######## sim_exit_monitor_flat ########
sim_exit_monitor_flat, cell outlines without signal wires:
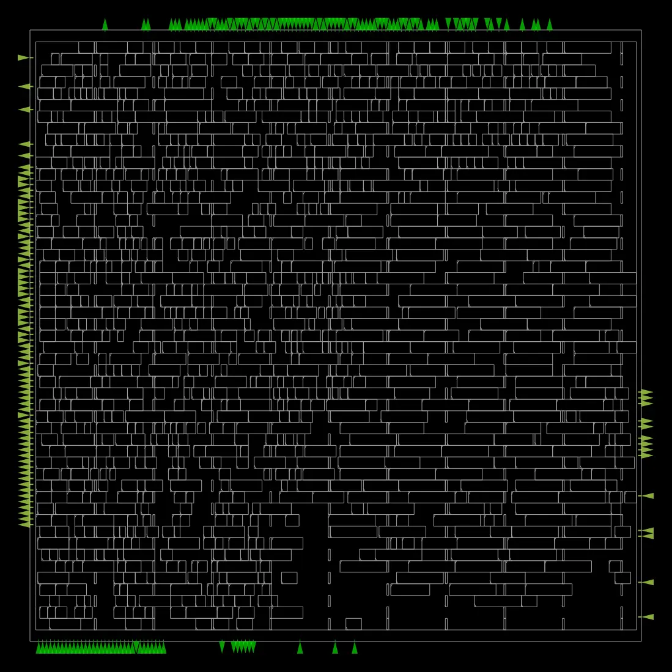

## src/rtl/sim_exit_monitor_if.sv

```systemverilog
// Snoop bus between the CPU-side environment and sim_exit_monitor: memory-port snoop inputs,
// console FIFO drain handshake and end-of-test status.
interface sim_exit_monitor_if #(
  parameter int CNT_W = 32
);
  logic             start;
  logic             dmem_we;
  logic [31:0]      dmem_addr;
  logic [31:0]      dmem_wdata;
  logic             retire;
  logic [31:0]      imem_addr;
  logic             con_valid;
  logic [7:0]       con_data;
  logic             con_ready;
  logic             con_overflow;
  logic             done;
  logic             pass;
  logic             timeout;
  logic [30:0]      fail_code;
  logic [CNT_W-1:0] cycle_count;
  logic [CNT_W-1:0] retire_count;

  modport master (
    output start, dmem_we, dmem_addr, dmem_wdata, retire, imem_addr, con_ready,
    input  con_valid, con_data, con_overflow, done, pass, timeout, fail_code,
           cycle_count, retire_count
  );

  modport slave (
    input  start, dmem_we, dmem_addr, dmem_wdata, retire, imem_addr, con_ready,
    output con_valid, con_data, con_overflow, done, pass, timeout, fail_code,
           cycle_count, retire_count
  );
endinterface

```

## src/rtl/sim_exit_monitor.sv

```systemverilog
// End-of-test monitor: tohost pass/fail decode, cycle watchdog, counters and console FIFO.
// Optional hang detection on a stuck fetch PC is enabled by defining SIM_EXIT_HANG_DETECT_EN.
module sim_exit_monitor #(
  parameter logic [31:0] TOHOST_ADDR    = 32'h0000_1000,
  parameter logic [31:0] CONSOLE_ADDR   = 32'h0000_1004,
  parameter int unsigned TIMEOUT_CYCLES = 5_000_000,
  parameter int          CNT_W          = 32,
  parameter int          CON_DEPTH      = 16,
  parameter int          HANG_CYCLES    = 1024
) (
  input  logic              clk,
  input  logic              rst,
  sim_exit_monitor_if.slave bus
);

  localparam int AW = $clog2(CON_DEPTH);
  localparam logic [CNT_W-1:0] WDOG_LAST = CNT_W'(TIMEOUT_CYCLES - 1);

  typedef enum logic [2:0] {
    S_IDLE,
    S_RUN,
    S_PASS,
    S_FAIL,
    S_TIMEOUT
  } state_t;

  state_t           r_state;
  state_t           w_nextState;
  logic [CNT_W-1:0] r_cycleCount;
  logic [CNT_W-1:0] r_retireCount;
  logic [30:0]      r_failCode;
  logic [7:0]       r_mem [CON_DEPTH];
  logic [AW:0]      r_wrPtr;
  logic [AW:0]      r_rdPtr;
  logic             r_overflow;

  logic w_inRun;
  logic w_tohostWr;
  logic w_conWr;
  logic w_wdogHit;
  logic w_hangHit;
  logic w_empty;
  logic w_full;
  logic w_pop;
  logic w_push;

  assign w_inRun    = (r_state == S_RUN);
  assign w_tohostWr = w_inRun && bus.dmem_we && (bus.dmem_addr == TOHOST_ADDR);
  assign w_conWr    = w_inRun && bus.dmem_we && (bus.dmem_addr == CONSOLE_ADDR);
  assign w_wdogHit  = w_inRun && (TIMEOUT_CYCLES != 0) && (r_cycleCount == WDOG_LAST);

`ifdef SIM_EXIT_HANG_DETECT_EN
  localparam int STALL_W = $clog2(HANG_CYCLES + 1);

  logic [31:0]        r_prevImem;
  logic [STALL_W-1:0] r_stall;
  logic [STALL_W-1:0] w_runLen;

  // r_stall == 0 marks the first RUN cycle, which always starts a fresh run of length 1
  assign w_runLen  = ((bus.imem_addr != r_prevImem) || (r_stall == '0)) ?
                     STALL_W'(1) : r_stall + STALL_W'(1);
  assign w_hangHit = w_inRun && (w_runLen == STALL_W'(HANG_CYCLES));

  always_ff @(posedge clk) begin
    if (rst) begin
      r_prevImem <= '0;
      r_stall    <= '0;
    end else begin
      r_prevImem <= bus.imem_addr;
      r_stall    <= w_inRun ? w_runLen : '0;
    end
  end
`else
  assign w_hangHit = 1'b0 && (HANG_CYCLES != 0);
`endif

  always_ff @(posedge clk) begin
    if (rst) begin
      r_state <= S_IDLE;
    end else begin
      r_state <= w_nextState;
    end
  end

  // tohost beats watchdog, watchdog beats hang detection
  always_comb begin
    w_nextState = r_state;
    case (r_state)
      S_IDLE: if (bus.start) w_nextState = S_RUN;
      S_RUN: begin
        if (w_tohostWr) begin
          w_nextState = (bus.dmem_wdata == 32'd1) ? S_PASS : S_FAIL;
        end else if (w_wdogHit || w_hangHit) begin
          w_nextState = S_TIMEOUT;
        end
      end
      default: w_nextState = r_state;
    endcase
  end

  always_ff @(posedge clk) begin
    if (rst) begin
      r_cycleCount  <= '0;
      r_retireCount <= '0;
      r_failCode    <= '0;
    end else if (w_inRun) begin
      if (!(&r_cycleCount)) r_cycleCount <= r_cycleCount + 1'b1;
      if (bus.retire && !(&r_retireCount)) r_retireCount <= r_retireCount + 1'b1;
      if (w_tohostWr && (bus.dmem_wdata != 32'd1)) r_failCode <= bus.dmem_wdata[31:1];
    end
  end

  // Extra pointer MSB distinguishes full from empty; a same-cycle pop frees room for the push
  assign w_empty = (r_wrPtr == r_rdPtr);
  assign w_full  = (r_wrPtr[AW] != r_rdPtr[AW]) && (r_wrPtr[AW-1:0] == r_rdPtr[AW-1:0]);
  assign w_pop   = !w_empty && bus.con_ready;
  assign w_push  = w_conWr && (!w_full || w_pop);

  always_ff @(posedge clk) begin
    if (rst) begin
      r_wrPtr    <= '0;
      r_rdPtr    <= '0;
      r_overflow <= 1'b0;
    end else begin
      if (w_push) r_wrPtr <= r_wrPtr + 1'b1;
      if (w_pop) r_rdPtr <= r_rdPtr + 1'b1;
      if (w_conWr && w_full && !w_pop) r_overflow <= 1'b1;
    end
  end

  always_ff @(posedge clk) begin
    if (w_push) r_mem[r_wrPtr[AW-1:0]] <= bus.dmem_wdata[7:0];
  end

  assign bus.con_valid    = !w_empty;
  assign bus.con_data     = w_empty ? 8'h00 : r_mem[r_rdPtr[AW-1:0]];
  assign bus.con_overflow = r_overflow;
  assign bus.done         = (r_state == S_PASS) || (r_state == S_FAIL) || (r_state == S_TIMEOUT);
  assign bus.pass         = (r_state == S_PASS);
  assign bus.timeout      = (r_state == S_TIMEOUT);
  assign bus.fail_code    = r_failCode;
  assign bus.cycle_count  = r_cycleCount;
  assign bus.retire_count = r_retireCount;

endmodule

```

## src/flat_wrapper.sv

```systemverilog
// flat-port wrapper written by rule: the top's interface ports become plain ports
module sim_exit_monitor_flat 
#(
  parameter logic [31:0] TOHOST_ADDR    = 32'h0000_1000,
  parameter logic [31:0] CONSOLE_ADDR   = 32'h0000_1004,
  parameter int unsigned TIMEOUT_CYCLES = 5_000_000,
  parameter int          CNT_W          = 32,
  parameter int          CON_DEPTH      = 16,
  parameter int          HANG_CYCLES    = 1024
)
  (clk, rst, bus_start, bus_dmem_we, bus_dmem_addr, bus_dmem_wdata, bus_retire, bus_imem_addr, bus_con_ready, bus_con_valid, bus_con_data, bus_con_overflow, bus_done, bus_pass, bus_timeout, bus_fail_code, bus_cycle_count, bus_retire_count);
  sim_exit_monitor_if #(.CNT_W(CNT_W)) bus_i ();
  input  logic clk;
  input  logic rst;
  input wire logic [$bits(bus_i.start)-1:0] bus_start;
  input wire logic [$bits(bus_i.dmem_we)-1:0] bus_dmem_we;
  input wire logic [$bits(bus_i.dmem_addr)-1:0] bus_dmem_addr;
  input wire logic [$bits(bus_i.dmem_wdata)-1:0] bus_dmem_wdata;
  input wire logic [$bits(bus_i.retire)-1:0] bus_retire;
  input wire logic [$bits(bus_i.imem_addr)-1:0] bus_imem_addr;
  input wire logic [$bits(bus_i.con_ready)-1:0] bus_con_ready;
  output wire logic [$bits(bus_i.con_valid)-1:0] bus_con_valid;
  output wire logic [$bits(bus_i.con_data)-1:0] bus_con_data;
  output wire logic [$bits(bus_i.con_overflow)-1:0] bus_con_overflow;
  output wire logic [$bits(bus_i.done)-1:0] bus_done;
  output wire logic [$bits(bus_i.pass)-1:0] bus_pass;
  output wire logic [$bits(bus_i.timeout)-1:0] bus_timeout;
  output wire logic [$bits(bus_i.fail_code)-1:0] bus_fail_code;
  output wire logic [$bits(bus_i.cycle_count)-1:0] bus_cycle_count;
  output wire logic [$bits(bus_i.retire_count)-1:0] bus_retire_count;
  assign bus_i.start = bus_start;
  assign bus_i.dmem_we = bus_dmem_we;
  assign bus_i.dmem_addr = bus_dmem_addr;
  assign bus_i.dmem_wdata = bus_dmem_wdata;
  assign bus_i.retire = bus_retire;
  assign bus_i.imem_addr = bus_imem_addr;
  assign bus_i.con_ready = bus_con_ready;
  assign bus_con_valid = bus_i.con_valid;
  assign bus_con_data = bus_i.con_data;
  assign bus_con_overflow = bus_i.con_overflow;
  assign bus_done = bus_i.done;
  assign bus_pass = bus_i.pass;
  assign bus_timeout = bus_i.timeout;
  assign bus_fail_code = bus_i.fail_code;
  assign bus_cycle_count = bus_i.cycle_count;
  assign bus_retire_count = bus_i.retire_count;
  sim_exit_monitor #(.TOHOST_ADDR(TOHOST_ADDR), .CONSOLE_ADDR(CONSOLE_ADDR), .TIMEOUT_CYCLES(TIMEOUT_CYCLES), .CNT_W(CNT_W), .CON_DEPTH(CON_DEPTH), .HANG_CYCLES(HANG_CYCLES)) u_core (.clk(clk), .rst(rst), .bus(bus_i));
endmodule
```

## config.mk

```make
export PLATFORM = sky130hd
export DESIGN_NAME = sim_exit_monitor_flat
export DESIGN_NICKNAME = d
export VERILOG_FILES = /design/src/rtl/sim_exit_monitor_if.sv /design/src/rtl/sim_exit_monitor.sv /design/src/flat_wrapper.sv
export SDC_FILE = /design/constraint.sdc
export NUM_CORES = 1
export LEC_CHECK = 0
export ABC_CLOCK_PERIOD_IN_PS = 3450
export CORE_UTILIZATION = 52
export CTS_CLUSTER_DIAMETER = 150
export DETAILED_ROUTE_END_ITERATION = 12
export PLACE_DENSITY_LB_ADDON = 0.15
export SLEW_MARGIN = 20
export SYNTH_ARGS = -nofsm -noshare
export SYNTH_HDL_FRONTEND = slang
export SYNTH_SLANG_ARGS = --single-unit
```

## constraint.sdc

```tcl
create_clock -name clk -period 3.45 [get_ports clk]
set_clock_uncertainty 0.2 [all_clocks]
set_input_delay 0.345 -clock clk [delete_from_list [all_inputs] [get_ports clk]]
set_output_delay 0.345 -clock clk [all_outputs]
set_load 0.02 [all_outputs]
```

######## mem_bus_master ########
`src/rtl/mem_bus_pkg.sv`:
```
// Shared definitions for the data-memory bus master and CPU decode.
// Contents:
//   SIZE_* : access size codes carried on the size port.
//   BE_ALL : full-word byte enable; Mem zeroes unselected lanes, so only this is used.
//   state_t: bus master FSM state encoding.
//   access_illegal(): illegal-size / misalignment test used at request check time.
package mem_bus_pkg;

   localparam logic [1:0] SIZE_BYTE = 2'b00;
   localparam logic [1:0] SIZE_HALF = 2'b01;
   localparam logic [1:0] SIZE_WORD = 2'b10;
   localparam logic [1:0] SIZE_ILL  = 2'b11;

   localparam logic [3:0] BE_ALL = 4'b1111;

   typedef enum logic [2:0] {
      ST_IDLE     = 3'd0,
      ST_CHECK    = 3'd1,
      ST_RD_ISSUE = 3'd2,
      ST_RD_WAIT  = 3'd3,
      ST_WR_ISSUE = 3'd4,
      ST_DONE     = 3'd5,
      ST_ERR      = 3'd6
   } state_t;

   // Illegal size code, odd half address, or word address not on a 4-byte boundary.
   function automatic logic access_illegal(input logic [1:0] size, input logic [1:0] off);
      return (size == SIZE_ILL) ||
             ((size == SIZE_HALF) && off[0]) ||
             ((size == SIZE_WORD) && (off != 2'b00));
   endfunction

endpackage

```
`src/rtl/mem_lane_align.sv`:
```
// Combinational lane alignment for the data-memory bus master.
// Ports:
//   word_i     in  32  word read from Mem
//   size_i     in  2   access size code
//   sign_ext_i in  1   1 = sign-extend sub-word loads, 0 = zero-extend
//   byte_off_i in  2   byte address bits [1:0]
//   wdata_i    in  32  right-justified store data
//   load_o     out 32  extracted and extended load value
//   merge_o    out 32  word_i with the addressed lane(s) replaced by wdata_i
module mem_lane_align
   import mem_bus_pkg::*;
(
   input  logic [31:0] word_i,
   input  logic [1:0]  size_i,
   input  logic        sign_ext_i,
   input  logic [1:0]  byte_off_i,
   input  logic [31:0] wdata_i,
   output logic [31:0] load_o,
   output logic [31:0] merge_o
);

   logic [7:0]  byte_sel;
   logic [15:0] half_sel;

   always_comb begin
      byte_sel = word_i[{byte_off_i, 3'b000} +: 8];
      half_sel = word_i[{byte_off_i[1], 4'b0000} +: 16];
      load_o   = word_i;
      merge_o  = wdata_i;
      case (size_i)
         SIZE_BYTE: begin
            load_o  = {{24{sign_ext_i & byte_sel[7]}}, byte_sel};
            merge_o = word_i;
            merge_o[{byte_off_i, 3'b000} +: 8] = wdata_i[7:0];
         end
         SIZE_HALF: begin
            load_o  = {{16{sign_ext_i & half_sel[15]}}, half_sel};
            merge_o = word_i;
            merge_o[{byte_off_i[1], 4'b0000} +: 16] = wdata_i[15:0];
         end
         default: ;
      endcase
   end

endmodule

```
`src/rtl/mem_bus_master.sv`:
```
// Load/store initiator between the CPU MEM stage and the word-addressed data memory.
// Takes one byte/half/word access, issues full-word Mem cycles (read-modify-write for
// sub-word stores) and returns extended load data. All outputs are registered.
// Ports:
//   Clk, Reset (async, active-high)
//   req/we/size/sign_ext/addr/wdata : CPU request, latched when accepted in IDLE
//   busy/done/err/rdata             : CPU status and load result
//   Mem_CS/RW/BE/Addr/DataOut       : Mem command (RW must only be high in WR_ISSUE)
//   Mem_DataIn/Mem_DataReady        : Mem read return
module mem_bus_master
   import mem_bus_pkg::*;
#(
   parameter int TIMEOUT_CYC = 16,
   parameter int TO_W        = 5
)(
   input  logic        Clk,
   input  logic        Reset,
   input  logic        req,
   input  logic        we,
   input  logic [1:0]  size,
   input  logic        sign_ext,
   input  logic [31:0] addr,
   input  logic [31:0] wdata,
   output logic        busy,
   output logic        done,
   output logic        err,
   output logic [31:0] rdata,
   output logic        Mem_CS,
   output logic        Mem_RW,
   output logic [3:0]  Mem_BE,
   output logic [29:0] Mem_Addr,
   output logic [31:0] Mem_DataOut,
   input  logic [31:0] Mem_DataIn,
   input  logic        Mem_DataReady
);

   localparam logic [TO_W-1:0] TO_LIMIT = TO_W'(TIMEOUT_CYC);

   state_t          state_q, state_d;
   logic [TO_W-1:0] cnt_q, cnt_d;
   logic            we_q, we_d, sext_q, sext_d;
   logic [1:0]      size_q, size_d;
   logic [31:0]     addr_q, addr_d, wdata_q, wdata_d;
   logic            busy_q, busy_d, done_q, done_d, err_q, err_d;
   logic            cs_q, cs_d, rw_q, rw_d;
   logic [3:0]      be_q, be_d;
   logic [31:0]     rdata_q, rdata_d, dout_q, dout_d;
   logic [29:0]     maddr_q, maddr_d;
   logic [31:0]     load_val, merge_val;

   mem_lane_align u_align (
      .word_i     (Mem_DataIn),
      .size_i     (size_q),
      .sign_ext_i (sext_q),
      .byte_off_i (addr_q[1:0]),
      .wdata_i    (wdata_q),
      .load_o     (load_val),
      .merge_o    (merge_val)
   );

   always_ff @(posedge Clk or posedge Reset) begin
      if (Reset) begin
         state_q <= ST_IDLE;
         cnt_q   <= '0;
         we_q    <= 1'b0;
         sext_q  <= 1'b0;
         size_q  <= 2'b00;
         addr_q  <= '0;
         wdata_q <= '0;
         busy_q  <= 1'b0;
         done_q  <= 1'b0;
         err_q   <= 1'b0;
         cs_q    <= 1'b0;
         rw_q    <= 1'b0;
         be_q    <= 4'b0000;
         rdata_q <= '0;
         dout_q  <= '0;
         maddr_q <= '0;
      end else begin
         state_q <= state_d;
         cnt_q   <= cnt_d;
         we_q    <= we_d;
         sext_q  <= sext_d;
         size_q  <= size_d;
         addr_q  <= addr_d;
         wdata_q <= wdata_d;
         busy_q  <= busy_d;
         done_q  <= done_d;
         err_q   <= err_d;
         cs_q    <= cs_d;
         rw_q    <= rw_d;
         be_q    <= be_d;
         rdata_q <= rdata_d;
         dout_q  <= dout_d;
         maddr_q <= maddr_d;
      end
   end

   always_comb begin
      state_d = state_q;
      cnt_d   = cnt_q;
      we_d    = we_q;
      sext_d  = sext_q;
      size_d  = size_q;
      addr_d  = addr_q;
      wdata_d = wdata_q;
      rdata_d = rdata_q;
      dout_d  = dout_q;
      maddr_d = maddr_q;

      case (state_q)
         ST_IDLE: begin
            if (req) begin
               we_d    = we;
               sext_d  = sign_ext;
               size_d  = size;
               addr_d  = addr;
               wdata_d = wdata;
               state_d = ST_CHECK;
            end
         end
         ST_CHECK: begin
            if (access_illegal(size_q, addr_q[1:0])) begin
               state_d = ST_ERR;
            end else if (we_q && (size_q == SIZE_WORD)) begin
               dout_d  = wdata_q;
               state_d = ST_WR_ISSUE;
            end else begin
               state_d = ST_RD_ISSUE;
            end
         end
         ST_RD_ISSUE: begin
            cnt_d   = '0;
            state_d = ST_RD_WAIT;
         end
         ST_RD_WAIT: begin
            if (Mem_DataReady) begin
               if (we_q) begin
                  dout_d  = merge_val;
                  state_d = ST_WR_ISSUE;
               end else begin
                  rdata_d = load_val;
                  state_d = ST_DONE;
               end
            end else if ((cnt_q + TO_W'(1)) == TO_LIMIT) begin
               state_d = ST_ERR;
            end else begin
               cnt_d = cnt_q + TO_W'(1);
            end
         end
         ST_WR_ISSUE: state_d = ST_DONE;
         ST_DONE:     state_d = ST_IDLE;
         ST_ERR:      state_d = ST_IDLE;
         default:     state_d = ST_IDLE;
      endcase

      // Outputs are decoded from the next state so they are registered yet line up
      // with the state they describe.
      busy_d = (state_d != ST_IDLE);
      done_d = (state_d == ST_DONE);
      err_d  = (state_d == ST_ERR);
      cs_d   = (state_d == ST_RD_ISSUE) || (state_d == ST_WR_ISSUE);
      rw_d   = (state_d == ST_WR_ISSUE);
      be_d   = cs_d ? BE_ALL : 4'b0000;
      if (cs_d) begin
         maddr_d = addr_d[31:2];
      end
   end

   assign busy        = busy_q;
   assign done        = done_q;
   assign err         = err_q;
   assign rdata       = rdata_q;
   assign Mem_CS      = cs_q;
   assign Mem_RW      = rw_q;
   assign Mem_BE      = be_q;
   assign Mem_Addr    = maddr_q;
   assign Mem_DataOut = dout_q;

endmodule

```
`config.mk`:
```
export PLATFORM = sky130hd
export DESIGN_NAME = mem_bus_master
export DESIGN_NICKNAME = d
export VERILOG_FILES = /design/src/rtl/mem_bus_pkg.sv /design/src/rtl/mem_lane_align.sv /design/src/rtl/mem_bus_master.sv
export SDC_FILE = /design/constraint.sdc
export NUM_CORES = 1
export LEC_CHECK = 0
export ABC_CLOCK_PERIOD_IN_PS = 14450
export CORE_MARGIN = 2
export CORE_UTILIZATION = 54
export CTS_CLUSTER_SIZE = 8
export DETAILED_ROUTE_END_ITERATION = 8
export HOLD_SLACK_MARGIN = 0.03
export PLACE_DENSITY_LB_ADDON = 0.25
export SYNTH_ARGS = -nofsm -noshare
export SYNTH_HDL_FRONTEND = slang
export SYNTH_SLANG_ARGS = --single-unit
```
`constraint.sdc`:
```
create_clock -name Clk -period 14.45 [get_ports Clk]
set_clock_uncertainty 0.2 [all_clocks]
set_input_delay 2.89 -clock Clk [delete_from_list [all_inputs] [get_ports Clk]]
set_output_delay 2.89 -clock Clk [all_outputs]
set_load 0.1 [all_outputs]
```
######## uart_rx_ctrl ########
<file path="config.mk">
export PLATFORM = sky130hd
export DESIGN_NAME = uart_rx_ctrl
export DESIGN_NICKNAME = d
export VERILOG_FILES = /design/src/rtl/uart_pkg.sv /design/src/rtl/uart_rx_sync.sv /design/src/rtl/uart_rx_ctrl.sv
export SDC_FILE = /design/constraint.sdc
export NUM_CORES = 1
export LEC_CHECK = 0
export CORE_ASPECT_RATIO = 1.2
export CORE_MARGIN = 2
export CORE_UTILIZATION = 50
export CTS_CLUSTER_SIZE = 16
export DETAILED_ROUTE_END_ITERATION = 8
export PLACE_DENSITY_LB_ADDON = 0.25
export SYNTH_ARGS = -nofsm -noshare
export SYNTH_HDL_FRONTEND = slang
export SYNTH_HIERARCHICAL = 1
export SYNTH_SLANG_ARGS = --single-unit
</file>
<file path="constraint.sdc">
create_clock -name CLK -period 3.3 [get_ports CLK]
set_clock_uncertainty 0.2 [all_clocks]
set_input_delay 0.66 -clock CLK [delete_from_list [all_inputs] [get_ports CLK]]
set_output_delay 0.66 -clock CLK [all_outputs]
set_load 0.1 [all_outputs]
</file>
<file path="src/rtl/uart_pkg.sv">
// Shared types and constants for the UART receive path.
package uart_pkg;

    localparam int DATA_W               = 8;
    localparam int DEFAULT_CLKS_PER_BIT = 16;

    typedef enum logic [2:0] {
        IDLE       = 3'd0,
        START      = 3'd1,
        DATA       = 3'd2,
        PARITY     = 3'd3,
        STOP       = 3'd4,
        BREAK_WAIT = 3'd5
    } rxState_t;

endpackage

</file>
<file path="src/rtl/uart_rx_sync.sv">
// Multi-flop synchronizer for the asynchronous RX pin; resets to the idle (high) level.
module uart_rx_sync #(
    parameter int SYNC_STAGES = 2
) (
    input  logic i_clk,
    input  logic i_rst,
    input  logic i_async,
    output logic o_sync
);

    logic [SYNC_STAGES-1:0] r_chain;

    always_ff @(posedge i_clk) begin
        if (i_rst) begin
            r_chain <= '1;
        end else begin
            r_chain[0] <= i_async;
            for (int i = 1; i < SYNC_STAGES; i++) begin
                r_chain[i] <= r_chain[i-1];
            end
        end
    end

    assign o_sync = r_chain[SYNC_STAGES-1];

endmodule

</file>
<file path="src/rtl/uart_rx_ctrl.sv">
// UART receiver: oversampled frame sequencing (start, 8 data LSB-first, optional parity, stop)
// with parity and framing checks; one result pulse per frame.
module uart_rx_ctrl
    import uart_pkg::*;
#(
    parameter int CLKS_PER_BIT = DEFAULT_CLKS_PER_BIT,
    parameter int SYNC_STAGES  = 2
) (
    input  logic              CLK,
    input  logic              RST,
    input  logic              RX_in,
    input  logic              parity_en,
    output logic [DATA_W-1:0] rx_data,
    output logic              rx_valid,
    output logic              parity_error,
    output logic              framing_error,
    output logic              busy
);

    localparam int                CNT_W   = $clog2(CLKS_PER_BIT);
    localparam logic [CNT_W-1:0]  HALF_M1 = CNT_W'(CLKS_PER_BIT / 2 - 1);
    localparam logic [CNT_W-1:0]  BIT_M1  = CNT_W'(CLKS_PER_BIT - 1);

    logic              w_rxS;
    logic              w_bitTick;
    logic              w_frameDone;
    logic              w_parErr;
    rxState_t          r_state;
    rxState_t          w_nextState;
    logic [CNT_W-1:0]  r_cnt;
    logic [2:0]        r_bitIdx;
    logic [DATA_W-1:0] r_shift;
    logic              r_parQ;
    logic              r_pbit;
    logic [DATA_W-1:0] r_rxData;
    logic              r_rxValid;
    logic              r_parityError;
    logic              r_framingError;

    uart_rx_sync #(
        .SYNC_STAGES(SYNC_STAGES)
    ) u_sync (
        .i_clk   (CLK),
        .i_rst   (RST),
        .i_async (RX_in),
        .o_sync  (w_rxS)
    );

    assign w_bitTick = (r_cnt == BIT_M1);
    assign w_parErr  = r_parQ & (r_pbit != ^r_shift);

    always_ff @(posedge CLK) begin
        if (RST) begin
            r_state <= IDLE;
        end else begin
            r_state <= w_nextState;
        end
    end

    always_comb begin
        w_nextState = r_state;
        w_frameDone = 1'b0;
        case (r_state)
            IDLE: begin
                if (!w_rxS) w_nextState = START;
            end
            START: begin
                if (r_cnt == HALF_M1) w_nextState = w_rxS ? IDLE : DATA;
            end
            DATA: begin
                if (w_bitTick && (r_bitIdx == 3'd7)) w_nextState = r_parQ ? PARITY : STOP;
            end
            PARITY: begin
                if (w_bitTick) w_nextState = STOP;
            end
            STOP: begin
                // Leaving at the stop midpoint leaves half a bit of slack for the next start edge
                if (w_bitTick) begin
                    w_frameDone = 1'b1;
                    w_nextState = w_rxS ? IDLE : BREAK_WAIT;
                end
            end
            BREAK_WAIT: begin
                if (w_rxS) w_nextState = IDLE;
            end
            default: w_nextState = IDLE;
        endcase
    end

    always_ff @(posedge CLK) begin
        if (RST) begin
            r_cnt          <= '0;
            r_bitIdx       <= 3'd0;
            r_shift        <= '0;
            r_parQ         <= 1'b0;
            r_pbit         <= 1'b0;
            r_rxData       <= '0;
            r_rxValid      <= 1'b0;
            r_parityError  <= 1'b0;
            r_framingError <= 1'b0;
        end else begin
            // Every state change restarts the bit-period counter
            if (r_state == IDLE || r_state == BREAK_WAIT || w_nextState != r_state) begin
                r_cnt <= '0;
            end else if (w_bitTick) begin
                r_cnt <= '0;
            end else begin
                r_cnt <= r_cnt + CNT_W'(1);
            end

            if (r_state == IDLE && !w_rxS) begin
                r_parQ <= parity_en;
            end

            if (r_state == START && w_nextState == DATA) begin
                r_bitIdx <= 3'd0;
            end

            if (r_state == DATA && w_bitTick) begin
                r_shift[r_bitIdx] <= w_rxS;
                r_bitIdx          <= r_bitIdx + 3'd1;
            end

            if (r_state == PARITY && w_bitTick) begin
                r_pbit <= w_rxS;
            end

            r_rxValid <= w_frameDone;
            if (w_frameDone) begin
                r_rxData       <= w_parErr ? '0 : r_shift;
                r_parityError  <= w_parErr;
                r_framingError <= ~w_rxS;
            end
        end
    end

    assign rx_data       = r_rxData;
    assign rx_valid      = r_rxValid;
    assign parity_error  = r_parityError;
    assign framing_error = r_framingError;
    assign busy          = (r_state != IDLE);

endmodule

</file>
######## msg_sequencer_flat ########
--- src/rtl/msg_sequencer_if.sv ---
// ============================================================================
//  Module      : msg_sequencer_if
//  Description : Avalon-ST source bundle between msg_sequencer and the datapath.
//  Revision    : 1.0 - initial release
// ============================================================================
`default_nettype none

interface msg_sequencer_if #(
    parameter int DATA_W = 32
);
    logic [DATA_W-1:0] src_data;
    logic              src_valid;
    logic              src_ready;
    logic              src_sop;
    logic              src_eop;

    modport master (
        output src_data,
        output src_valid,
        output src_sop,
        output src_eop,
        input  src_ready
    );

    modport slave (
        input  src_data,
        input  src_valid,
        input  src_sop,
        input  src_eop,
        output src_ready
    );
endinterface

`default_nettype wire

--- src/rtl/msg_sequencer.sv ---
// ============================================================================
//  Module      : msg_sequencer
//  Description : Emits one numbered test message per start, then waits for the
//                remover count to match or times out. Optional start_overrun
//                flag is enabled by defining MSG_SEQ_OVERRUN_EN.
//  Revision    : 1.0 - initial release
// ============================================================================
`default_nettype none

module msg_sequencer #(
    parameter int DATA_W      = 32,
    parameter int TIMEOUT_CYC = 1024
) (
    input  wire logic                 clk,
    input  wire logic                 rst_n,
    input  wire logic                 msg_start,
    input  wire logic [7:0]           msg_words,
    input  wire logic [7:0]           msg_words_in_remover,
    msg_sequencer_if.master           src,
    output logic                      busy,
    output logic                      done,
    output logic                      err_timeout,
`ifdef MSG_SEQ_OVERRUN_EN
    output logic                      start_overrun,
`endif
    output logic [7:0]                words_sent
);

    localparam int c_TCNT_W = $clog2(TIMEOUT_CYC);
    localparam logic [c_TCNT_W-1:0] c_TCNT_LAST = c_TCNT_W'(TIMEOUT_CYC - 1);

    typedef enum logic [1:0] {
        S_IDLE  = 2'd0,
        S_SEND  = 2'd1,
        S_DRAIN = 2'd2,
        S_DONE  = 2'd3
    } state_t;

    state_t              r_state;
    logic [7:0]          r_msg_id;
    logic [7:0]          r_n;
    logic [7:0]          r_index;
    logic [c_TCNT_W-1:0] r_tcnt;
    logic [7:0]          r_words_sent;
    logic                r_busy;
    logic                r_done;
    logic                r_err;
    logic                r_valid;
    logic                r_sop;
    logic                r_eop;
    logic [DATA_W-1:0]   r_data;
`ifdef MSG_SEQ_OVERRUN_EN
    logic                r_overrun;
`endif

    logic                w_xfer;
    logic [7:0]          w_idx_nxt;

    assign w_xfer    = r_valid & src.src_ready;
    assign w_idx_nxt = r_index + 8'd1;

    // Message id in the top byte, word index in the bottom byte, zeros between.
    function automatic logic [DATA_W-1:0] f_word(input logic [7:0] id, input logic [7:0] idx);
        logic [DATA_W-1:0] w;
        w               = '0;
        w[DATA_W-1 -: 8] = id;
        w[7:0]          = idx;
        return w;
    endfunction

    always_ff @(posedge clk or negedge rst_n) begin
        if (!rst_n) begin
            r_state      <= S_IDLE;
            r_msg_id     <= 8'd0;
            r_n          <= 8'd0;
            r_index      <= 8'd0;
            r_tcnt       <= '0;
            r_words_sent <= 8'd0;
            r_busy       <= 1'b0;
            r_done       <= 1'b0;
            r_err        <= 1'b0;
            r_valid      <= 1'b0;
            r_sop        <= 1'b0;
            r_eop        <= 1'b0;
            r_data       <= '0;
`ifdef MSG_SEQ_OVERRUN_EN
            r_overrun    <= 1'b0;
`endif
        end else begin
            r_done <= 1'b0;
            case (r_state)
                S_IDLE: begin
                    if (msg_start) begin
                        r_err        <= 1'b0;
                        r_words_sent <= 8'd0;
                        r_index      <= 8'd0;
                        r_n          <= msg_words;
                        if (msg_words == 8'd0) begin
                            r_done   <= 1'b1;
                            r_msg_id <= r_msg_id + 8'd1;
                        end else begin
                            r_state <= S_SEND;
                            r_busy  <= 1'b1;
                            r_valid <= 1'b1;
                            r_sop   <= 1'b1;
                            r_eop   <= (msg_words == 8'd1);
                            r_data  <= f_word(r_msg_id, 8'd0);
                        end
                    end
                end
                S_SEND: begin
                    if (w_xfer) begin
                        r_words_sent <= r_words_sent + 8'd1;
                        if (r_eop) begin
                            r_valid <= 1'b0;
                            r_sop   <= 1'b0;
                            r_eop   <= 1'b0;
                            r_tcnt  <= '0;
                            r_state <= S_DRAIN;
                        end else begin
                            r_index <= w_idx_nxt;
                            r_sop   <= 1'b0;
                            r_eop   <= (w_idx_nxt == r_n - 8'd1);
                            r_data  <= f_word(r_msg_id, w_idx_nxt);
                        end
                    end
                end
                S_DRAIN: begin
                    // A count match in the final timeout cycle still counts as success.
                    if (msg_words_in_remover == r_n) begin
                        r_done  <= 1'b1;
                        r_state <= S_DONE;
                    end else if (r_tcnt == c_TCNT_LAST) begin
                        r_err   <= 1'b1;
                        r_done  <= 1'b1;
                        r_state <= S_DONE;
                    end else begin
                        r_tcnt <= r_tcnt + 1'b1;
                    end
                end
                S_DONE: begin
                    r_msg_id <= r_msg_id + 8'd1;
                    r_busy   <= 1'b0;
                    r_state  <= S_IDLE;
                end
                default: begin
                    r_state <= S_IDLE;
                end
            endcase
`ifdef MSG_SEQ_OVERRUN_EN
            // Later assignment gives a fresh overrun priority over the clear.
            if ((r_state == S_IDLE) && msg_start)
                r_overrun <= 1'b0;
            if (msg_start && r_busy)
                r_overrun <= 1'b1;
`endif
        end
    end

    assign src.src_data  = r_data;
    assign src.src_valid = r_valid;
    assign src.src_sop   = r_sop;
    assign src.src_eop   = r_eop;
    assign busy          = r_busy;
    assign done          = r_done;
    assign err_timeout   = r_err;
    assign words_sent    = r_words_sent;
`ifdef MSG_SEQ_OVERRUN_EN
    assign start_overrun = r_overrun;
`endif

endmodule

`default_nettype wire

--- src/flat_wrapper.sv ---
// flat-port wrapper written by rule: the top's interface ports become plain ports
module msg_sequencer_flat 
#(
    parameter int DATA_W      = 32,
    parameter int TIMEOUT_CYC = 1024
)
  (clk, rst_n, msg_start, msg_words, msg_words_in_remover, busy, done, err_timeout, words_sent, src_src_data, src_src_valid, src_src_sop, src_src_eop, src_src_ready);
  msg_sequencer_if #(.DATA_W(DATA_W)) src_i ();
  input  wire logic clk;
  input  wire logic rst_n;
  input  wire logic msg_start;
  input  wire logic [7:0] msg_words;
  input  wire logic [7:0] msg_words_in_remover;
  output logic busy;
  output logic done;
  output logic err_timeout;
  output logic [7:0] words_sent;
  output wire logic [$bits(src_i.src_data)-1:0] src_src_data;
  output wire logic [$bits(src_i.src_valid)-1:0] src_src_valid;
  output wire logic [$bits(src_i.src_sop)-1:0] src_src_sop;
  output wire logic [$bits(src_i.src_eop)-1:0] src_src_eop;
  input wire logic [$bits(src_i.src_ready)-1:0] src_src_ready;
  assign src_src_data = src_i.src_data;
  assign src_src_valid = src_i.src_valid;
  assign src_src_sop = src_i.src_sop;
  assign src_src_eop = src_i.src_eop;
  assign src_i.src_ready = src_src_ready;
  msg_sequencer #(.DATA_W(DATA_W), .TIMEOUT_CYC(TIMEOUT_CYC)) u_core (.clk(clk), .rst_n(rst_n), .msg_start(msg_start), .msg_words(msg_words), .msg_words_in_remover(msg_words_in_remover), .src(src_i), .busy(busy), .done(done), .err_timeout(err_timeout), .words_sent(words_sent));
endmodule
--- config.mk ---
export PLATFORM = sky130hd
export DESIGN_NAME = msg_sequencer_flat
export DESIGN_NICKNAME = d
export VERILOG_FILES = /design/src/rtl/msg_sequencer_if.sv /design/src/rtl/msg_sequencer.sv /design/src/flat_wrapper.sv
export SDC_FILE = /design/constraint.sdc
export NUM_CORES = 1
export LEC_CHECK = 0
export ABC_AREA = 1
export CORE_ASPECT_RATIO = 0.9
export CORE_UTILIZATION = 54
export DETAILED_ROUTE_END_ITERATION = 16
export PLACE_DENSITY = 0.81
export SYNTH_ARGS = -nofsm -noshare
export SYNTH_HDL_FRONTEND = slang
export SYNTH_SLANG_ARGS = --single-unit
--- constraint.sdc ---
create_clock -name clk -period 2.44 [get_ports clk]
set_input_delay 0.488 -clock clk [delete_from_list [all_inputs] [get_ports clk]]
set_output_delay 0.488 -clock clk [all_outputs]
set_load 0.1 [all_outputs]
uart_rx_ctrl, signal metal coverage by tile:
11 x 13 tiles, from dark blue (low) to red (high), scaled to the fullest tile. Values are wire area over tile area, all layers added.
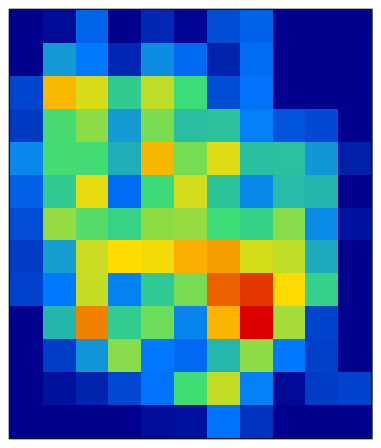
mean over tiles: 0.13
fullest tile: 0.40
nearly empty tiles: 20%
Total Routing Usage GR: 20.10%
number of vias after detailed routing: 1156
routed len/inst: 13.79 um

==> run notes, uart_rx_ctrl <==
Observations from the implementation run.

Outcome:
- The flow ran to the end, and the final reports show no timing, DRC or antenna violations.

Synth:
- After synthesis, the most frequently instantiated cells are dfxtp_1, nor2_1, mux2i_1.
- The run puts the mean post-synth cell area at roughly 9.3 um^2.
- The largest total area in the synthesized netlist belongs to dfxtp_1.
- The synthesis run identifies the leading combinational cell family as simple AND/OR/NAND/NOR gates.

Clocking:
- The run puts the number of buffers created by CTS at 5.
- The run gives the maximum clock insertion buffer count as 2.
- The run gives the number of clock sinks as 33.
- The run gives the number of buffers added to fix hold violations after cts as 0.

Placed design:
- The run puts the instance area after placement at 0.001592 mm^2.
- The final weighted congestion recorded by global placement is around 0.8.

Global routing:
- The first global-routing pass estimated about 5 mm of wire.
- The run gives the number of antenna violations at the first check in global routing as 0.

Final layout:
- After layout, the buffer instance count without clock buffers stands at 16.
- The run puts the flop count at 33.
- 0 antenna diodes ended up in the layout.
- The library cells used most frequently in the layout, excluding fill and tap cells, are dfxtp_1, nor2_1, buf_4.
- The run gives the number of combinational gates with multiple inputs as 113.
- The run puts the flop share of the area at about two fifths.
- Clock buffers in the final layout number 6.

Setup path:
- STA classifies the critical path startpoint as a flop.

Floorplan:
- According to the floorplan log, the row count is 21.

Routing:
- The routed design uses around 1.5 mm of met2 wire.
- The run gives the length of the first detailed-routing pass in iterations as 4.
- After the first detailed-routing iteration, the DRC count stood at 39.
- Once detail routing completed, the nets flagged for antenna violations numbered 0.

Timing:
- The run puts the total negative slack at 0 ns.
- Headroom to the max-slew limit came out at between 60% and 70%.
==> uart_rx_ctrl: final timing paths <==
kind | start | end | slack (ns) | cells past startpoint
setup / recovery | r_state[2] | busy | 1.03 | 2
hold / removal | u_sync/r_chain[0] | u_sync/r_chain[1] | 0.23 | 1
setup reg to reg | r_cnt[0] | r_shift[1] | 1.15 | 6
hold reg to reg | u_sync/r_chain[0] | u_sync/r_chain[1] | 0.23 | 1
==> uart_rx_ctrl: through the flow <==
step / worst slack (ns) / util, %
3_5_place_dp: 0.9861 / 56.61
6_report: 1.030 / 58.43
4_1_cts: 1.016 / 58.43
3_3_place_gp: 1.030 / 56.61
5_1_grt: 0.9404 / 58.43
2_1_floorplan: 1.129 / -
==> uart_rx_ctrl: registers in the layout (all words and copies together) (netlist names) <==
signal          cells
rx_valid            1
r_shift             8
r_cnt               4
r_state             3
u_sync/r_chain      2
framing_error       1
r_bitIdx            3
parity_error        1
r_parQ              1
r_pbit              1
rx_data             8
msg_sequencer_flat, where the registers sit:
Scale bar: 20 um. Other sequential cells in the stronger grey, the rest of the logic in the fainter grey.
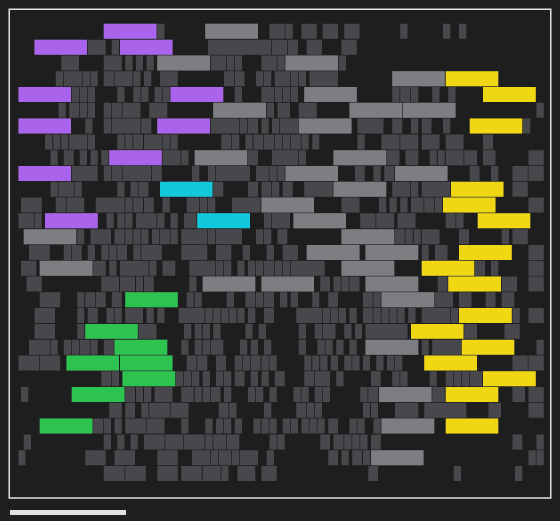
[cyan] u_core.r_state | sequential cells: 2
[purple] u_core.r_tcnt | sequential cells: 10 | where: top left
[green] u_core.r_n | sequential cells: 8 | where: bottom left
[yellow] u_core.src.src_data | sequential cells: 16
not coloured: 30

==> run notes, msg_sequencer_flat <==
Observations from the implementation run.

Outcome:
- The run finished with clean final reports.

Setup path:
- Per the timing report, the biggest fanout along the worst path comes to 26.
- The script reports the combined buffer and inverter count of the critical path as 4.
- STA classifies the critical path startpoint as a flop.

Floorplan:
- For this design the top-level I/O count stands at around 66.
- The run gives the area of the placeable core as just over 0.007 mm^2.

Synth:
- The run gives the compound-cell area share of the yosys netlist as 8.484%.
- The run puts the post-synthesis register bit count at 66.

Clocking:
- The clock passes through at most 2 buffers.
- The run gives the clock input transition at the sequential cells of the worst setup and hold paths as roughly 0.08 ns.
- The run puts the number of buffers added to fix hold violations after cts at 0.

Final layout:
- between 300 and 400 cells are multi-input combinational gates.
- Non-clock buffers make up under 10% of the layout cell area.

Worst hold path:
- STA reports the tightest min-delay check as being of type in -> async.

Timing:
- The run puts the number of pins with negative max-slew slack in the final report at 0.
msg_sequencer_flat: registers in the layout (all words and copies together), names as in the netlist, 2 cells and up:
register and count:
u_core.src.src_data 16, u_core.r_index 8, u_core.r_tcnt 10, u_core.r_msg_id 8
u_core.r_n 8, u_core.words_sent 8, u_core.r_state 2
msg_sequencer_flat: synth_stat cells (8+ instances only):
cell type	instances	area share, %
nand4_1	9	1.4
nor2_1	44	4.1
nor3_1	12	1.5
o21ai_0	26	3.2
buf_4	17	3.2
nand2_1	164	15
inv_1	61	5.7
xnor2_1	9	2.0
ha_1	9	2.8
nand3_1	27	3.4
xor2_1	18	3.9
o21ai_2	8	1.7
dfrtp_1	66	41
nand2_2	11	1.7
o21ai_1	12	1.5
msg_sequencer_flat: per-layer routing:
metal  wire length [um]  vias up
met2               3879       92
li1                   -     1738
met4                121        0
met1               3805     1590
met5                  0        -
met3                357       14
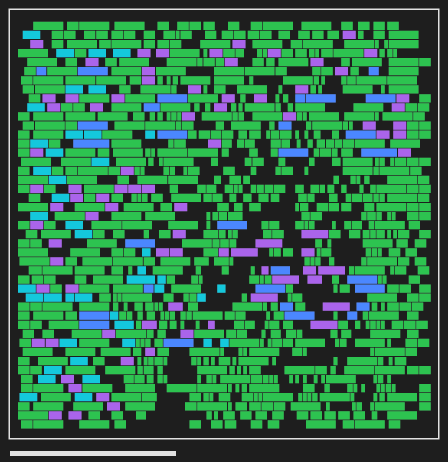
mem_bus_master: cells by drive strength
Scale bar: 50 um.
[cyan] drive 3 to 4 | cells: 43 | share: 4.6% | most used: mux2_4
[blue] drive 6 and up | cells: 29 | share: 3.1% | most used: clkbuf_16
[purple] drive 2 | cells: 83 | share: 9.0% | most used: mux2_2
[green] drive 1 or less | cells: 770 | share: 83% | most used: clkdlybuf4s50_1

==> run notes, mem_bus_master <==
Observations from the implementation run.

Floorplan:
- The horizontal die dimension reported for this design is ~130 um.
- During I/O placement, the number of pins put on the boundary was ~210.

Timing:
- The final timing report derives a shortest allowable period of just over 5 ns.

Clocking:
- The run gives the clock input transition at the sequential cells of the worst setup and hold paths as around 0.070 ns.
- The run gives the deepest level of the CTS H-tree as 4.
- The run gives the number of clock sinks as approximately 180.
- The run gives the number of buffers added to fix hold violations after cts as 0.
- The run puts the maximum clock insertion buffer count at 2.

Placed design:
- Per the detailed placement report, the placed cell area equals ~0.010 mm^2.

Final layout:
- The run gives the leading cell type in the layout, fill and taps excluded as clkdlybuf4s50_1.
- In the layout the commonest cells are clkdlybuf4s50_1, dfrtp_1, nand2_1.

Setup path:
- On the worst path, the slowest cell contributes a delay of around 1.2 ns.
- The run puts the path depth of the worst reg2reg path at 10.

Outcome:
- The run finished with clean final reports.

Global routing:
- The run gives the number of antenna violations at the first check in global routing as 0.
- The number of global-route vias before repair was ~6900.
- The run gives the met1 track demand over resource in global routing as a little under two fifths.
- The run puts the sum of overflow across all layers after global routing at 0.
- Global route summary, busiest routing layer listed as met2.

Worst hold path:
- The min-delay analysis places its worst path in the category reg -> reg.
- The run gives the terminating pin of the worst hold path as Mem_DataOut[23].

Synth:
- Yosys reports the multiplexer fraction of the synthesized area as between 10% and 20%.
- The post-synth register bit count is between 150 and 200.
- Of the total synthesized cell area, the portion taken by full adders, half adders and majority gates is less than 1%.
mem_bus_master: cell type report:
class / count / area [um^2] / area share (%)
clock buffer: 18 / 439.2 / 3.962
clock inverter: 13 / 170.2 / 1.535
inverter: 8 / 35.03 / 0.3160
multi-input combinational: 497 / 3705 / 33.42
sequential: 175 / 4379 / 39.50
tap: 188 / 235.2 / 2.122
timing repair buffer: 214 / 2122 / 19.14
mem_bus_master: Yosys cell counts (2+ instances only):
library cell and number:
mux2_2 68, a311oi_1 8, a221oi_1 7, ha_1 6
nand2b_1 2, mux2i_1 16, o21ai_1 3, o22ai_1 16
o21ai_0 63, buf_4 4, a21oi_1 37, nor3b_1 2
o31ai_1 4, dfrtp_1 175, nor2_1 49, nor2b_1 15
nand3b_1 2, a22oi_1 17, buf_2 11, buf_12 3
nand3_1 2, mux4_2 8, buf_1 3, mux2_4 29
inv_1 7, a31oi_1 3, nand2_1 78, o221ai_1 9
a21boi_0 8, or2_2 2, clkbuf_1 29, a22o_1 14
nor3_1 3, a211oi_1 8
sim_exit_monitor_flat, cells by drive strength:
Scale bar: 50 um.
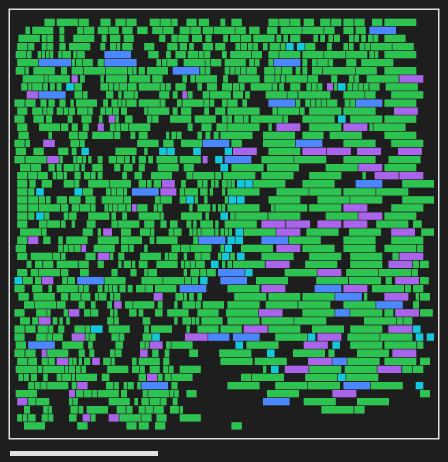
[cyan] drive 3 to 4 | cells: 43 | share: 3.9% | most used: buf_4
[purple] drive 2 | cells: 74 | share: 6.7% | most used: mux4_2
[blue] drive 6 and up | cells: 31 | share: 2.8% | most used: clkbuf_16
[green] drive 1 or less | cells: 958 | share: 87% | most used: clkdlybuf4s50_1

sim_exit_monitor_flat, where the registers sit:
Scale bar: 50 um. Other sequential cells in the stronger grey, the rest of the logic in the fainter grey.
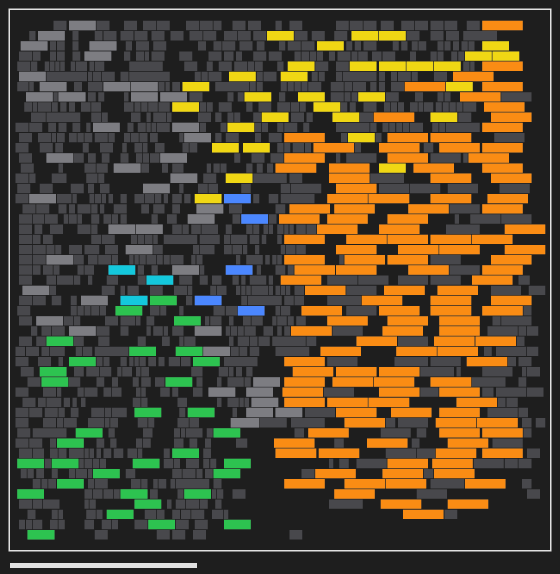
[orange] u_core.r_mem | sequential cells: 128
[cyan] u_core.r_state | sequential cells: 3
[green] u_core.bus.cycle_count | sequential cells: 32
[yellow] u_core.bus.fail_code | sequential cells: 31
[blue] u_core.r_wrPtr | sequential cells: 5 | where: middle
end-of-flow core utilization: 68.86%
Storage cell area: 0.006107 mm^2

Notes on 'cell outlines without signal wires' of sim_exit_monitor_flat above:
non-filler instance count after layout: 1371
number of fillers in the final layout: 1479
tap cell count: 265
placeable core region: 0.01965 mm^2

==> run notes, sim_exit_monitor_flat <==
Observations from the implementation run.

Synth:
- The run gives the mean post-synth cell area as around 12 um^2.
- The run puts the number of instances in the synthesized netlist at 897.
- The run gives the count of synthesis-stage warnings from yosys as 0.
- Counting flops with a built-in enable in the synthesized netlist gives ~130.
- Looking at the cell usage after synthesis, the top flip-flop cell is edfxtp_1.
- The run gives the tally of unique sky130hd cells used after synthesis as a little over 60.

Flow run:
- The run gives the total of max-cap violations as 0.

Clocking:
- The run puts the post-CTS setup repair buffer count at 0.
- The run gives the TritonCTS clock tree as built.
- In this run the deepest clock path goes through 3 buffers.
- The run gives the clock input transition at the sequential cells of the worst setup and hold paths as approximately 0.060 ns.

Routing:
- Detailed-route iteration 0 reported a violation count of approximately 540.
- Per the post-route antenna check, the number of violating nets is 0.

Placed design:
- The run gives the instance area after placement as 0.01273 mm^2.
- The run gives the number of buffer cells added on primary ports as 177.
- The run puts the number of cells after detailed placement at about 1300.

Final layout:
- In the final layout, clock buffers and inverters account for 5.759% of the cell area.
- The run puts the antenna diode count at 0.
- After layout, the clock buffer instance count stands at 33.
- The run gives the area of all placed cells without fillers as ~0.014 mm^2.

Timing:
- The run gives the slew at the pin closest to its max-slew limit as 1.019 ns.
- Setup slack closes at 0.09038 ns.
- The run gives the final period demand of the worst path as 3.360 ns.

Setup path:
- The run gives the kind of critical path as reg -> out.
- The run gives the capturing element type of the critical path as an output pin.

Outcome:
- The run finished with clean final reports.

Global routing:
- The number of antenna violations at the first check in global routing is 0.
sim_exit_monitor_flat: cell usage in the layout (no fill, tap or decap), types with 20 or more instances in the layout:
master           count
mux4_2              40
nor4_1              23
a21oi_1             85
clkbuf_16           26
or4_1               25
buf_4               41
nor2_1              45
nand3_1             56
dfxtp_1            112
or3_1               27
clkdlybuf4s50_1    169
nand2_1             44
edfxtp_1           128
nor3_1              20
o31ai_1             20
nand4_1             26
o21ai_0             60
sim_exit_monitor_flat: timing repair:
item,4_1_cts,5_1_grt
pin swaps,0,0
cloned,0,1
resized,5,3
setup endpoints to repair,5,4
sim_exit_monitor_flat: layer usage:
layer / wire length [um] / vias up / track usage, % / part of all wire, %
met5: 0 / - / 0 / 0
met4: 466 / 0 / 5.983 / 1.8
met3: 1576 / 33 / 4.371 / 5.9
met2: 13670 / 249 / 44.55 / 51
met1: 10900 / 3880 / 33.02 / 41
li1: - / 3866 / - / -
sim_exit_monitor_flat: cell families after synthesis:
family,synth area share [%]
buffers and inverters,2.771
DFF,58.04
and+or+nand+nor,17.23
xor gates and xnor gates,1.249
muxes,9.408
AOI/OAI and AO/OA,10.47
adders and majority gates,0.8325

==> notes/layouts.md <==
Pictures saved along the way, in no particular order.

Cell outlines without signal wires.
Plate I
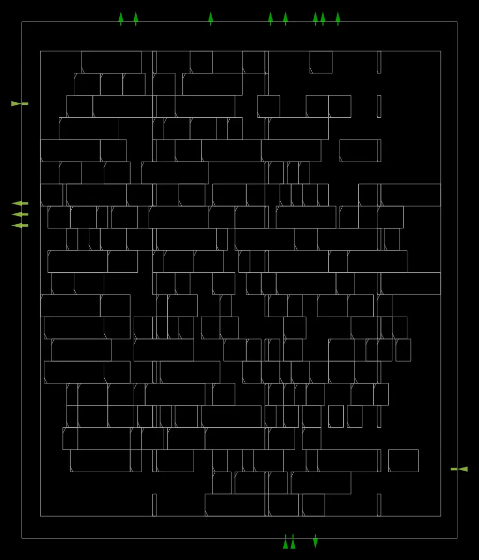
Plate II
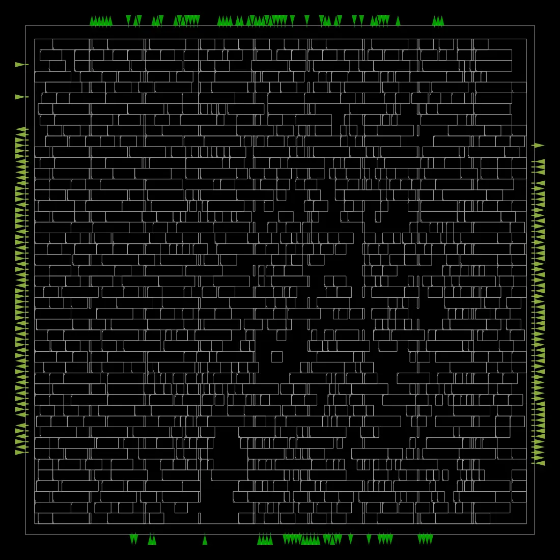
Plate III
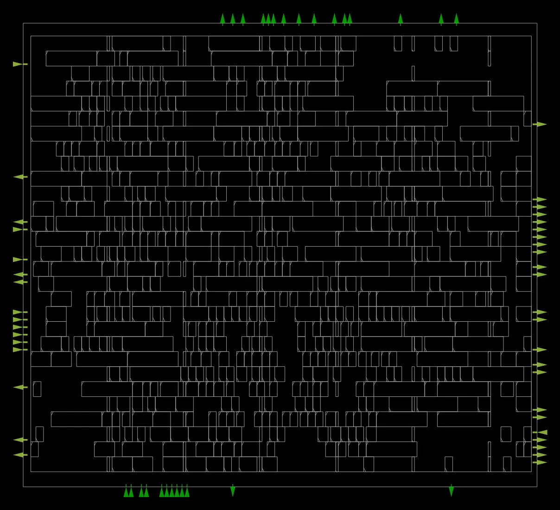
Plate I is uart_rx_ctrl.
Plate III is msg_sequencer_flat.
Plate II is mem_bus_master.


######## instruction_queue ########
`src/rtl/instruction_queue_pkg.sv`:
```
// Shared ISA field widths and field-position helpers for the fetch queue,
// decoder and control FSM.
package instruction_queue_pkg;

  localparam int unsigned OPCODE_W_DEF = 4;
  localparam int unsigned REG_W_DEF    = 5;
  localparam int unsigned IMM_W_DEF    = 8;
  localparam int unsigned DATA_W_DEF   = 16;
  localparam int unsigned DEPTH_DEF    = 4;

  // Field MSB positions for the default ISA layout: op | rd | rs1 | rs2 | imm
  localparam int unsigned IMM_MSB = IMM_W_DEF - 1;
  localparam int unsigned RS2_MSB = IMM_W_DEF + REG_W_DEF - 1;
  localparam int unsigned RS1_MSB = IMM_W_DEF + 2 * REG_W_DEF - 1;
  localparam int unsigned RD_MSB  = IMM_W_DEF + 3 * REG_W_DEF - 1;
  localparam int unsigned OP_MSB  = RD_MSB + OPCODE_W_DEF;

  function automatic int unsigned instr_width(int unsigned opcode_w, int unsigned reg_w,
                                              int unsigned imm_w);
    return opcode_w + 3 * reg_w + imm_w;
  endfunction

  // LSB of a register field: slot 0 = rs2, 1 = rs1, 2 = rd, 3 = opcode
  function automatic int unsigned field_lsb(int unsigned imm_w, int unsigned reg_w,
                                            int unsigned slot);
    return imm_w + slot * reg_w;
  endfunction

endpackage

```
`src/rtl/instruction_field_decode.sv`:
```
// Splits the queue head into opcode/register/immediate fields; all outputs read
// zero while no head entry is present.
module instruction_field_decode
  import instruction_queue_pkg::*;
#(
  parameter  int unsigned OPCODE_W = OPCODE_W_DEF,
  parameter  int unsigned REG_W    = REG_W_DEF,
  parameter  int unsigned IMM_W    = IMM_W_DEF,
  parameter  int unsigned DATA_W   = DATA_W_DEF,
  localparam int unsigned INSTR_W  = instr_width(OPCODE_W, REG_W, IMM_W)
) (
  input  logic                valid,
  input  logic [INSTR_W-1:0]  instr,
  output logic [OPCODE_W-1:0] opcode,
  output logic [REG_W-1:0]    reg_dest,
  output logic [REG_W-1:0]    reg_source_1,
  output logic [REG_W-1:0]    reg_source_2,
  output logic [IMM_W-1:0]    immediate,
  output logic [DATA_W-1:0]   imm_sext
);

  localparam int unsigned RS2_LSB = field_lsb(IMM_W, REG_W, 0);
  localparam int unsigned RS1_LSB = field_lsb(IMM_W, REG_W, 1);
  localparam int unsigned RD_LSB  = field_lsb(IMM_W, REG_W, 2);
  localparam int unsigned OP_LSB  = field_lsb(IMM_W, REG_W, 3);

  always_comb begin
    opcode       = '0;
    reg_dest     = '0;
    reg_source_1 = '0;
    reg_source_2 = '0;
    immediate    = '0;
    imm_sext     = '0;
    if (valid) begin
      opcode       = instr[OP_LSB +: OPCODE_W];
      reg_dest     = instr[RD_LSB +: REG_W];
      reg_source_1 = instr[RS1_LSB +: REG_W];
      reg_source_2 = instr[RS2_LSB +: REG_W];
      immediate    = instr[IMM_W-1:0];
      imm_sext     = DATA_W'($signed(instr[IMM_W-1:0]));
    end
  end

endmodule

```
`src/rtl/instruction_queue.sv`:
```
// DEPTH-entry FIFO of fetched instructions between memory fetch and the
// multicycle control unit, with valid/ready on both sides and a synchronous flush.
module instruction_queue
  import instruction_queue_pkg::*;
#(
  parameter  int unsigned OPCODE_W = OPCODE_W_DEF,
  parameter  int unsigned REG_W    = REG_W_DEF,
  parameter  int unsigned IMM_W    = IMM_W_DEF,
  parameter  int unsigned DATA_W   = DATA_W_DEF,
  parameter  int unsigned DEPTH    = DEPTH_DEF,
  localparam int unsigned INSTR_W  = instr_width(OPCODE_W, REG_W, IMM_W),
  localparam int unsigned CNT_W    = $clog2(DEPTH) + 1
) (
  input  logic                clk,
  input  logic                reset,
  input  logic                flush,
  input  logic                in_valid,
  output logic                in_ready,
  input  logic [INSTR_W-1:0]  instruction_in,
  output logic                out_valid,
  input  logic                out_ready,
  output logic [OPCODE_W-1:0] opcode,
  output logic [REG_W-1:0]    reg_dest,
  output logic [REG_W-1:0]    reg_source_1,
  output logic [REG_W-1:0]    reg_source_2,
  output logic [IMM_W-1:0]    immediate,
  output logic [DATA_W-1:0]   imm_sext,
  output logic [CNT_W-1:0]    count
);

  localparam int unsigned PTR_W = $clog2(DEPTH);

  logic [INSTR_W-1:0] mem [DEPTH];
  logic [PTR_W-1:0]   wr_ptr;
  logic [PTR_W-1:0]   rd_ptr;
  logic [CNT_W-1:0]   count_nxt;
  logic               push;
  logic               pop;

  assign push = in_valid & in_ready;
  assign pop  = out_valid & out_ready;

  always_comb begin
    count_nxt = count;
    if (push && !pop) begin
      count_nxt = count + CNT_W'(1);
    end else if (pop && !push) begin
      count_nxt = count - CNT_W'(1);
    end
  end

  // Flags are registered from the next count so they track count exactly.
  always_ff @(posedge clk) begin
    if (reset || flush) begin
      wr_ptr    <= '0;
      rd_ptr    <= '0;
      count     <= '0;
      in_ready  <= 1'b1;
      out_valid <= 1'b0;
    end else begin
      if (push) wr_ptr <= wr_ptr + PTR_W'(1);
      if (pop)  rd_ptr <= rd_ptr + PTR_W'(1);
      count     <= count_nxt;
      in_ready  <= (count_nxt != CNT_W'(DEPTH));
      out_valid <= (count_nxt != CNT_W'(0));
    end
  end

  // Storage needs no reset; a voided push never lands.
  always_ff @(posedge clk) begin
    if (push && !reset && !flush) begin
      mem[wr_ptr] <= instruction_in;
    end
  end

  instruction_field_decode #(
    .OPCODE_W (OPCODE_W),
    .REG_W    (REG_W),
    .IMM_W    (IMM_W),
    .DATA_W   (DATA_W)
  ) u_decode (
    .valid        (out_valid),
    .instr        (mem[rd_ptr]),
    .opcode       (opcode),
    .reg_dest     (reg_dest),
    .reg_source_1 (reg_source_1),
    .reg_source_2 (reg_source_2),
    .immediate    (immediate),
    .imm_sext     (imm_sext)
  );

endmodule

```
`config.mk`:
```
export PLATFORM = sky130hd
export DESIGN_NAME = instruction_queue
export DESIGN_NICKNAME = d
export VERILOG_FILES = /design/src/rtl/instruction_queue_pkg.sv /design/src/rtl/instruction_field_decode.sv /design/src/rtl/instruction_queue.sv
export SDC_FILE = /design/constraint.sdc
export NUM_CORES = 1
export LEC_CHECK = 0
export CORE_ASPECT_RATIO = 0.8
export CORE_MARGIN = 2
export CORE_UTILIZATION = 48
export CTS_CLUSTER_DIAMETER = 100
export DETAILED_ROUTE_END_ITERATION = 12
export PLACE_DENSITY = 0.76
export SLEW_MARGIN = 20
export SYNTH_ARGS = -nofsm -noshare
export SYNTH_HDL_FRONTEND = slang
export SYNTH_HIERARCHICAL = 1
export SYNTH_SLANG_ARGS = --single-unit
```
`constraint.sdc`:
```
create_clock -name clk -period 2.01 [get_ports clk]
set_clock_uncertainty 0.05 [all_clocks]
set_input_delay 0.5025 -clock clk [delete_from_list [all_inputs] [get_ports clk]]
set_output_delay 0.5025 -clock clk [all_outputs]
set_load 0.01 [all_outputs]
```
######## switch_out_arbiter ########
<file path="src/rtl/packet_pkg.sv">
// Shared types for the switch egress path: port index/mask types, the arbiter
// FSM encoding and a reference round-robin pick for the default port count.
package packet_pkg;

    localparam int NUM_PORTS_DEF = 4;
    localparam int PORT_IDX_W    = $clog2(NUM_PORTS_DEF);

    typedef logic [PORT_IDX_W-1:0]    port_idx_t;
    typedef logic [NUM_PORTS_DEF-1:0] port_mask_t;

    typedef enum logic {
        ST_IDLE = 1'b0,
        ST_HOLD = 1'b1
    } arb_state_e;

    typedef struct packed {
        logic      found;
        port_idx_t idx;
    } rr_pick_t;

    // Scan from the highest offset down so the nearest set bit at or above ptr wins last.
    function automatic rr_pick_t rr_pick(input port_mask_t mask, input port_idx_t ptr);
        rr_pick_t  res;
        port_idx_t cand;
        res = '0;
        for (int k = NUM_PORTS_DEF - 1; k >= 0; k--) begin
            cand = ptr + port_idx_t'(k);
            if (mask[cand]) begin
                res.found = 1'b1;
                res.idx   = cand;
            end
        end
        return res;
    endfunction

endpackage

</file>
<file path="src/rtl/switch_out_arbiter_rr_core.sv">
// Combinational round-robin picker: first set bit of elig at or above ptr,
// wrapping modulo NUM_PORTS.
module rr_arbiter_core
    import packet_pkg::*;
#(
    parameter int NUM_PORTS = NUM_PORTS_DEF
) (
    input  logic [NUM_PORTS-1:0]         elig,
    input  logic [$clog2(NUM_PORTS)-1:0] ptr,
    output logic [$clog2(NUM_PORTS)-1:0] winner,
    output logic                         found
);

    localparam int IDX_W = $clog2(NUM_PORTS);

    if (NUM_PORTS == NUM_PORTS_DEF) begin : g_default
        rr_pick_t pick;

        assign pick   = rr_pick(elig, ptr);
        assign winner = pick.idx;
        assign found  = pick.found;
    end else begin : g_generic
        // rot[k] is the requester k positions above ptr, so a plain priority
        // encoder on rot yields the round-robin offset.
        logic [NUM_PORTS-1:0] rot;
        logic [IDX_W-1:0]     offset;
        logic                 any;

        for (genvar gi = 0; gi < NUM_PORTS; gi++) begin : g_rot
            logic [IDX_W-1:0] src;
            assign src     = IDX_W'(gi) + ptr;
            assign rot[gi] = elig[src];
        end

        always_comb begin
            any    = 1'b0;
            offset = '0;
            for (int k = NUM_PORTS - 1; k >= 0; k--) begin
                if (rot[k]) begin
                    any    = 1'b1;
                    offset = IDX_W'(k);
                end
            end
        end

        assign winner = ptr + offset;
        assign found  = any;
    end

endmodule

</file>
<file path="src/rtl/switch_out_arbiter.sv">
// Per-egress-port scheduler: round-robin pick among ingress queues, pop the
// winner and hold its packet in a valid/ready output register.
module switch_out_arbiter
    import packet_pkg::*;
#(
    parameter int NUM_PORTS = 4,
    parameter int DATA_W    = 8,
    parameter int PORT_ID   = 0
) (
    input  logic                                 clk,
    input  logic                                 rst,
    input  logic [NUM_PORTS-1:0]                 req_valid,
    input  logic [NUM_PORTS-1:0][NUM_PORTS-1:0]  req_source,
    input  logic [NUM_PORTS-1:0][DATA_W-1:0]     req_data,
    output logic [NUM_PORTS-1:0]                 req_ack,
    input  logic [NUM_PORTS-1:0]                 cfg_mask,
    output logic                                 out_valid,
    output logic [NUM_PORTS-1:0]                 out_source,
    output logic [DATA_W-1:0]                    out_data,
    output logic [$clog2(NUM_PORTS)-1:0]         out_grant,
    input  logic                                 out_ready,
    output logic [$clog2(NUM_PORTS)-1:0]         rr_ptr
);

    localparam int IDX_W = $clog2(NUM_PORTS);

    if (NUM_PORTS < 2 || (NUM_PORTS & (NUM_PORTS - 1)) != 0) begin : g_bad_num_ports
        $error("switch_out_arbiter: NUM_PORTS must be a power of two >= 2");
    end
    if (PORT_ID < 0 || PORT_ID >= NUM_PORTS) begin : g_bad_port_id
        $error("switch_out_arbiter: PORT_ID out of range");
    end

    arb_state_e            state_q, state_d;
    logic [NUM_PORTS-1:0]  out_source_q, out_source_d;
    logic [DATA_W-1:0]     out_data_q, out_data_d;
    logic [IDX_W-1:0]      out_grant_q, out_grant_d;
    logic [IDX_W-1:0]      rr_ptr_q, rr_ptr_d;

    logic [NUM_PORTS-1:0]  elig;
    logic [IDX_W-1:0]      winner;
    logic                  found;
    logic                  load;

    assign elig = req_valid & ~cfg_mask;

    rr_arbiter_core #(
        .NUM_PORTS (NUM_PORTS)
    ) u_rr_core (
        .elig   (elig),
        .ptr    (rr_ptr_q),
        .winner (winner),
        .found  (found)
    );

    // A pop is only legal when the register is free or being emptied this cycle.
    assign load = found && (state_q == ST_IDLE || out_ready) && !rst;

    always_ff @(posedge clk) begin
        if (rst) begin
            state_q      <= ST_IDLE;
            out_source_q <= '0;
            out_data_q   <= '0;
            out_grant_q  <= '0;
            rr_ptr_q     <= '0;
        end else begin
            state_q      <= state_d;
            out_source_q <= out_source_d;
            out_data_q   <= out_data_d;
            out_grant_q  <= out_grant_d;
            rr_ptr_q     <= rr_ptr_d;
        end
    end

    always_comb begin
        state_d = state_q;
        case (state_q)
            ST_IDLE: if (load) state_d = ST_HOLD;
            ST_HOLD: if (out_ready && !load) state_d = ST_IDLE;
            default: state_d = ST_IDLE;
        endcase
    end

    always_comb begin
        out_source_d = out_source_q;
        out_data_d   = out_data_q;
        out_grant_d  = out_grant_q;
        rr_ptr_d     = rr_ptr_q;
        if (load) begin
            out_source_d = req_source[winner];
            out_data_d   = req_data[winner];
            out_grant_d  = winner;
            rr_ptr_d     = winner + IDX_W'(1);
        end
    end

    always_comb begin
        req_ack = '0;
        if (load) req_ack[winner] = 1'b1;
        out_valid = (state_q == ST_HOLD);
    end

    assign out_source = out_source_q;
    assign out_data   = out_data_q;
    assign out_grant  = out_grant_q;
    assign rr_ptr     = rr_ptr_q;

endmodule

</file>
<file path="config.mk">
export PLATFORM = sky130hd
export DESIGN_NAME = switch_out_arbiter
export DESIGN_NICKNAME = d
export VERILOG_FILES = /design/src/rtl/packet_pkg.sv /design/src/rtl/switch_out_arbiter_rr_core.sv /design/src/rtl/switch_out_arbiter.sv
export SDC_FILE = /design/constraint.sdc
export NUM_CORES = 1
export LEC_CHECK = 0
export CORE_UTILIZATION = 36
export CTS_CLUSTER_DIAMETER = 120
export DETAILED_ROUTE_END_ITERATION = 10
export PLACE_DENSITY_LB_ADDON = 0.25
export SYNTH_ARGS = -nofsm -noshare
export SYNTH_HDL_FRONTEND = slang
export SYNTH_SLANG_ARGS = --single-unit
</file>
<file path="constraint.sdc">
create_clock -name clk -period 2.3 [get_ports clk]
set_input_delay 0.345 -clock clk [delete_from_list [all_inputs] [get_ports clk]]
set_output_delay 0.345 -clock clk [all_outputs]
set_load 0.01 [all_outputs]
</file>
######## lsq_issue_sched ########
## src/rtl/lsq_issue_sched.sv

```systemverilog
// rtl/lsq_issue_sched.sv - oldest-first LSQ issue scheduler with one-deep request hold
module lsq_issue_sched #(
    parameter int LsqSize = 16,
    parameter int LsqIdxW = 4
) (
    input  logic                 clk,
    input  logic                 rst_n,
    input  logic [LsqSize-1:0]   lsq_entry_vld,
    input  logic [LsqSize-1:0]   entry_can_execute,
    input  logic [2*LsqSize-1:0] lsq_entry_channel_id,
    input  logic [LsqIdxW-1:0]   lsq_btm_ptr,
    input  logic [LsqSize-1:0]   lsq_entry_dealloc,
    input  logic                 flush,
    output logic                 iss_valid,
    output logic [LsqIdxW-1:0]   iss_idx,
    output logic [2:0]           iss_channel_1hot,
    input  logic [2:0]           iss_ready,
    output logic [LsqSize-1:0]   issued_vec,
    output logic [3*16-1:0]      iss_cnt
);

    typedef enum logic {IDLE, HOLD} state_t;

    state_t              state;
    logic [1:0]          chan_id [LsqSize];
    logic [LsqSize-1:0]  cand;
    logic                sel_found;
    logic [LsqIdxW-1:0]  sel_idx;
    logic [LsqIdxW-1:0]  scan_idx;
    logic [2:0]          sel_1hot;
    logic                fire;
    logic                held_dealloc;
    logic [LsqSize-1:0]  fire_vec;

    assign iss_valid = (state == HOLD);

    // Candidate vector: credited, allocated, not yet sent, legal channel, and not the entry already on the bus
    always_comb begin
        for (int i = 0; i < LsqSize; i++) begin
            chan_id[i] = lsq_entry_channel_id[2*i +: 2];
            cand[i]    = lsq_entry_vld[i] & entry_can_execute[i] & ~issued_vec[i] &
                         (chan_id[i] != 2'd3) &
                         ~(iss_valid && (iss_idx == LsqIdxW'(i)));
        end
    end

    // Oldest-first pick: scan upward from the bottom pointer, wrapping through the top entry
    always_comb begin
        sel_found = 1'b0;
        sel_idx   = '0;
        scan_idx  = '0;
        for (int k = 0; k < LsqSize; k++) begin
            scan_idx = lsq_btm_ptr + LsqIdxW'(k);
            if (!sel_found && cand[scan_idx]) begin
                sel_found = 1'b1;
                sel_idx   = scan_idx;
            end
        end
    end

    // Channel decode of the selected entry; an illegal id can never be selected
    always_comb begin
        case (chan_id[sel_idx])
            2'd0:    sel_1hot = 3'b001;
            2'd1:    sel_1hot = 3'b010;
            2'd2:    sel_1hot = 3'b100;
            default: sel_1hot = 3'b000;
        endcase
    end

    // Handshake terms: only the ready of the held entry's channel matters
    always_comb begin
        fire         = iss_valid & |(iss_channel_1hot & iss_ready);
        held_dealloc = iss_valid & lsq_entry_dealloc[iss_idx];
        fire_vec     = fire ? (LsqSize'(1) << iss_idx) : '0;
    end

    // Request FSM, issued tracking and per-channel counters
    always_ff @(posedge clk) begin
        if (!rst_n) begin
            state            <= IDLE;
            iss_idx          <= '0;
            iss_channel_1hot <= 3'b000;
            issued_vec       <= '0;
            iss_cnt          <= '0;
        end else begin
            // Dealloc is applied after the fire bit so a same-cycle dealloc leaves the entry clear
            if (flush) begin
                issued_vec <= '0;
            end else begin
                issued_vec <= (issued_vec | fire_vec) & ~lsq_entry_dealloc;
            end

            for (int c = 0; c < 3; c++) begin
                if (fire && !flush && iss_channel_1hot[c]) begin
                    iss_cnt[16*c +: 16] <= iss_cnt[16*c +: 16] + 16'd1;
                end
            end

            case (state)
                IDLE: begin
                    if (!flush && sel_found) begin
                        state            <= HOLD;
                        iss_idx          <= sel_idx;
                        iss_channel_1hot <= sel_1hot;
                    end
                end
                HOLD: begin
                    if (flush || (held_dealloc && !fire)) begin
                        state            <= IDLE;
                        iss_channel_1hot <= 3'b000;
                    end else if (fire) begin
                        if (sel_found) begin
                            iss_idx          <= sel_idx;
                            iss_channel_1hot <= sel_1hot;
                        end else begin
                            state            <= IDLE;
                            iss_channel_1hot <= 3'b000;
                        end
                    end
                end
                default: begin
                    state            <= IDLE;
                    iss_channel_1hot <= 3'b000;
                end
            endcase
        end
    end

endmodule

```

## config.mk

```make
export PLATFORM = sky130hd
export DESIGN_NAME = lsq_issue_sched
export DESIGN_NICKNAME = d
export VERILOG_FILES = /design/src/rtl/lsq_issue_sched.sv
export SDC_FILE = /design/constraint.sdc
export NUM_CORES = 1
export LEC_CHECK = 0
export CORE_ASPECT_RATIO = 1.75
export CORE_MARGIN = 3
export CORE_UTILIZATION = 40
export DETAILED_ROUTE_END_ITERATION = 12
export GPL_TIMING_DRIVEN = 0
export HOLD_SLACK_MARGIN = 0.1
export PLACE_DENSITY = 0.7
export SLEW_MARGIN = 20
export SYNTH_ARGS = -nofsm -noshare
export SYNTH_HDL_FRONTEND = slang
export SYNTH_SLANG_ARGS = --single-unit
```

## constraint.sdc

```tcl
create_clock -name clk -period 14.7 [get_ports clk]
set_input_delay 2.94 -clock clk [delete_from_list [all_inputs] [get_ports clk]]
set_output_delay 2.94 -clock clk [all_outputs]
set_load 0.01 [all_outputs]
```

######## fmc_adc_thres_trig ########
File: src/rtl/fmc_adc_trig_pkg.sv
// Shared definitions for the FMC-ADC internal and external trigger paths.
package fmc_adc_trig_pkg;

    // Comparison width; wide enough for any data width up to 32 bits plus sign.
    localparam int unsigned c_CMP_WIDTH = 33;

    localparam logic c_POL_RISING  = 1'b0;
    localparam logic c_POL_FALLING = 1'b1;

    typedef enum logic [2:0] {
        ST_IDLE,
        ST_WAIT_ARM,
        ST_ARMED,
        ST_QUALIFY,
        ST_DELAY
    } t_thres_trig_state;

    function automatic logic f_cmp_cross(
        input logic                          pol,
        input logic signed [c_CMP_WIDTH-1:0] data,
        input logic signed [c_CMP_WIDTH-1:0] thres
    );
        if (pol == c_POL_FALLING) begin
            return data <= thres;
        end
        return data >= thres;
    endfunction

endpackage

File: src/rtl/fmc_adc_trig_dly.sv
// Loadable down-counter advanced by the sample strobe; done_c_o flags the last tick.
module fmc_adc_trig_dly #(
    parameter int unsigned g_DLY_WIDTH = 32
) (
    input  logic                   clk_i,
    input  logic                   rst_n_i,
    input  logic                   clr_i,
    input  logic                   load_i,
    input  logic [g_DLY_WIDTH-1:0] load_val_i,
    input  logic                   tick_i,
    output logic                   done_c_o
);

    logic [g_DLY_WIDTH-1:0] cnt_q, cnt_d;

    always_comb begin
        cnt_d = cnt_q;
        if (clr_i) begin
            cnt_d = '0;
        end else if (load_i) begin
            cnt_d = load_val_i;
        end else if (tick_i && (cnt_q != '0)) begin
            cnt_d = cnt_q - g_DLY_WIDTH'(1);
        end
    end

    assign done_c_o = tick_i && !clr_i && !load_i && (cnt_q == g_DLY_WIDTH'(1));

    always_ff @(posedge clk_i or negedge rst_n_i) begin
        if (!rst_n_i) begin
            cnt_q <= '0;
        end else begin
            cnt_q <= cnt_d;
        end
    end

endmodule

File: src/rtl/fmc_adc_thres_trig.sv
// Per-channel threshold trigger: hysteresis arming, glitch filter and strobe-counted delay.
module fmc_adc_thres_trig
    import fmc_adc_trig_pkg::*;
#(
    parameter int unsigned g_DATA_WIDTH   = 16,
    parameter int unsigned g_GLITCH_WIDTH = 8,
    parameter int unsigned g_DLY_WIDTH    = 32
) (
    input  logic                      clk_i,
    input  logic                      rst_n_i,
    input  logic                      en_i,
    input  logic                      pol_i,
    input  logic [g_DATA_WIDTH-1:0]   thres_i,
    input  logic [g_DATA_WIDTH-1:0]   hyst_i,
    input  logic [g_GLITCH_WIDTH-1:0] glitch_len_i,
    input  logic [g_DLY_WIDTH-1:0]    dly_i,
    input  logic [g_DATA_WIDTH-1:0]   data_i,
    input  logic                      data_valid_i,
    output logic                      trig_o,
    output logic                      armed_o,
    output logic                      busy_o
);

    localparam int unsigned c_XW = g_DATA_WIDTH + 1;

    t_thres_trig_state         state_q, state_d;
    logic [g_GLITCH_WIDTH-1:0] glitch_q, glitch_d;
    logic                      trig_q, trig_d;
    logic                      armed_q, armed_d;
    logic                      busy_q, busy_d;
    logic                      fire;
    logic                      dly_clr, dly_load, dly_done_c;

    // Sign-extended operands; one extra bit keeps thres -/+ hyst from wrapping.
    logic signed [c_XW-1:0] data_x, thres_x, hyst_x, lo_x, hi_x;
    logic                   arm_c, cross_c;

    assign data_x  = signed'({data_i[g_DATA_WIDTH-1], data_i});
    assign thres_x = signed'({thres_i[g_DATA_WIDTH-1], thres_i});
    assign hyst_x  = signed'({1'b0, hyst_i});
    assign lo_x    = thres_x - hyst_x;
    assign hi_x    = thres_x + hyst_x;

    assign arm_c   = (pol_i == c_POL_RISING) ? (data_x < lo_x) : (data_x > hi_x);
    assign cross_c = f_cmp_cross(pol_i, c_CMP_WIDTH'(data_x), c_CMP_WIDTH'(thres_x));

    fmc_adc_trig_dly #(
        .g_DLY_WIDTH (g_DLY_WIDTH)
    ) u_dly (
        .clk_i      (clk_i),
        .rst_n_i    (rst_n_i),
        .clr_i      (dly_clr),
        .load_i     (dly_load),
        .load_val_i (dly_i),
        .tick_i     (data_valid_i),
        .done_c_o   (dly_done_c)
    );

    always_comb begin
        state_d  = state_q;
        glitch_d = glitch_q;
        trig_d   = 1'b0;
        fire     = 1'b0;
        dly_clr  = 1'b0;
        dly_load = 1'b0;

        if (!en_i) begin
            state_d  = ST_IDLE;
            glitch_d = '0;
            dly_clr  = 1'b1;
        end else begin
            case (state_q)
                ST_IDLE: state_d = ST_WAIT_ARM;
                ST_WAIT_ARM: begin
                    if (data_valid_i && arm_c) state_d = ST_ARMED;
                end
                ST_ARMED: begin
                    if (data_valid_i && cross_c) begin
                        if (glitch_len_i == '0) begin
                            fire = 1'b1;
                        end else begin
                            state_d  = ST_QUALIFY;
                            glitch_d = g_GLITCH_WIDTH'(1);
                        end
                    end
                end
                // glitch_q counts crossing samples seen so far in this run.
                ST_QUALIFY: begin
                    if (data_valid_i) begin
                        if (!cross_c) begin
                            state_d  = ST_ARMED;
                            glitch_d = '0;
                        end else if (glitch_q == glitch_len_i) begin
                            fire = 1'b1;
                        end else begin
                            glitch_d = glitch_q + g_GLITCH_WIDTH'(1);
                        end
                    end
                end
                ST_DELAY: begin
                    if (dly_done_c) begin
                        state_d = ST_WAIT_ARM;
                        trig_d  = 1'b1;
                    end
                end
                default: state_d = ST_IDLE;
            endcase

            if (fire) begin
                glitch_d = '0;
                if (dly_i == '0) begin
                    state_d = ST_WAIT_ARM;
                    trig_d  = 1'b1;
                end else begin
                    state_d  = ST_DELAY;
                    dly_load = 1'b1;
                end
            end
        end

        armed_d = (state_d == ST_ARMED) || (state_d == ST_QUALIFY);
        busy_d  = (state_d == ST_DELAY);
    end

    always_ff @(posedge clk_i or negedge rst_n_i) begin
        if (!rst_n_i) begin
            state_q  <= ST_IDLE;
            glitch_q <= '0;
            trig_q   <= 1'b0;
            armed_q  <= 1'b0;
            busy_q   <= 1'b0;
        end else begin
            state_q  <= state_d;
            glitch_q <= glitch_d;
            trig_q   <= trig_d;
            armed_q  <= armed_d;
            busy_q   <= busy_d;
        end
    end

    assign trig_o  = trig_q;
    assign armed_o = armed_q;
    assign busy_o  = busy_q;

endmodule

File: config.mk
export PLATFORM = sky130hd
export DESIGN_NAME = fmc_adc_thres_trig
export DESIGN_NICKNAME = d
export VERILOG_FILES = /design/src/rtl/fmc_adc_trig_pkg.sv /design/src/rtl/fmc_adc_trig_dly.sv /design/src/rtl/fmc_adc_thres_trig.sv
export SDC_FILE = /design/constraint.sdc
export NUM_CORES = 1
export LEC_CHECK = 0
export ABC_AREA = 1
export CELL_PAD_IN_SITES_DETAIL_PLACEMENT = 1
export CELL_PAD_IN_SITES_GLOBAL_PLACEMENT = 2
export CORE_ASPECT_RATIO = 1.4
export CORE_MARGIN = 2
export CORE_UTILIZATION = 31
export CTS_CLUSTER_SIZE = 16
export DETAILED_ROUTE_END_ITERATION = 10
export GPL_TIMING_DRIVEN = 0
export PLACE_DENSITY_LB_ADDON = 0.1
export SLEW_MARGIN = 20
export SYNTH_ARGS = -nofsm -noshare
export SYNTH_HDL_FRONTEND = slang
export SYNTH_SLANG_ARGS = --single-unit
File: constraint.sdc
create_clock -name clk_i -period 2.25 [get_ports clk_i]
set_clock_uncertainty 0.1 [all_clocks]
set_input_delay 0.45 -clock clk_i [delete_from_list [all_inputs] [get_ports clk_i]]
set_output_delay 0.45 -clock clk_i [all_outputs]
set_load 0.1 [all_outputs]
fmc_adc_thres_trig, where the registers sit:
Scale bar: 50 um. Other sequential cells in the stronger grey, the rest of the logic in the fainter grey.
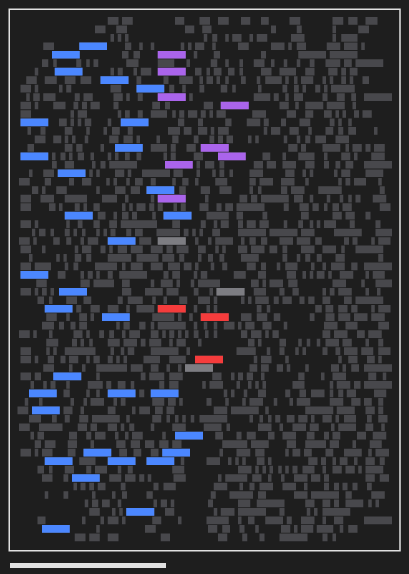
[purple] glitch_q | sequential cells: 8 | where: top middle
[red] state_q | sequential cells: 3
[blue] u_dly.cnt_q | sequential cells: 32
register fraction of the total cell area: 11.97%
Storage cell area: 0.001151 mm^2
power of the sequential group: 1.27 mW
end-of-flow core utilization: 47.30%

fmc_adc_thres_trig, cell outlines without signal wires:
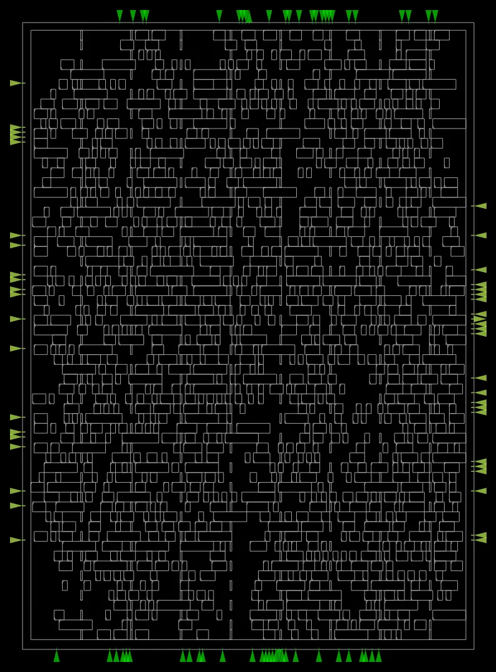
row count: 62
tap cell count: 256

==> run notes, fmc_adc_thres_trig <==
Observations from the implementation run.

Timing:
- The run puts the final period demand of the worst path at 3.437 ns.
- The run puts the count of endpoints failing setup in the final report at about 40.
- The critical path in the final layout is reported with a setup slack of -1.187 ns.
- The run puts the number of pins with negative max-slew slack in the final report at 0.

Synth:
- The run gives the XOR/XNOR share of the synthesized area as 9.087%.

Setup path:
- The run gives the capturing element type of the critical path as a flop.
- The run puts the maximum fanout encountered on the critical timing path at 5.

Global routing:
- The run gives the layer carrying the most global-route usage as met2.
- The run gives the met2 layer usage reported by global route as around 47%.

Outcome:
- The checks that failed: setup timing.
- The flow ran to the end, but the final reports show violations.

Final layout:
- The run gives the logic area as roughly 0.0056 mm^2.
- Fill cells in the final layout number roughly 2600.
- Non-clock inverters in the final layout number 139.

Routing:
- The run gives the met1 routed wirelength after detailed routing as 8.460 mm.
- The run puts the final routed wire length divided by cell count at 17.39 um.

Floorplan:
- At the floorplan stage, the core utilization is reported as 31.30%.
## fmc_adc_thres_trig: power by group through the flow
| stage | clock (mW) | sequential [mW] | combinational [mW] |
|---|---|---|---|
| 2_1_floorplan | 0 | 1.22 | 2.70 |
| 3_3_place_gp | 0 | 1.27 | 3.71 |
| 3_5_place_dp | 0 | 1.27 | 3.75 |
| 4_1_cts | 0.885 | 1.26 | 4.38 |
| 5_1_grt | 0.911 | 1.30 | 5.07 |
| 6_report | 0.871 | 1.27 | 4.54 |
## fmc_adc_thres_trig: state kept, by name, summed over array words and instances (netlist names)
name	flops
u_dly.cnt_q	32
glitch_q	8
state_q	3
armed_o	1
busy_o	1
trig_o	1
## fmc_adc_thres_trig: stage by stage
| step | hold WS, ns | std cells | setup WS [ns] |
|---|---|---|---|
| after global placement | 0.4296 | 1305 | -2.408 |
| final | 0.07191 | 1378 | -1.187 |
| after CTS | 0.1151 | 1365 | -1.257 |
| after global routing | 0.1193 | 1378 | -1.432 |
| after detailed placement | 0.4378 | 1305 | -2.398 |
| after floorplan | 0.05441 | 956 | -1.059 |
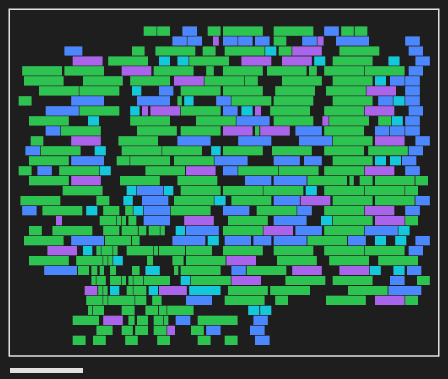
instruction_queue: cells by drive strength
Scale bar: 20 um.
[purple] drive 2 | cells: 37 | share: 10% | most used: mux4_2
[blue] drive 6 and up | cells: 82 | share: 22% | most used: buf_6
[cyan] drive 3 to 4 | cells: 42 | share: 11% | most used: and2_4
[green] drive 1 or less | cells: 206 | share: 56% | most used: edfxtp_1
final critical-path setup slack: -0.3891 ns
number of non-clock buffers: 109

instruction_queue, signal metal coverage by tile:
23 x 19 tiles, from dark blue (low) to red (high), scaled to the fullest tile. Values are wire area over tile area, all layers added.
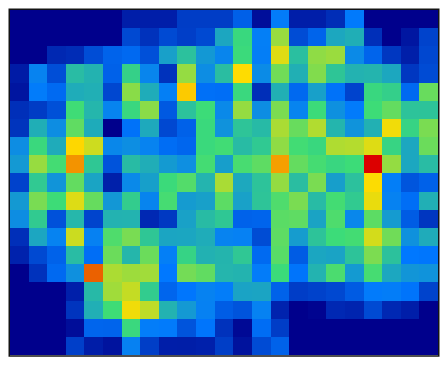
tiles over half the peak: 20%
densest ninth of the die: right middle
nearly empty tiles: 12%
mean over tiles: 0.13
fullest tile: 0.42
Total Routing Usage GR: 18.46%
number of vias after detailed routing: 2558

==> run notes, instruction_queue <==
Observations from the implementation run.

Global routing:
- The run gives the number of antenna violations at the first check in global routing as 0.

Synth:
- The run gives the combined area of all synthesized cells as 0.004875 mm^2.
- The run puts the area share of and/or/nand/nor cells after synthesis at ~6.8%.
- The synthesis report gives the async set-or-reset register share as 0%.
- The run gives the count of synthesis-stage warnings from yosys as 6.
- The run puts the area share of the largest cell type after synthesis at between 60 and 70%.

Placed design:
- Once placement finished, the instance area stood at around 0.0058 mm^2.
- At the end of routability-driven placement, the weighted congestion stood at 0.6941.

Worst hold path:
- For hold timing, the worst endpoint is wr_ptr[1].

Setup path:
- For the worst reg-to-reg path, the endpoint reported by OpenROAD is out_valid.
- The number of buffers and inverters on the critical path is 3.

Timing:
- The run gives the worst-case setup margin in the final layout as -0.3891 ns.
- The run gives the count of endpoints failing setup in the final report as roughly 43.

Outcome:
- The final reports fail on setup timing.
- The flow ran to the end, but the final reports show violations.
instruction_queue: sequential cells by signal, summed over array words and instances (netlist names), named ones only:
name,count
count,3
rd_ptr,2
wr_ptr,2
out_valid,1
mem,108
in_ready,1
instruction_queue: final cells by class:
cell class	instances	area, um^2	area share, %
multi-input cells	103	1191	17.91
well taps	136	170.2	2.559
inverters	4	15.01	0.2258
flip-flops and latches	119	3468	52.15
clock buffers	26	541.8	8.147
clock inverters	6	35.03	0.5268
repair buffers	109	1229	18.48
instruction_queue: cells in the final DEF (no fill, tap or decap), types with 4 or more instances in the layout:
master / netlist / final
xnor2_1: 4 / 4
edfxtp_1: 108 / 108
and3_1: 4 / 4
and2_4: 0 / 26
clkdlybuf4s50_1: 0 / 35
clkbuf_8: 0 / 4
buf_12: 2 / 12
clkbuf_16: 0 / 19
nor2_1: 9 / 9
dfxtp_1: 11 / 9
inv_1: 4 / 4
ha_1: 6 / 6
nand2_1: 5 / 5
clkinv_2: 0 / 4
buf_4: 16 / 12
mux4_2: 20 / 27
buf_6: 4 / 47
and2_1: 8 / 4
instruction_queue: per-layer routing:
layer	wire length [um]	track usage, %
met1	3758	22.88
met2	4711	30.23
met3	538	6.258
met4	121	6.961
met5	0	0
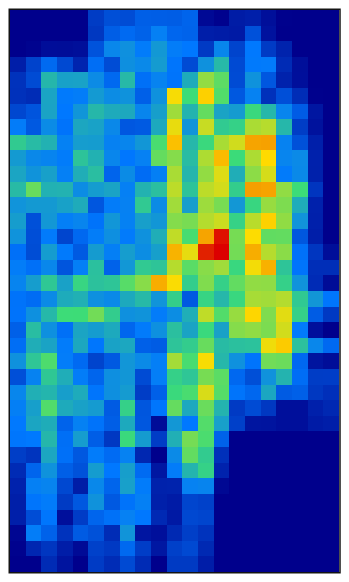
lsq_issue_sched: signal metal coverage by tile
21 x 36 tiles, from dark blue (low) to red (high), scaled to the fullest tile. Values are wire area over tile area, all layers added.
mean over tiles: 0.24
densest ninth of the die: middle
fullest tile: 0.89
tiles over half the peak: 15%
nearly empty tiles: 16%
emptiest ninth of the die: bottom right

==> run notes, lsq_issue_sched <==
Observations from the implementation run.

Outcome:
- The run finished with clean final reports.

Synth:
- After Yosys synthesis, AND-OR and OR-AND compound gates account for approximately a quarter of the synthesized area.
- The run gives the fraction of synthesis flops using an asynchronous set or reset pin as 0%.
- The run gives the XOR/XNOR share of the synthesized area as under 10%.
- The run puts the mean post-synth cell area at approximately 8.5 um^2.

Floorplan:
- The run puts the top-level port count at 162.
- The run puts the area of the die at between 0.015 and 0.02 mm^2.
- Per the OpenROAD floorplan log, the area of the core is 0.01645 mm^2.

Power and ir drop:
- The run puts the reported leakage power at 3.249 nW.
- Ranked by power, first place goes to combinational logic.
- The run gives the power consumed by combinational cells as roughly 0.35 mW.

Timing:
- Derived from the worst setup path, the maximum achievable clock frequency is a little under 0.1 GHz.

Setup path:
- Along the critical path, the tally of buffer and inverter instances is 7.
- At the worst endpoint, the required time is roughly 15 ns.

Global routing:
- The number of antenna violations at the first check in global routing came to 0.
- The run gives the first-pass GRT wire length as between 40 and 50 mm.

Worst hold path:
- In this run the worst hold path is classified as reg -> reg.

Final layout:
- The run gives the antenna diode count as 0.
- The top cell type in the final layout, fill and taps aside, is clkdlybuf4s50_1.
lsq_issue_sched: routing by layer:
layer,routed length [um],GRT usage (%),vias up,part of all wire [%]
li1,-,-,3422,-
met1,9314,29.69,3490,35
met2,13140,49.76,376,50
met3,2043,5.970,110,7.7
met4,1884,18.52,0,7.1
met5,0,0,-,0
lsq_issue_sched: registers in the layout, summed over array words and instances, names as in the netlist:
signal,cells
iss_cnt,48
iss_idx,4
iss_channel_1hot,3
issued_vec,16
iss_valid,1
lsq_issue_sched: area by class of cell:
class | instances | area share [%]
inverters | 13 | 0.5464
clock buffers | 11 | 2.718
plain buffers | 49 | 2.382
repair buffers | 160 | 17.93
well taps | 224 | 3.139
clock inverters | 5 | 0.8827
multi-input cells | 661 | 56.26
flip-flops and latches | 72 | 16.14
lsq_issue_sched: through the flow:
step | cell area (um^2) | hold slack (ns) | util (%)
floorplan | 6726 | 0.4990 | -
global placement | 8608 | 0.4881 | 52.34
detailed placement | 8608 | 0.4895 | 52.34
CTS | 8930 | 0.4986 | 54.30
global route | 8930 | 0.5333 | 54.30
finish | 8930 | 0.4952 | 54.30
switch_out_arbiter, signal metal coverage by tile:
12 x 12 tiles, from dark blue (low) to red (high), scaled to the fullest tile. Values are wire area over tile area, all layers added.
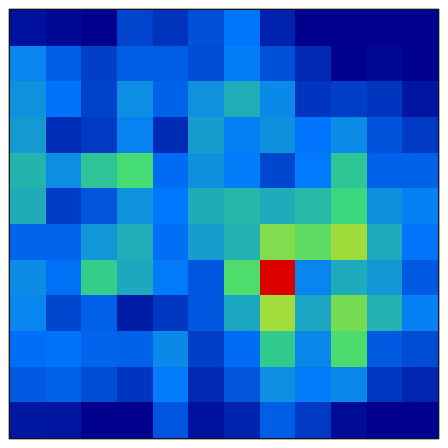
fullest tile: 0.78
nearly empty tiles: 9.0%
mean over tiles: 0.19
tiles over half the peak: 6.2%
emptiest ninth of the die: top right

==> run notes, switch_out_arbiter <==
Observations from the implementation run.

Outcome:
- The run finished, with violations left.
- The final reports fail on setup timing.

Setup path:
- Measured in cells, the most critical reg-to-reg path has a length of 8.
- The run puts the required arrival time at the worst endpoint at a little under 2 ns.

Final layout:
- The run gives the leading cell type in the layout, fill and taps excluded as clkdlybuf4s50_1.
- The area growth from synthesis to layout is 90.98%.

Worst hold path:
- The run gives the number of cells traversed by the worst hold path as 2.

Synth:
- The run gives the most used standard cell by instance count after synthesis as mux2i_1.
- Among the non-sequential cells, AND-OR/OR-AND gates take the most area.
- The run puts the area share of and/or/nand/nor cells after synthesis at 16.68%.
- The run puts the sequential element share of the synthesized area at 28.19%.

Timing:
- The run gives the final tally of hold violations as 0.
- The run puts the fraction of the cycle the final worst path needs at 100.6%.
- The run puts the count of endpoints failing setup in the final report at 1.
- Setup slack on the critical path of the routed design comes to -0.01281 ns.

Placed design:
- The run puts the routability-driven placement congestion ratio at between 0.7 and 0.8.
- After detailed placement, the design holds a cell count of ~250.

Clocking:
- The run puts the clock input transition at the sequential cells of the worst setup and hold paths at 0.10 ns.
-- switch_out_arbiter: area by class of cell --
type	count	area (um^2)	area share, %
clock buffers	4	26.28	1.139
multi-input cells	88	842.1	36.52
inverters	6	22.52	0.9767
well taps	44	55.05	2.387
repair buffers	106	1020	44.22
flip-flops and latches	17	340.3	14.76
-- switch_out_arbiter: metrics by stage --
| step | setup WS [ns] | setup TNS [ns] | total power [mW] |
|---|---|---|---|
| 2_1_floorplan | 0.4291 | 0 | 0.6179 |
| 3_3_place_gp | -0.3381 | -1.460 | 0.8624 |
| 3_5_place_dp | -0.4055 | -1.951 | 0.8746 |
| 4_1_cts | 0.005519 | 0 | 1.051 |
| 5_1_grt | -0.04688 | -0.07439 | 1.149 |
| 6_report | -0.01281 | -0.01281 | 1.092 |
-- switch_out_arbiter: power breakdown --
| part | switching, mW | total (mW) | internal [mW] |
|---|---|---|---|
| Clock | 0.0937 | 0.161 | 0.0674 |
| Combinational | 0.227 | 0.560 | 0.333 |
| Sequential | 0.0343 | 0.371 | 0.336 |
| Total | 0.355 | 1.09 | 0.737 |


==> layout pictures side by side <==
Cells by drive strength.
panel A
Scale bar: 50 um.
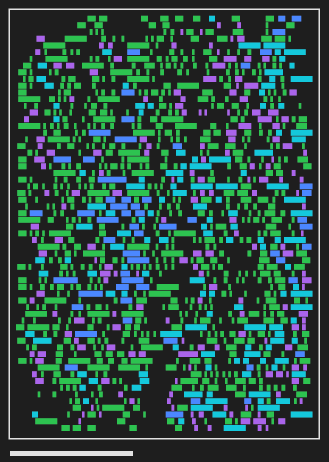
panel B
Scale bar: 20 um.
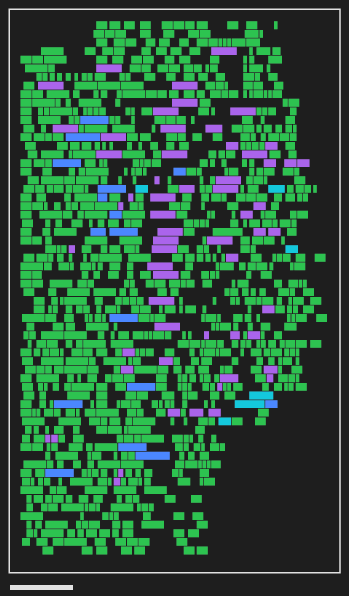
panel C
Scale bar: 20 um.
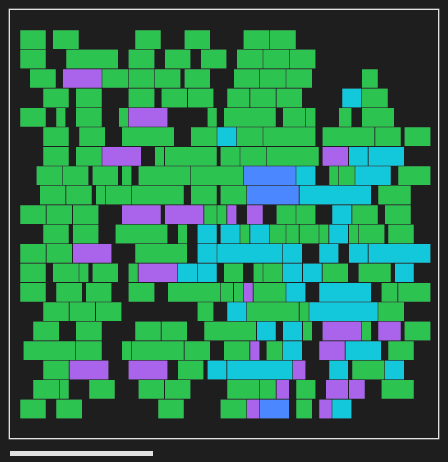
panel D
Scale bar: 20 um.
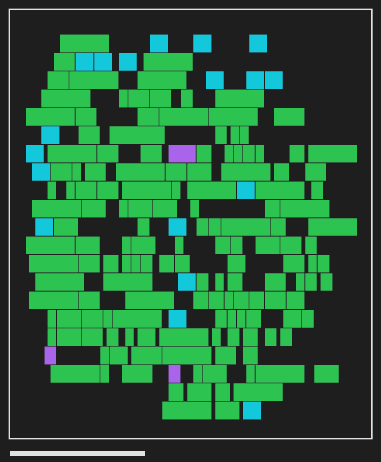
panel E
Scale bar: 20 um.
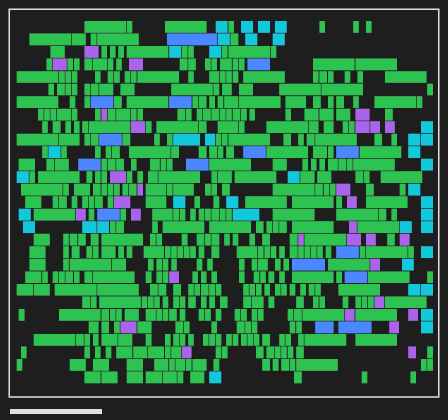
Panel D comes from uart_rx_ctrl.
Panel A comes from fmc_adc_thres_trig.
Panel E comes from msg_sequencer_flat.
Panel B comes from lsq_issue_sched.
Panel C comes from switch_out_arbiter.


## Gallery

Signal metal coverage by tile.
shot_01.png
25 x 35 tiles, from dark blue (low) to red (high), scaled to the fullest tile. Values are wire area over tile area, all layers added.
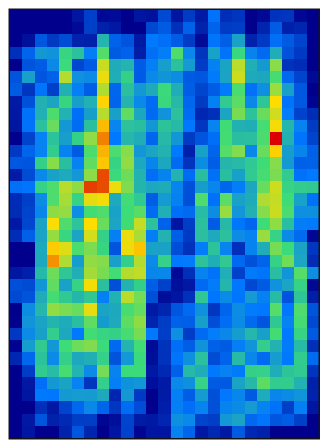
shot_02.png
29 x 29 tiles, from dark blue (low) to red (high), scaled to the fullest tile. Values are wire area over tile area, all layers added.
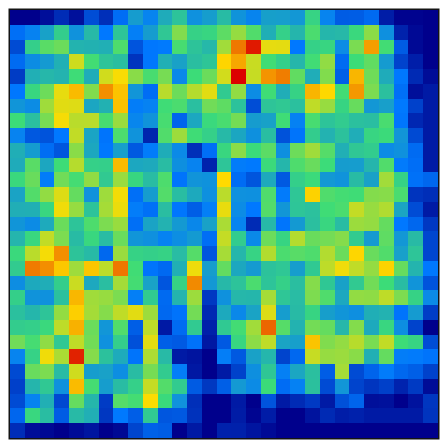
shot_03.png
19 x 17 tiles, from dark blue (low) to red (high), scaled to the fullest tile. Values are wire area over tile area, all layers added.
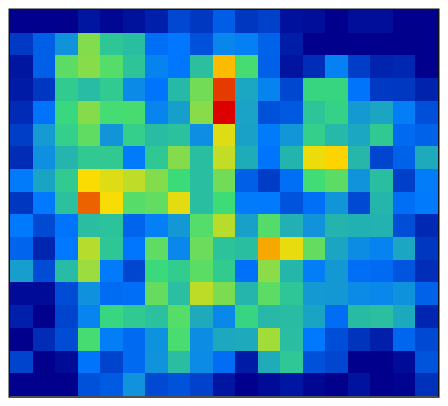
shot_04.png
26 x 26 tiles, from dark blue (low) to red (high), scaled to the fullest tile. Values are wire area over tile area, all layers added.
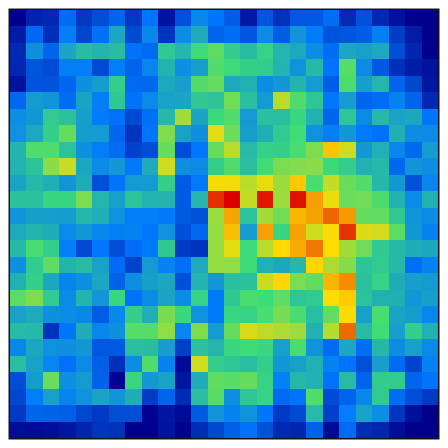
For msg_sequencer_flat, see shot_03.png.
For sim_exit_monitor_flat, see shot_02.png.
For mem_bus_master, see shot_04.png.
For fmc_adc_thres_trig, see shot_01.png.

Key to shot_04.png:
tiles over half the peak: 20%
mean over tiles: 0.24
nearly empty tiles: 1.9%
fullest tile: 0.66

Power and IR drop assume default switching activity.
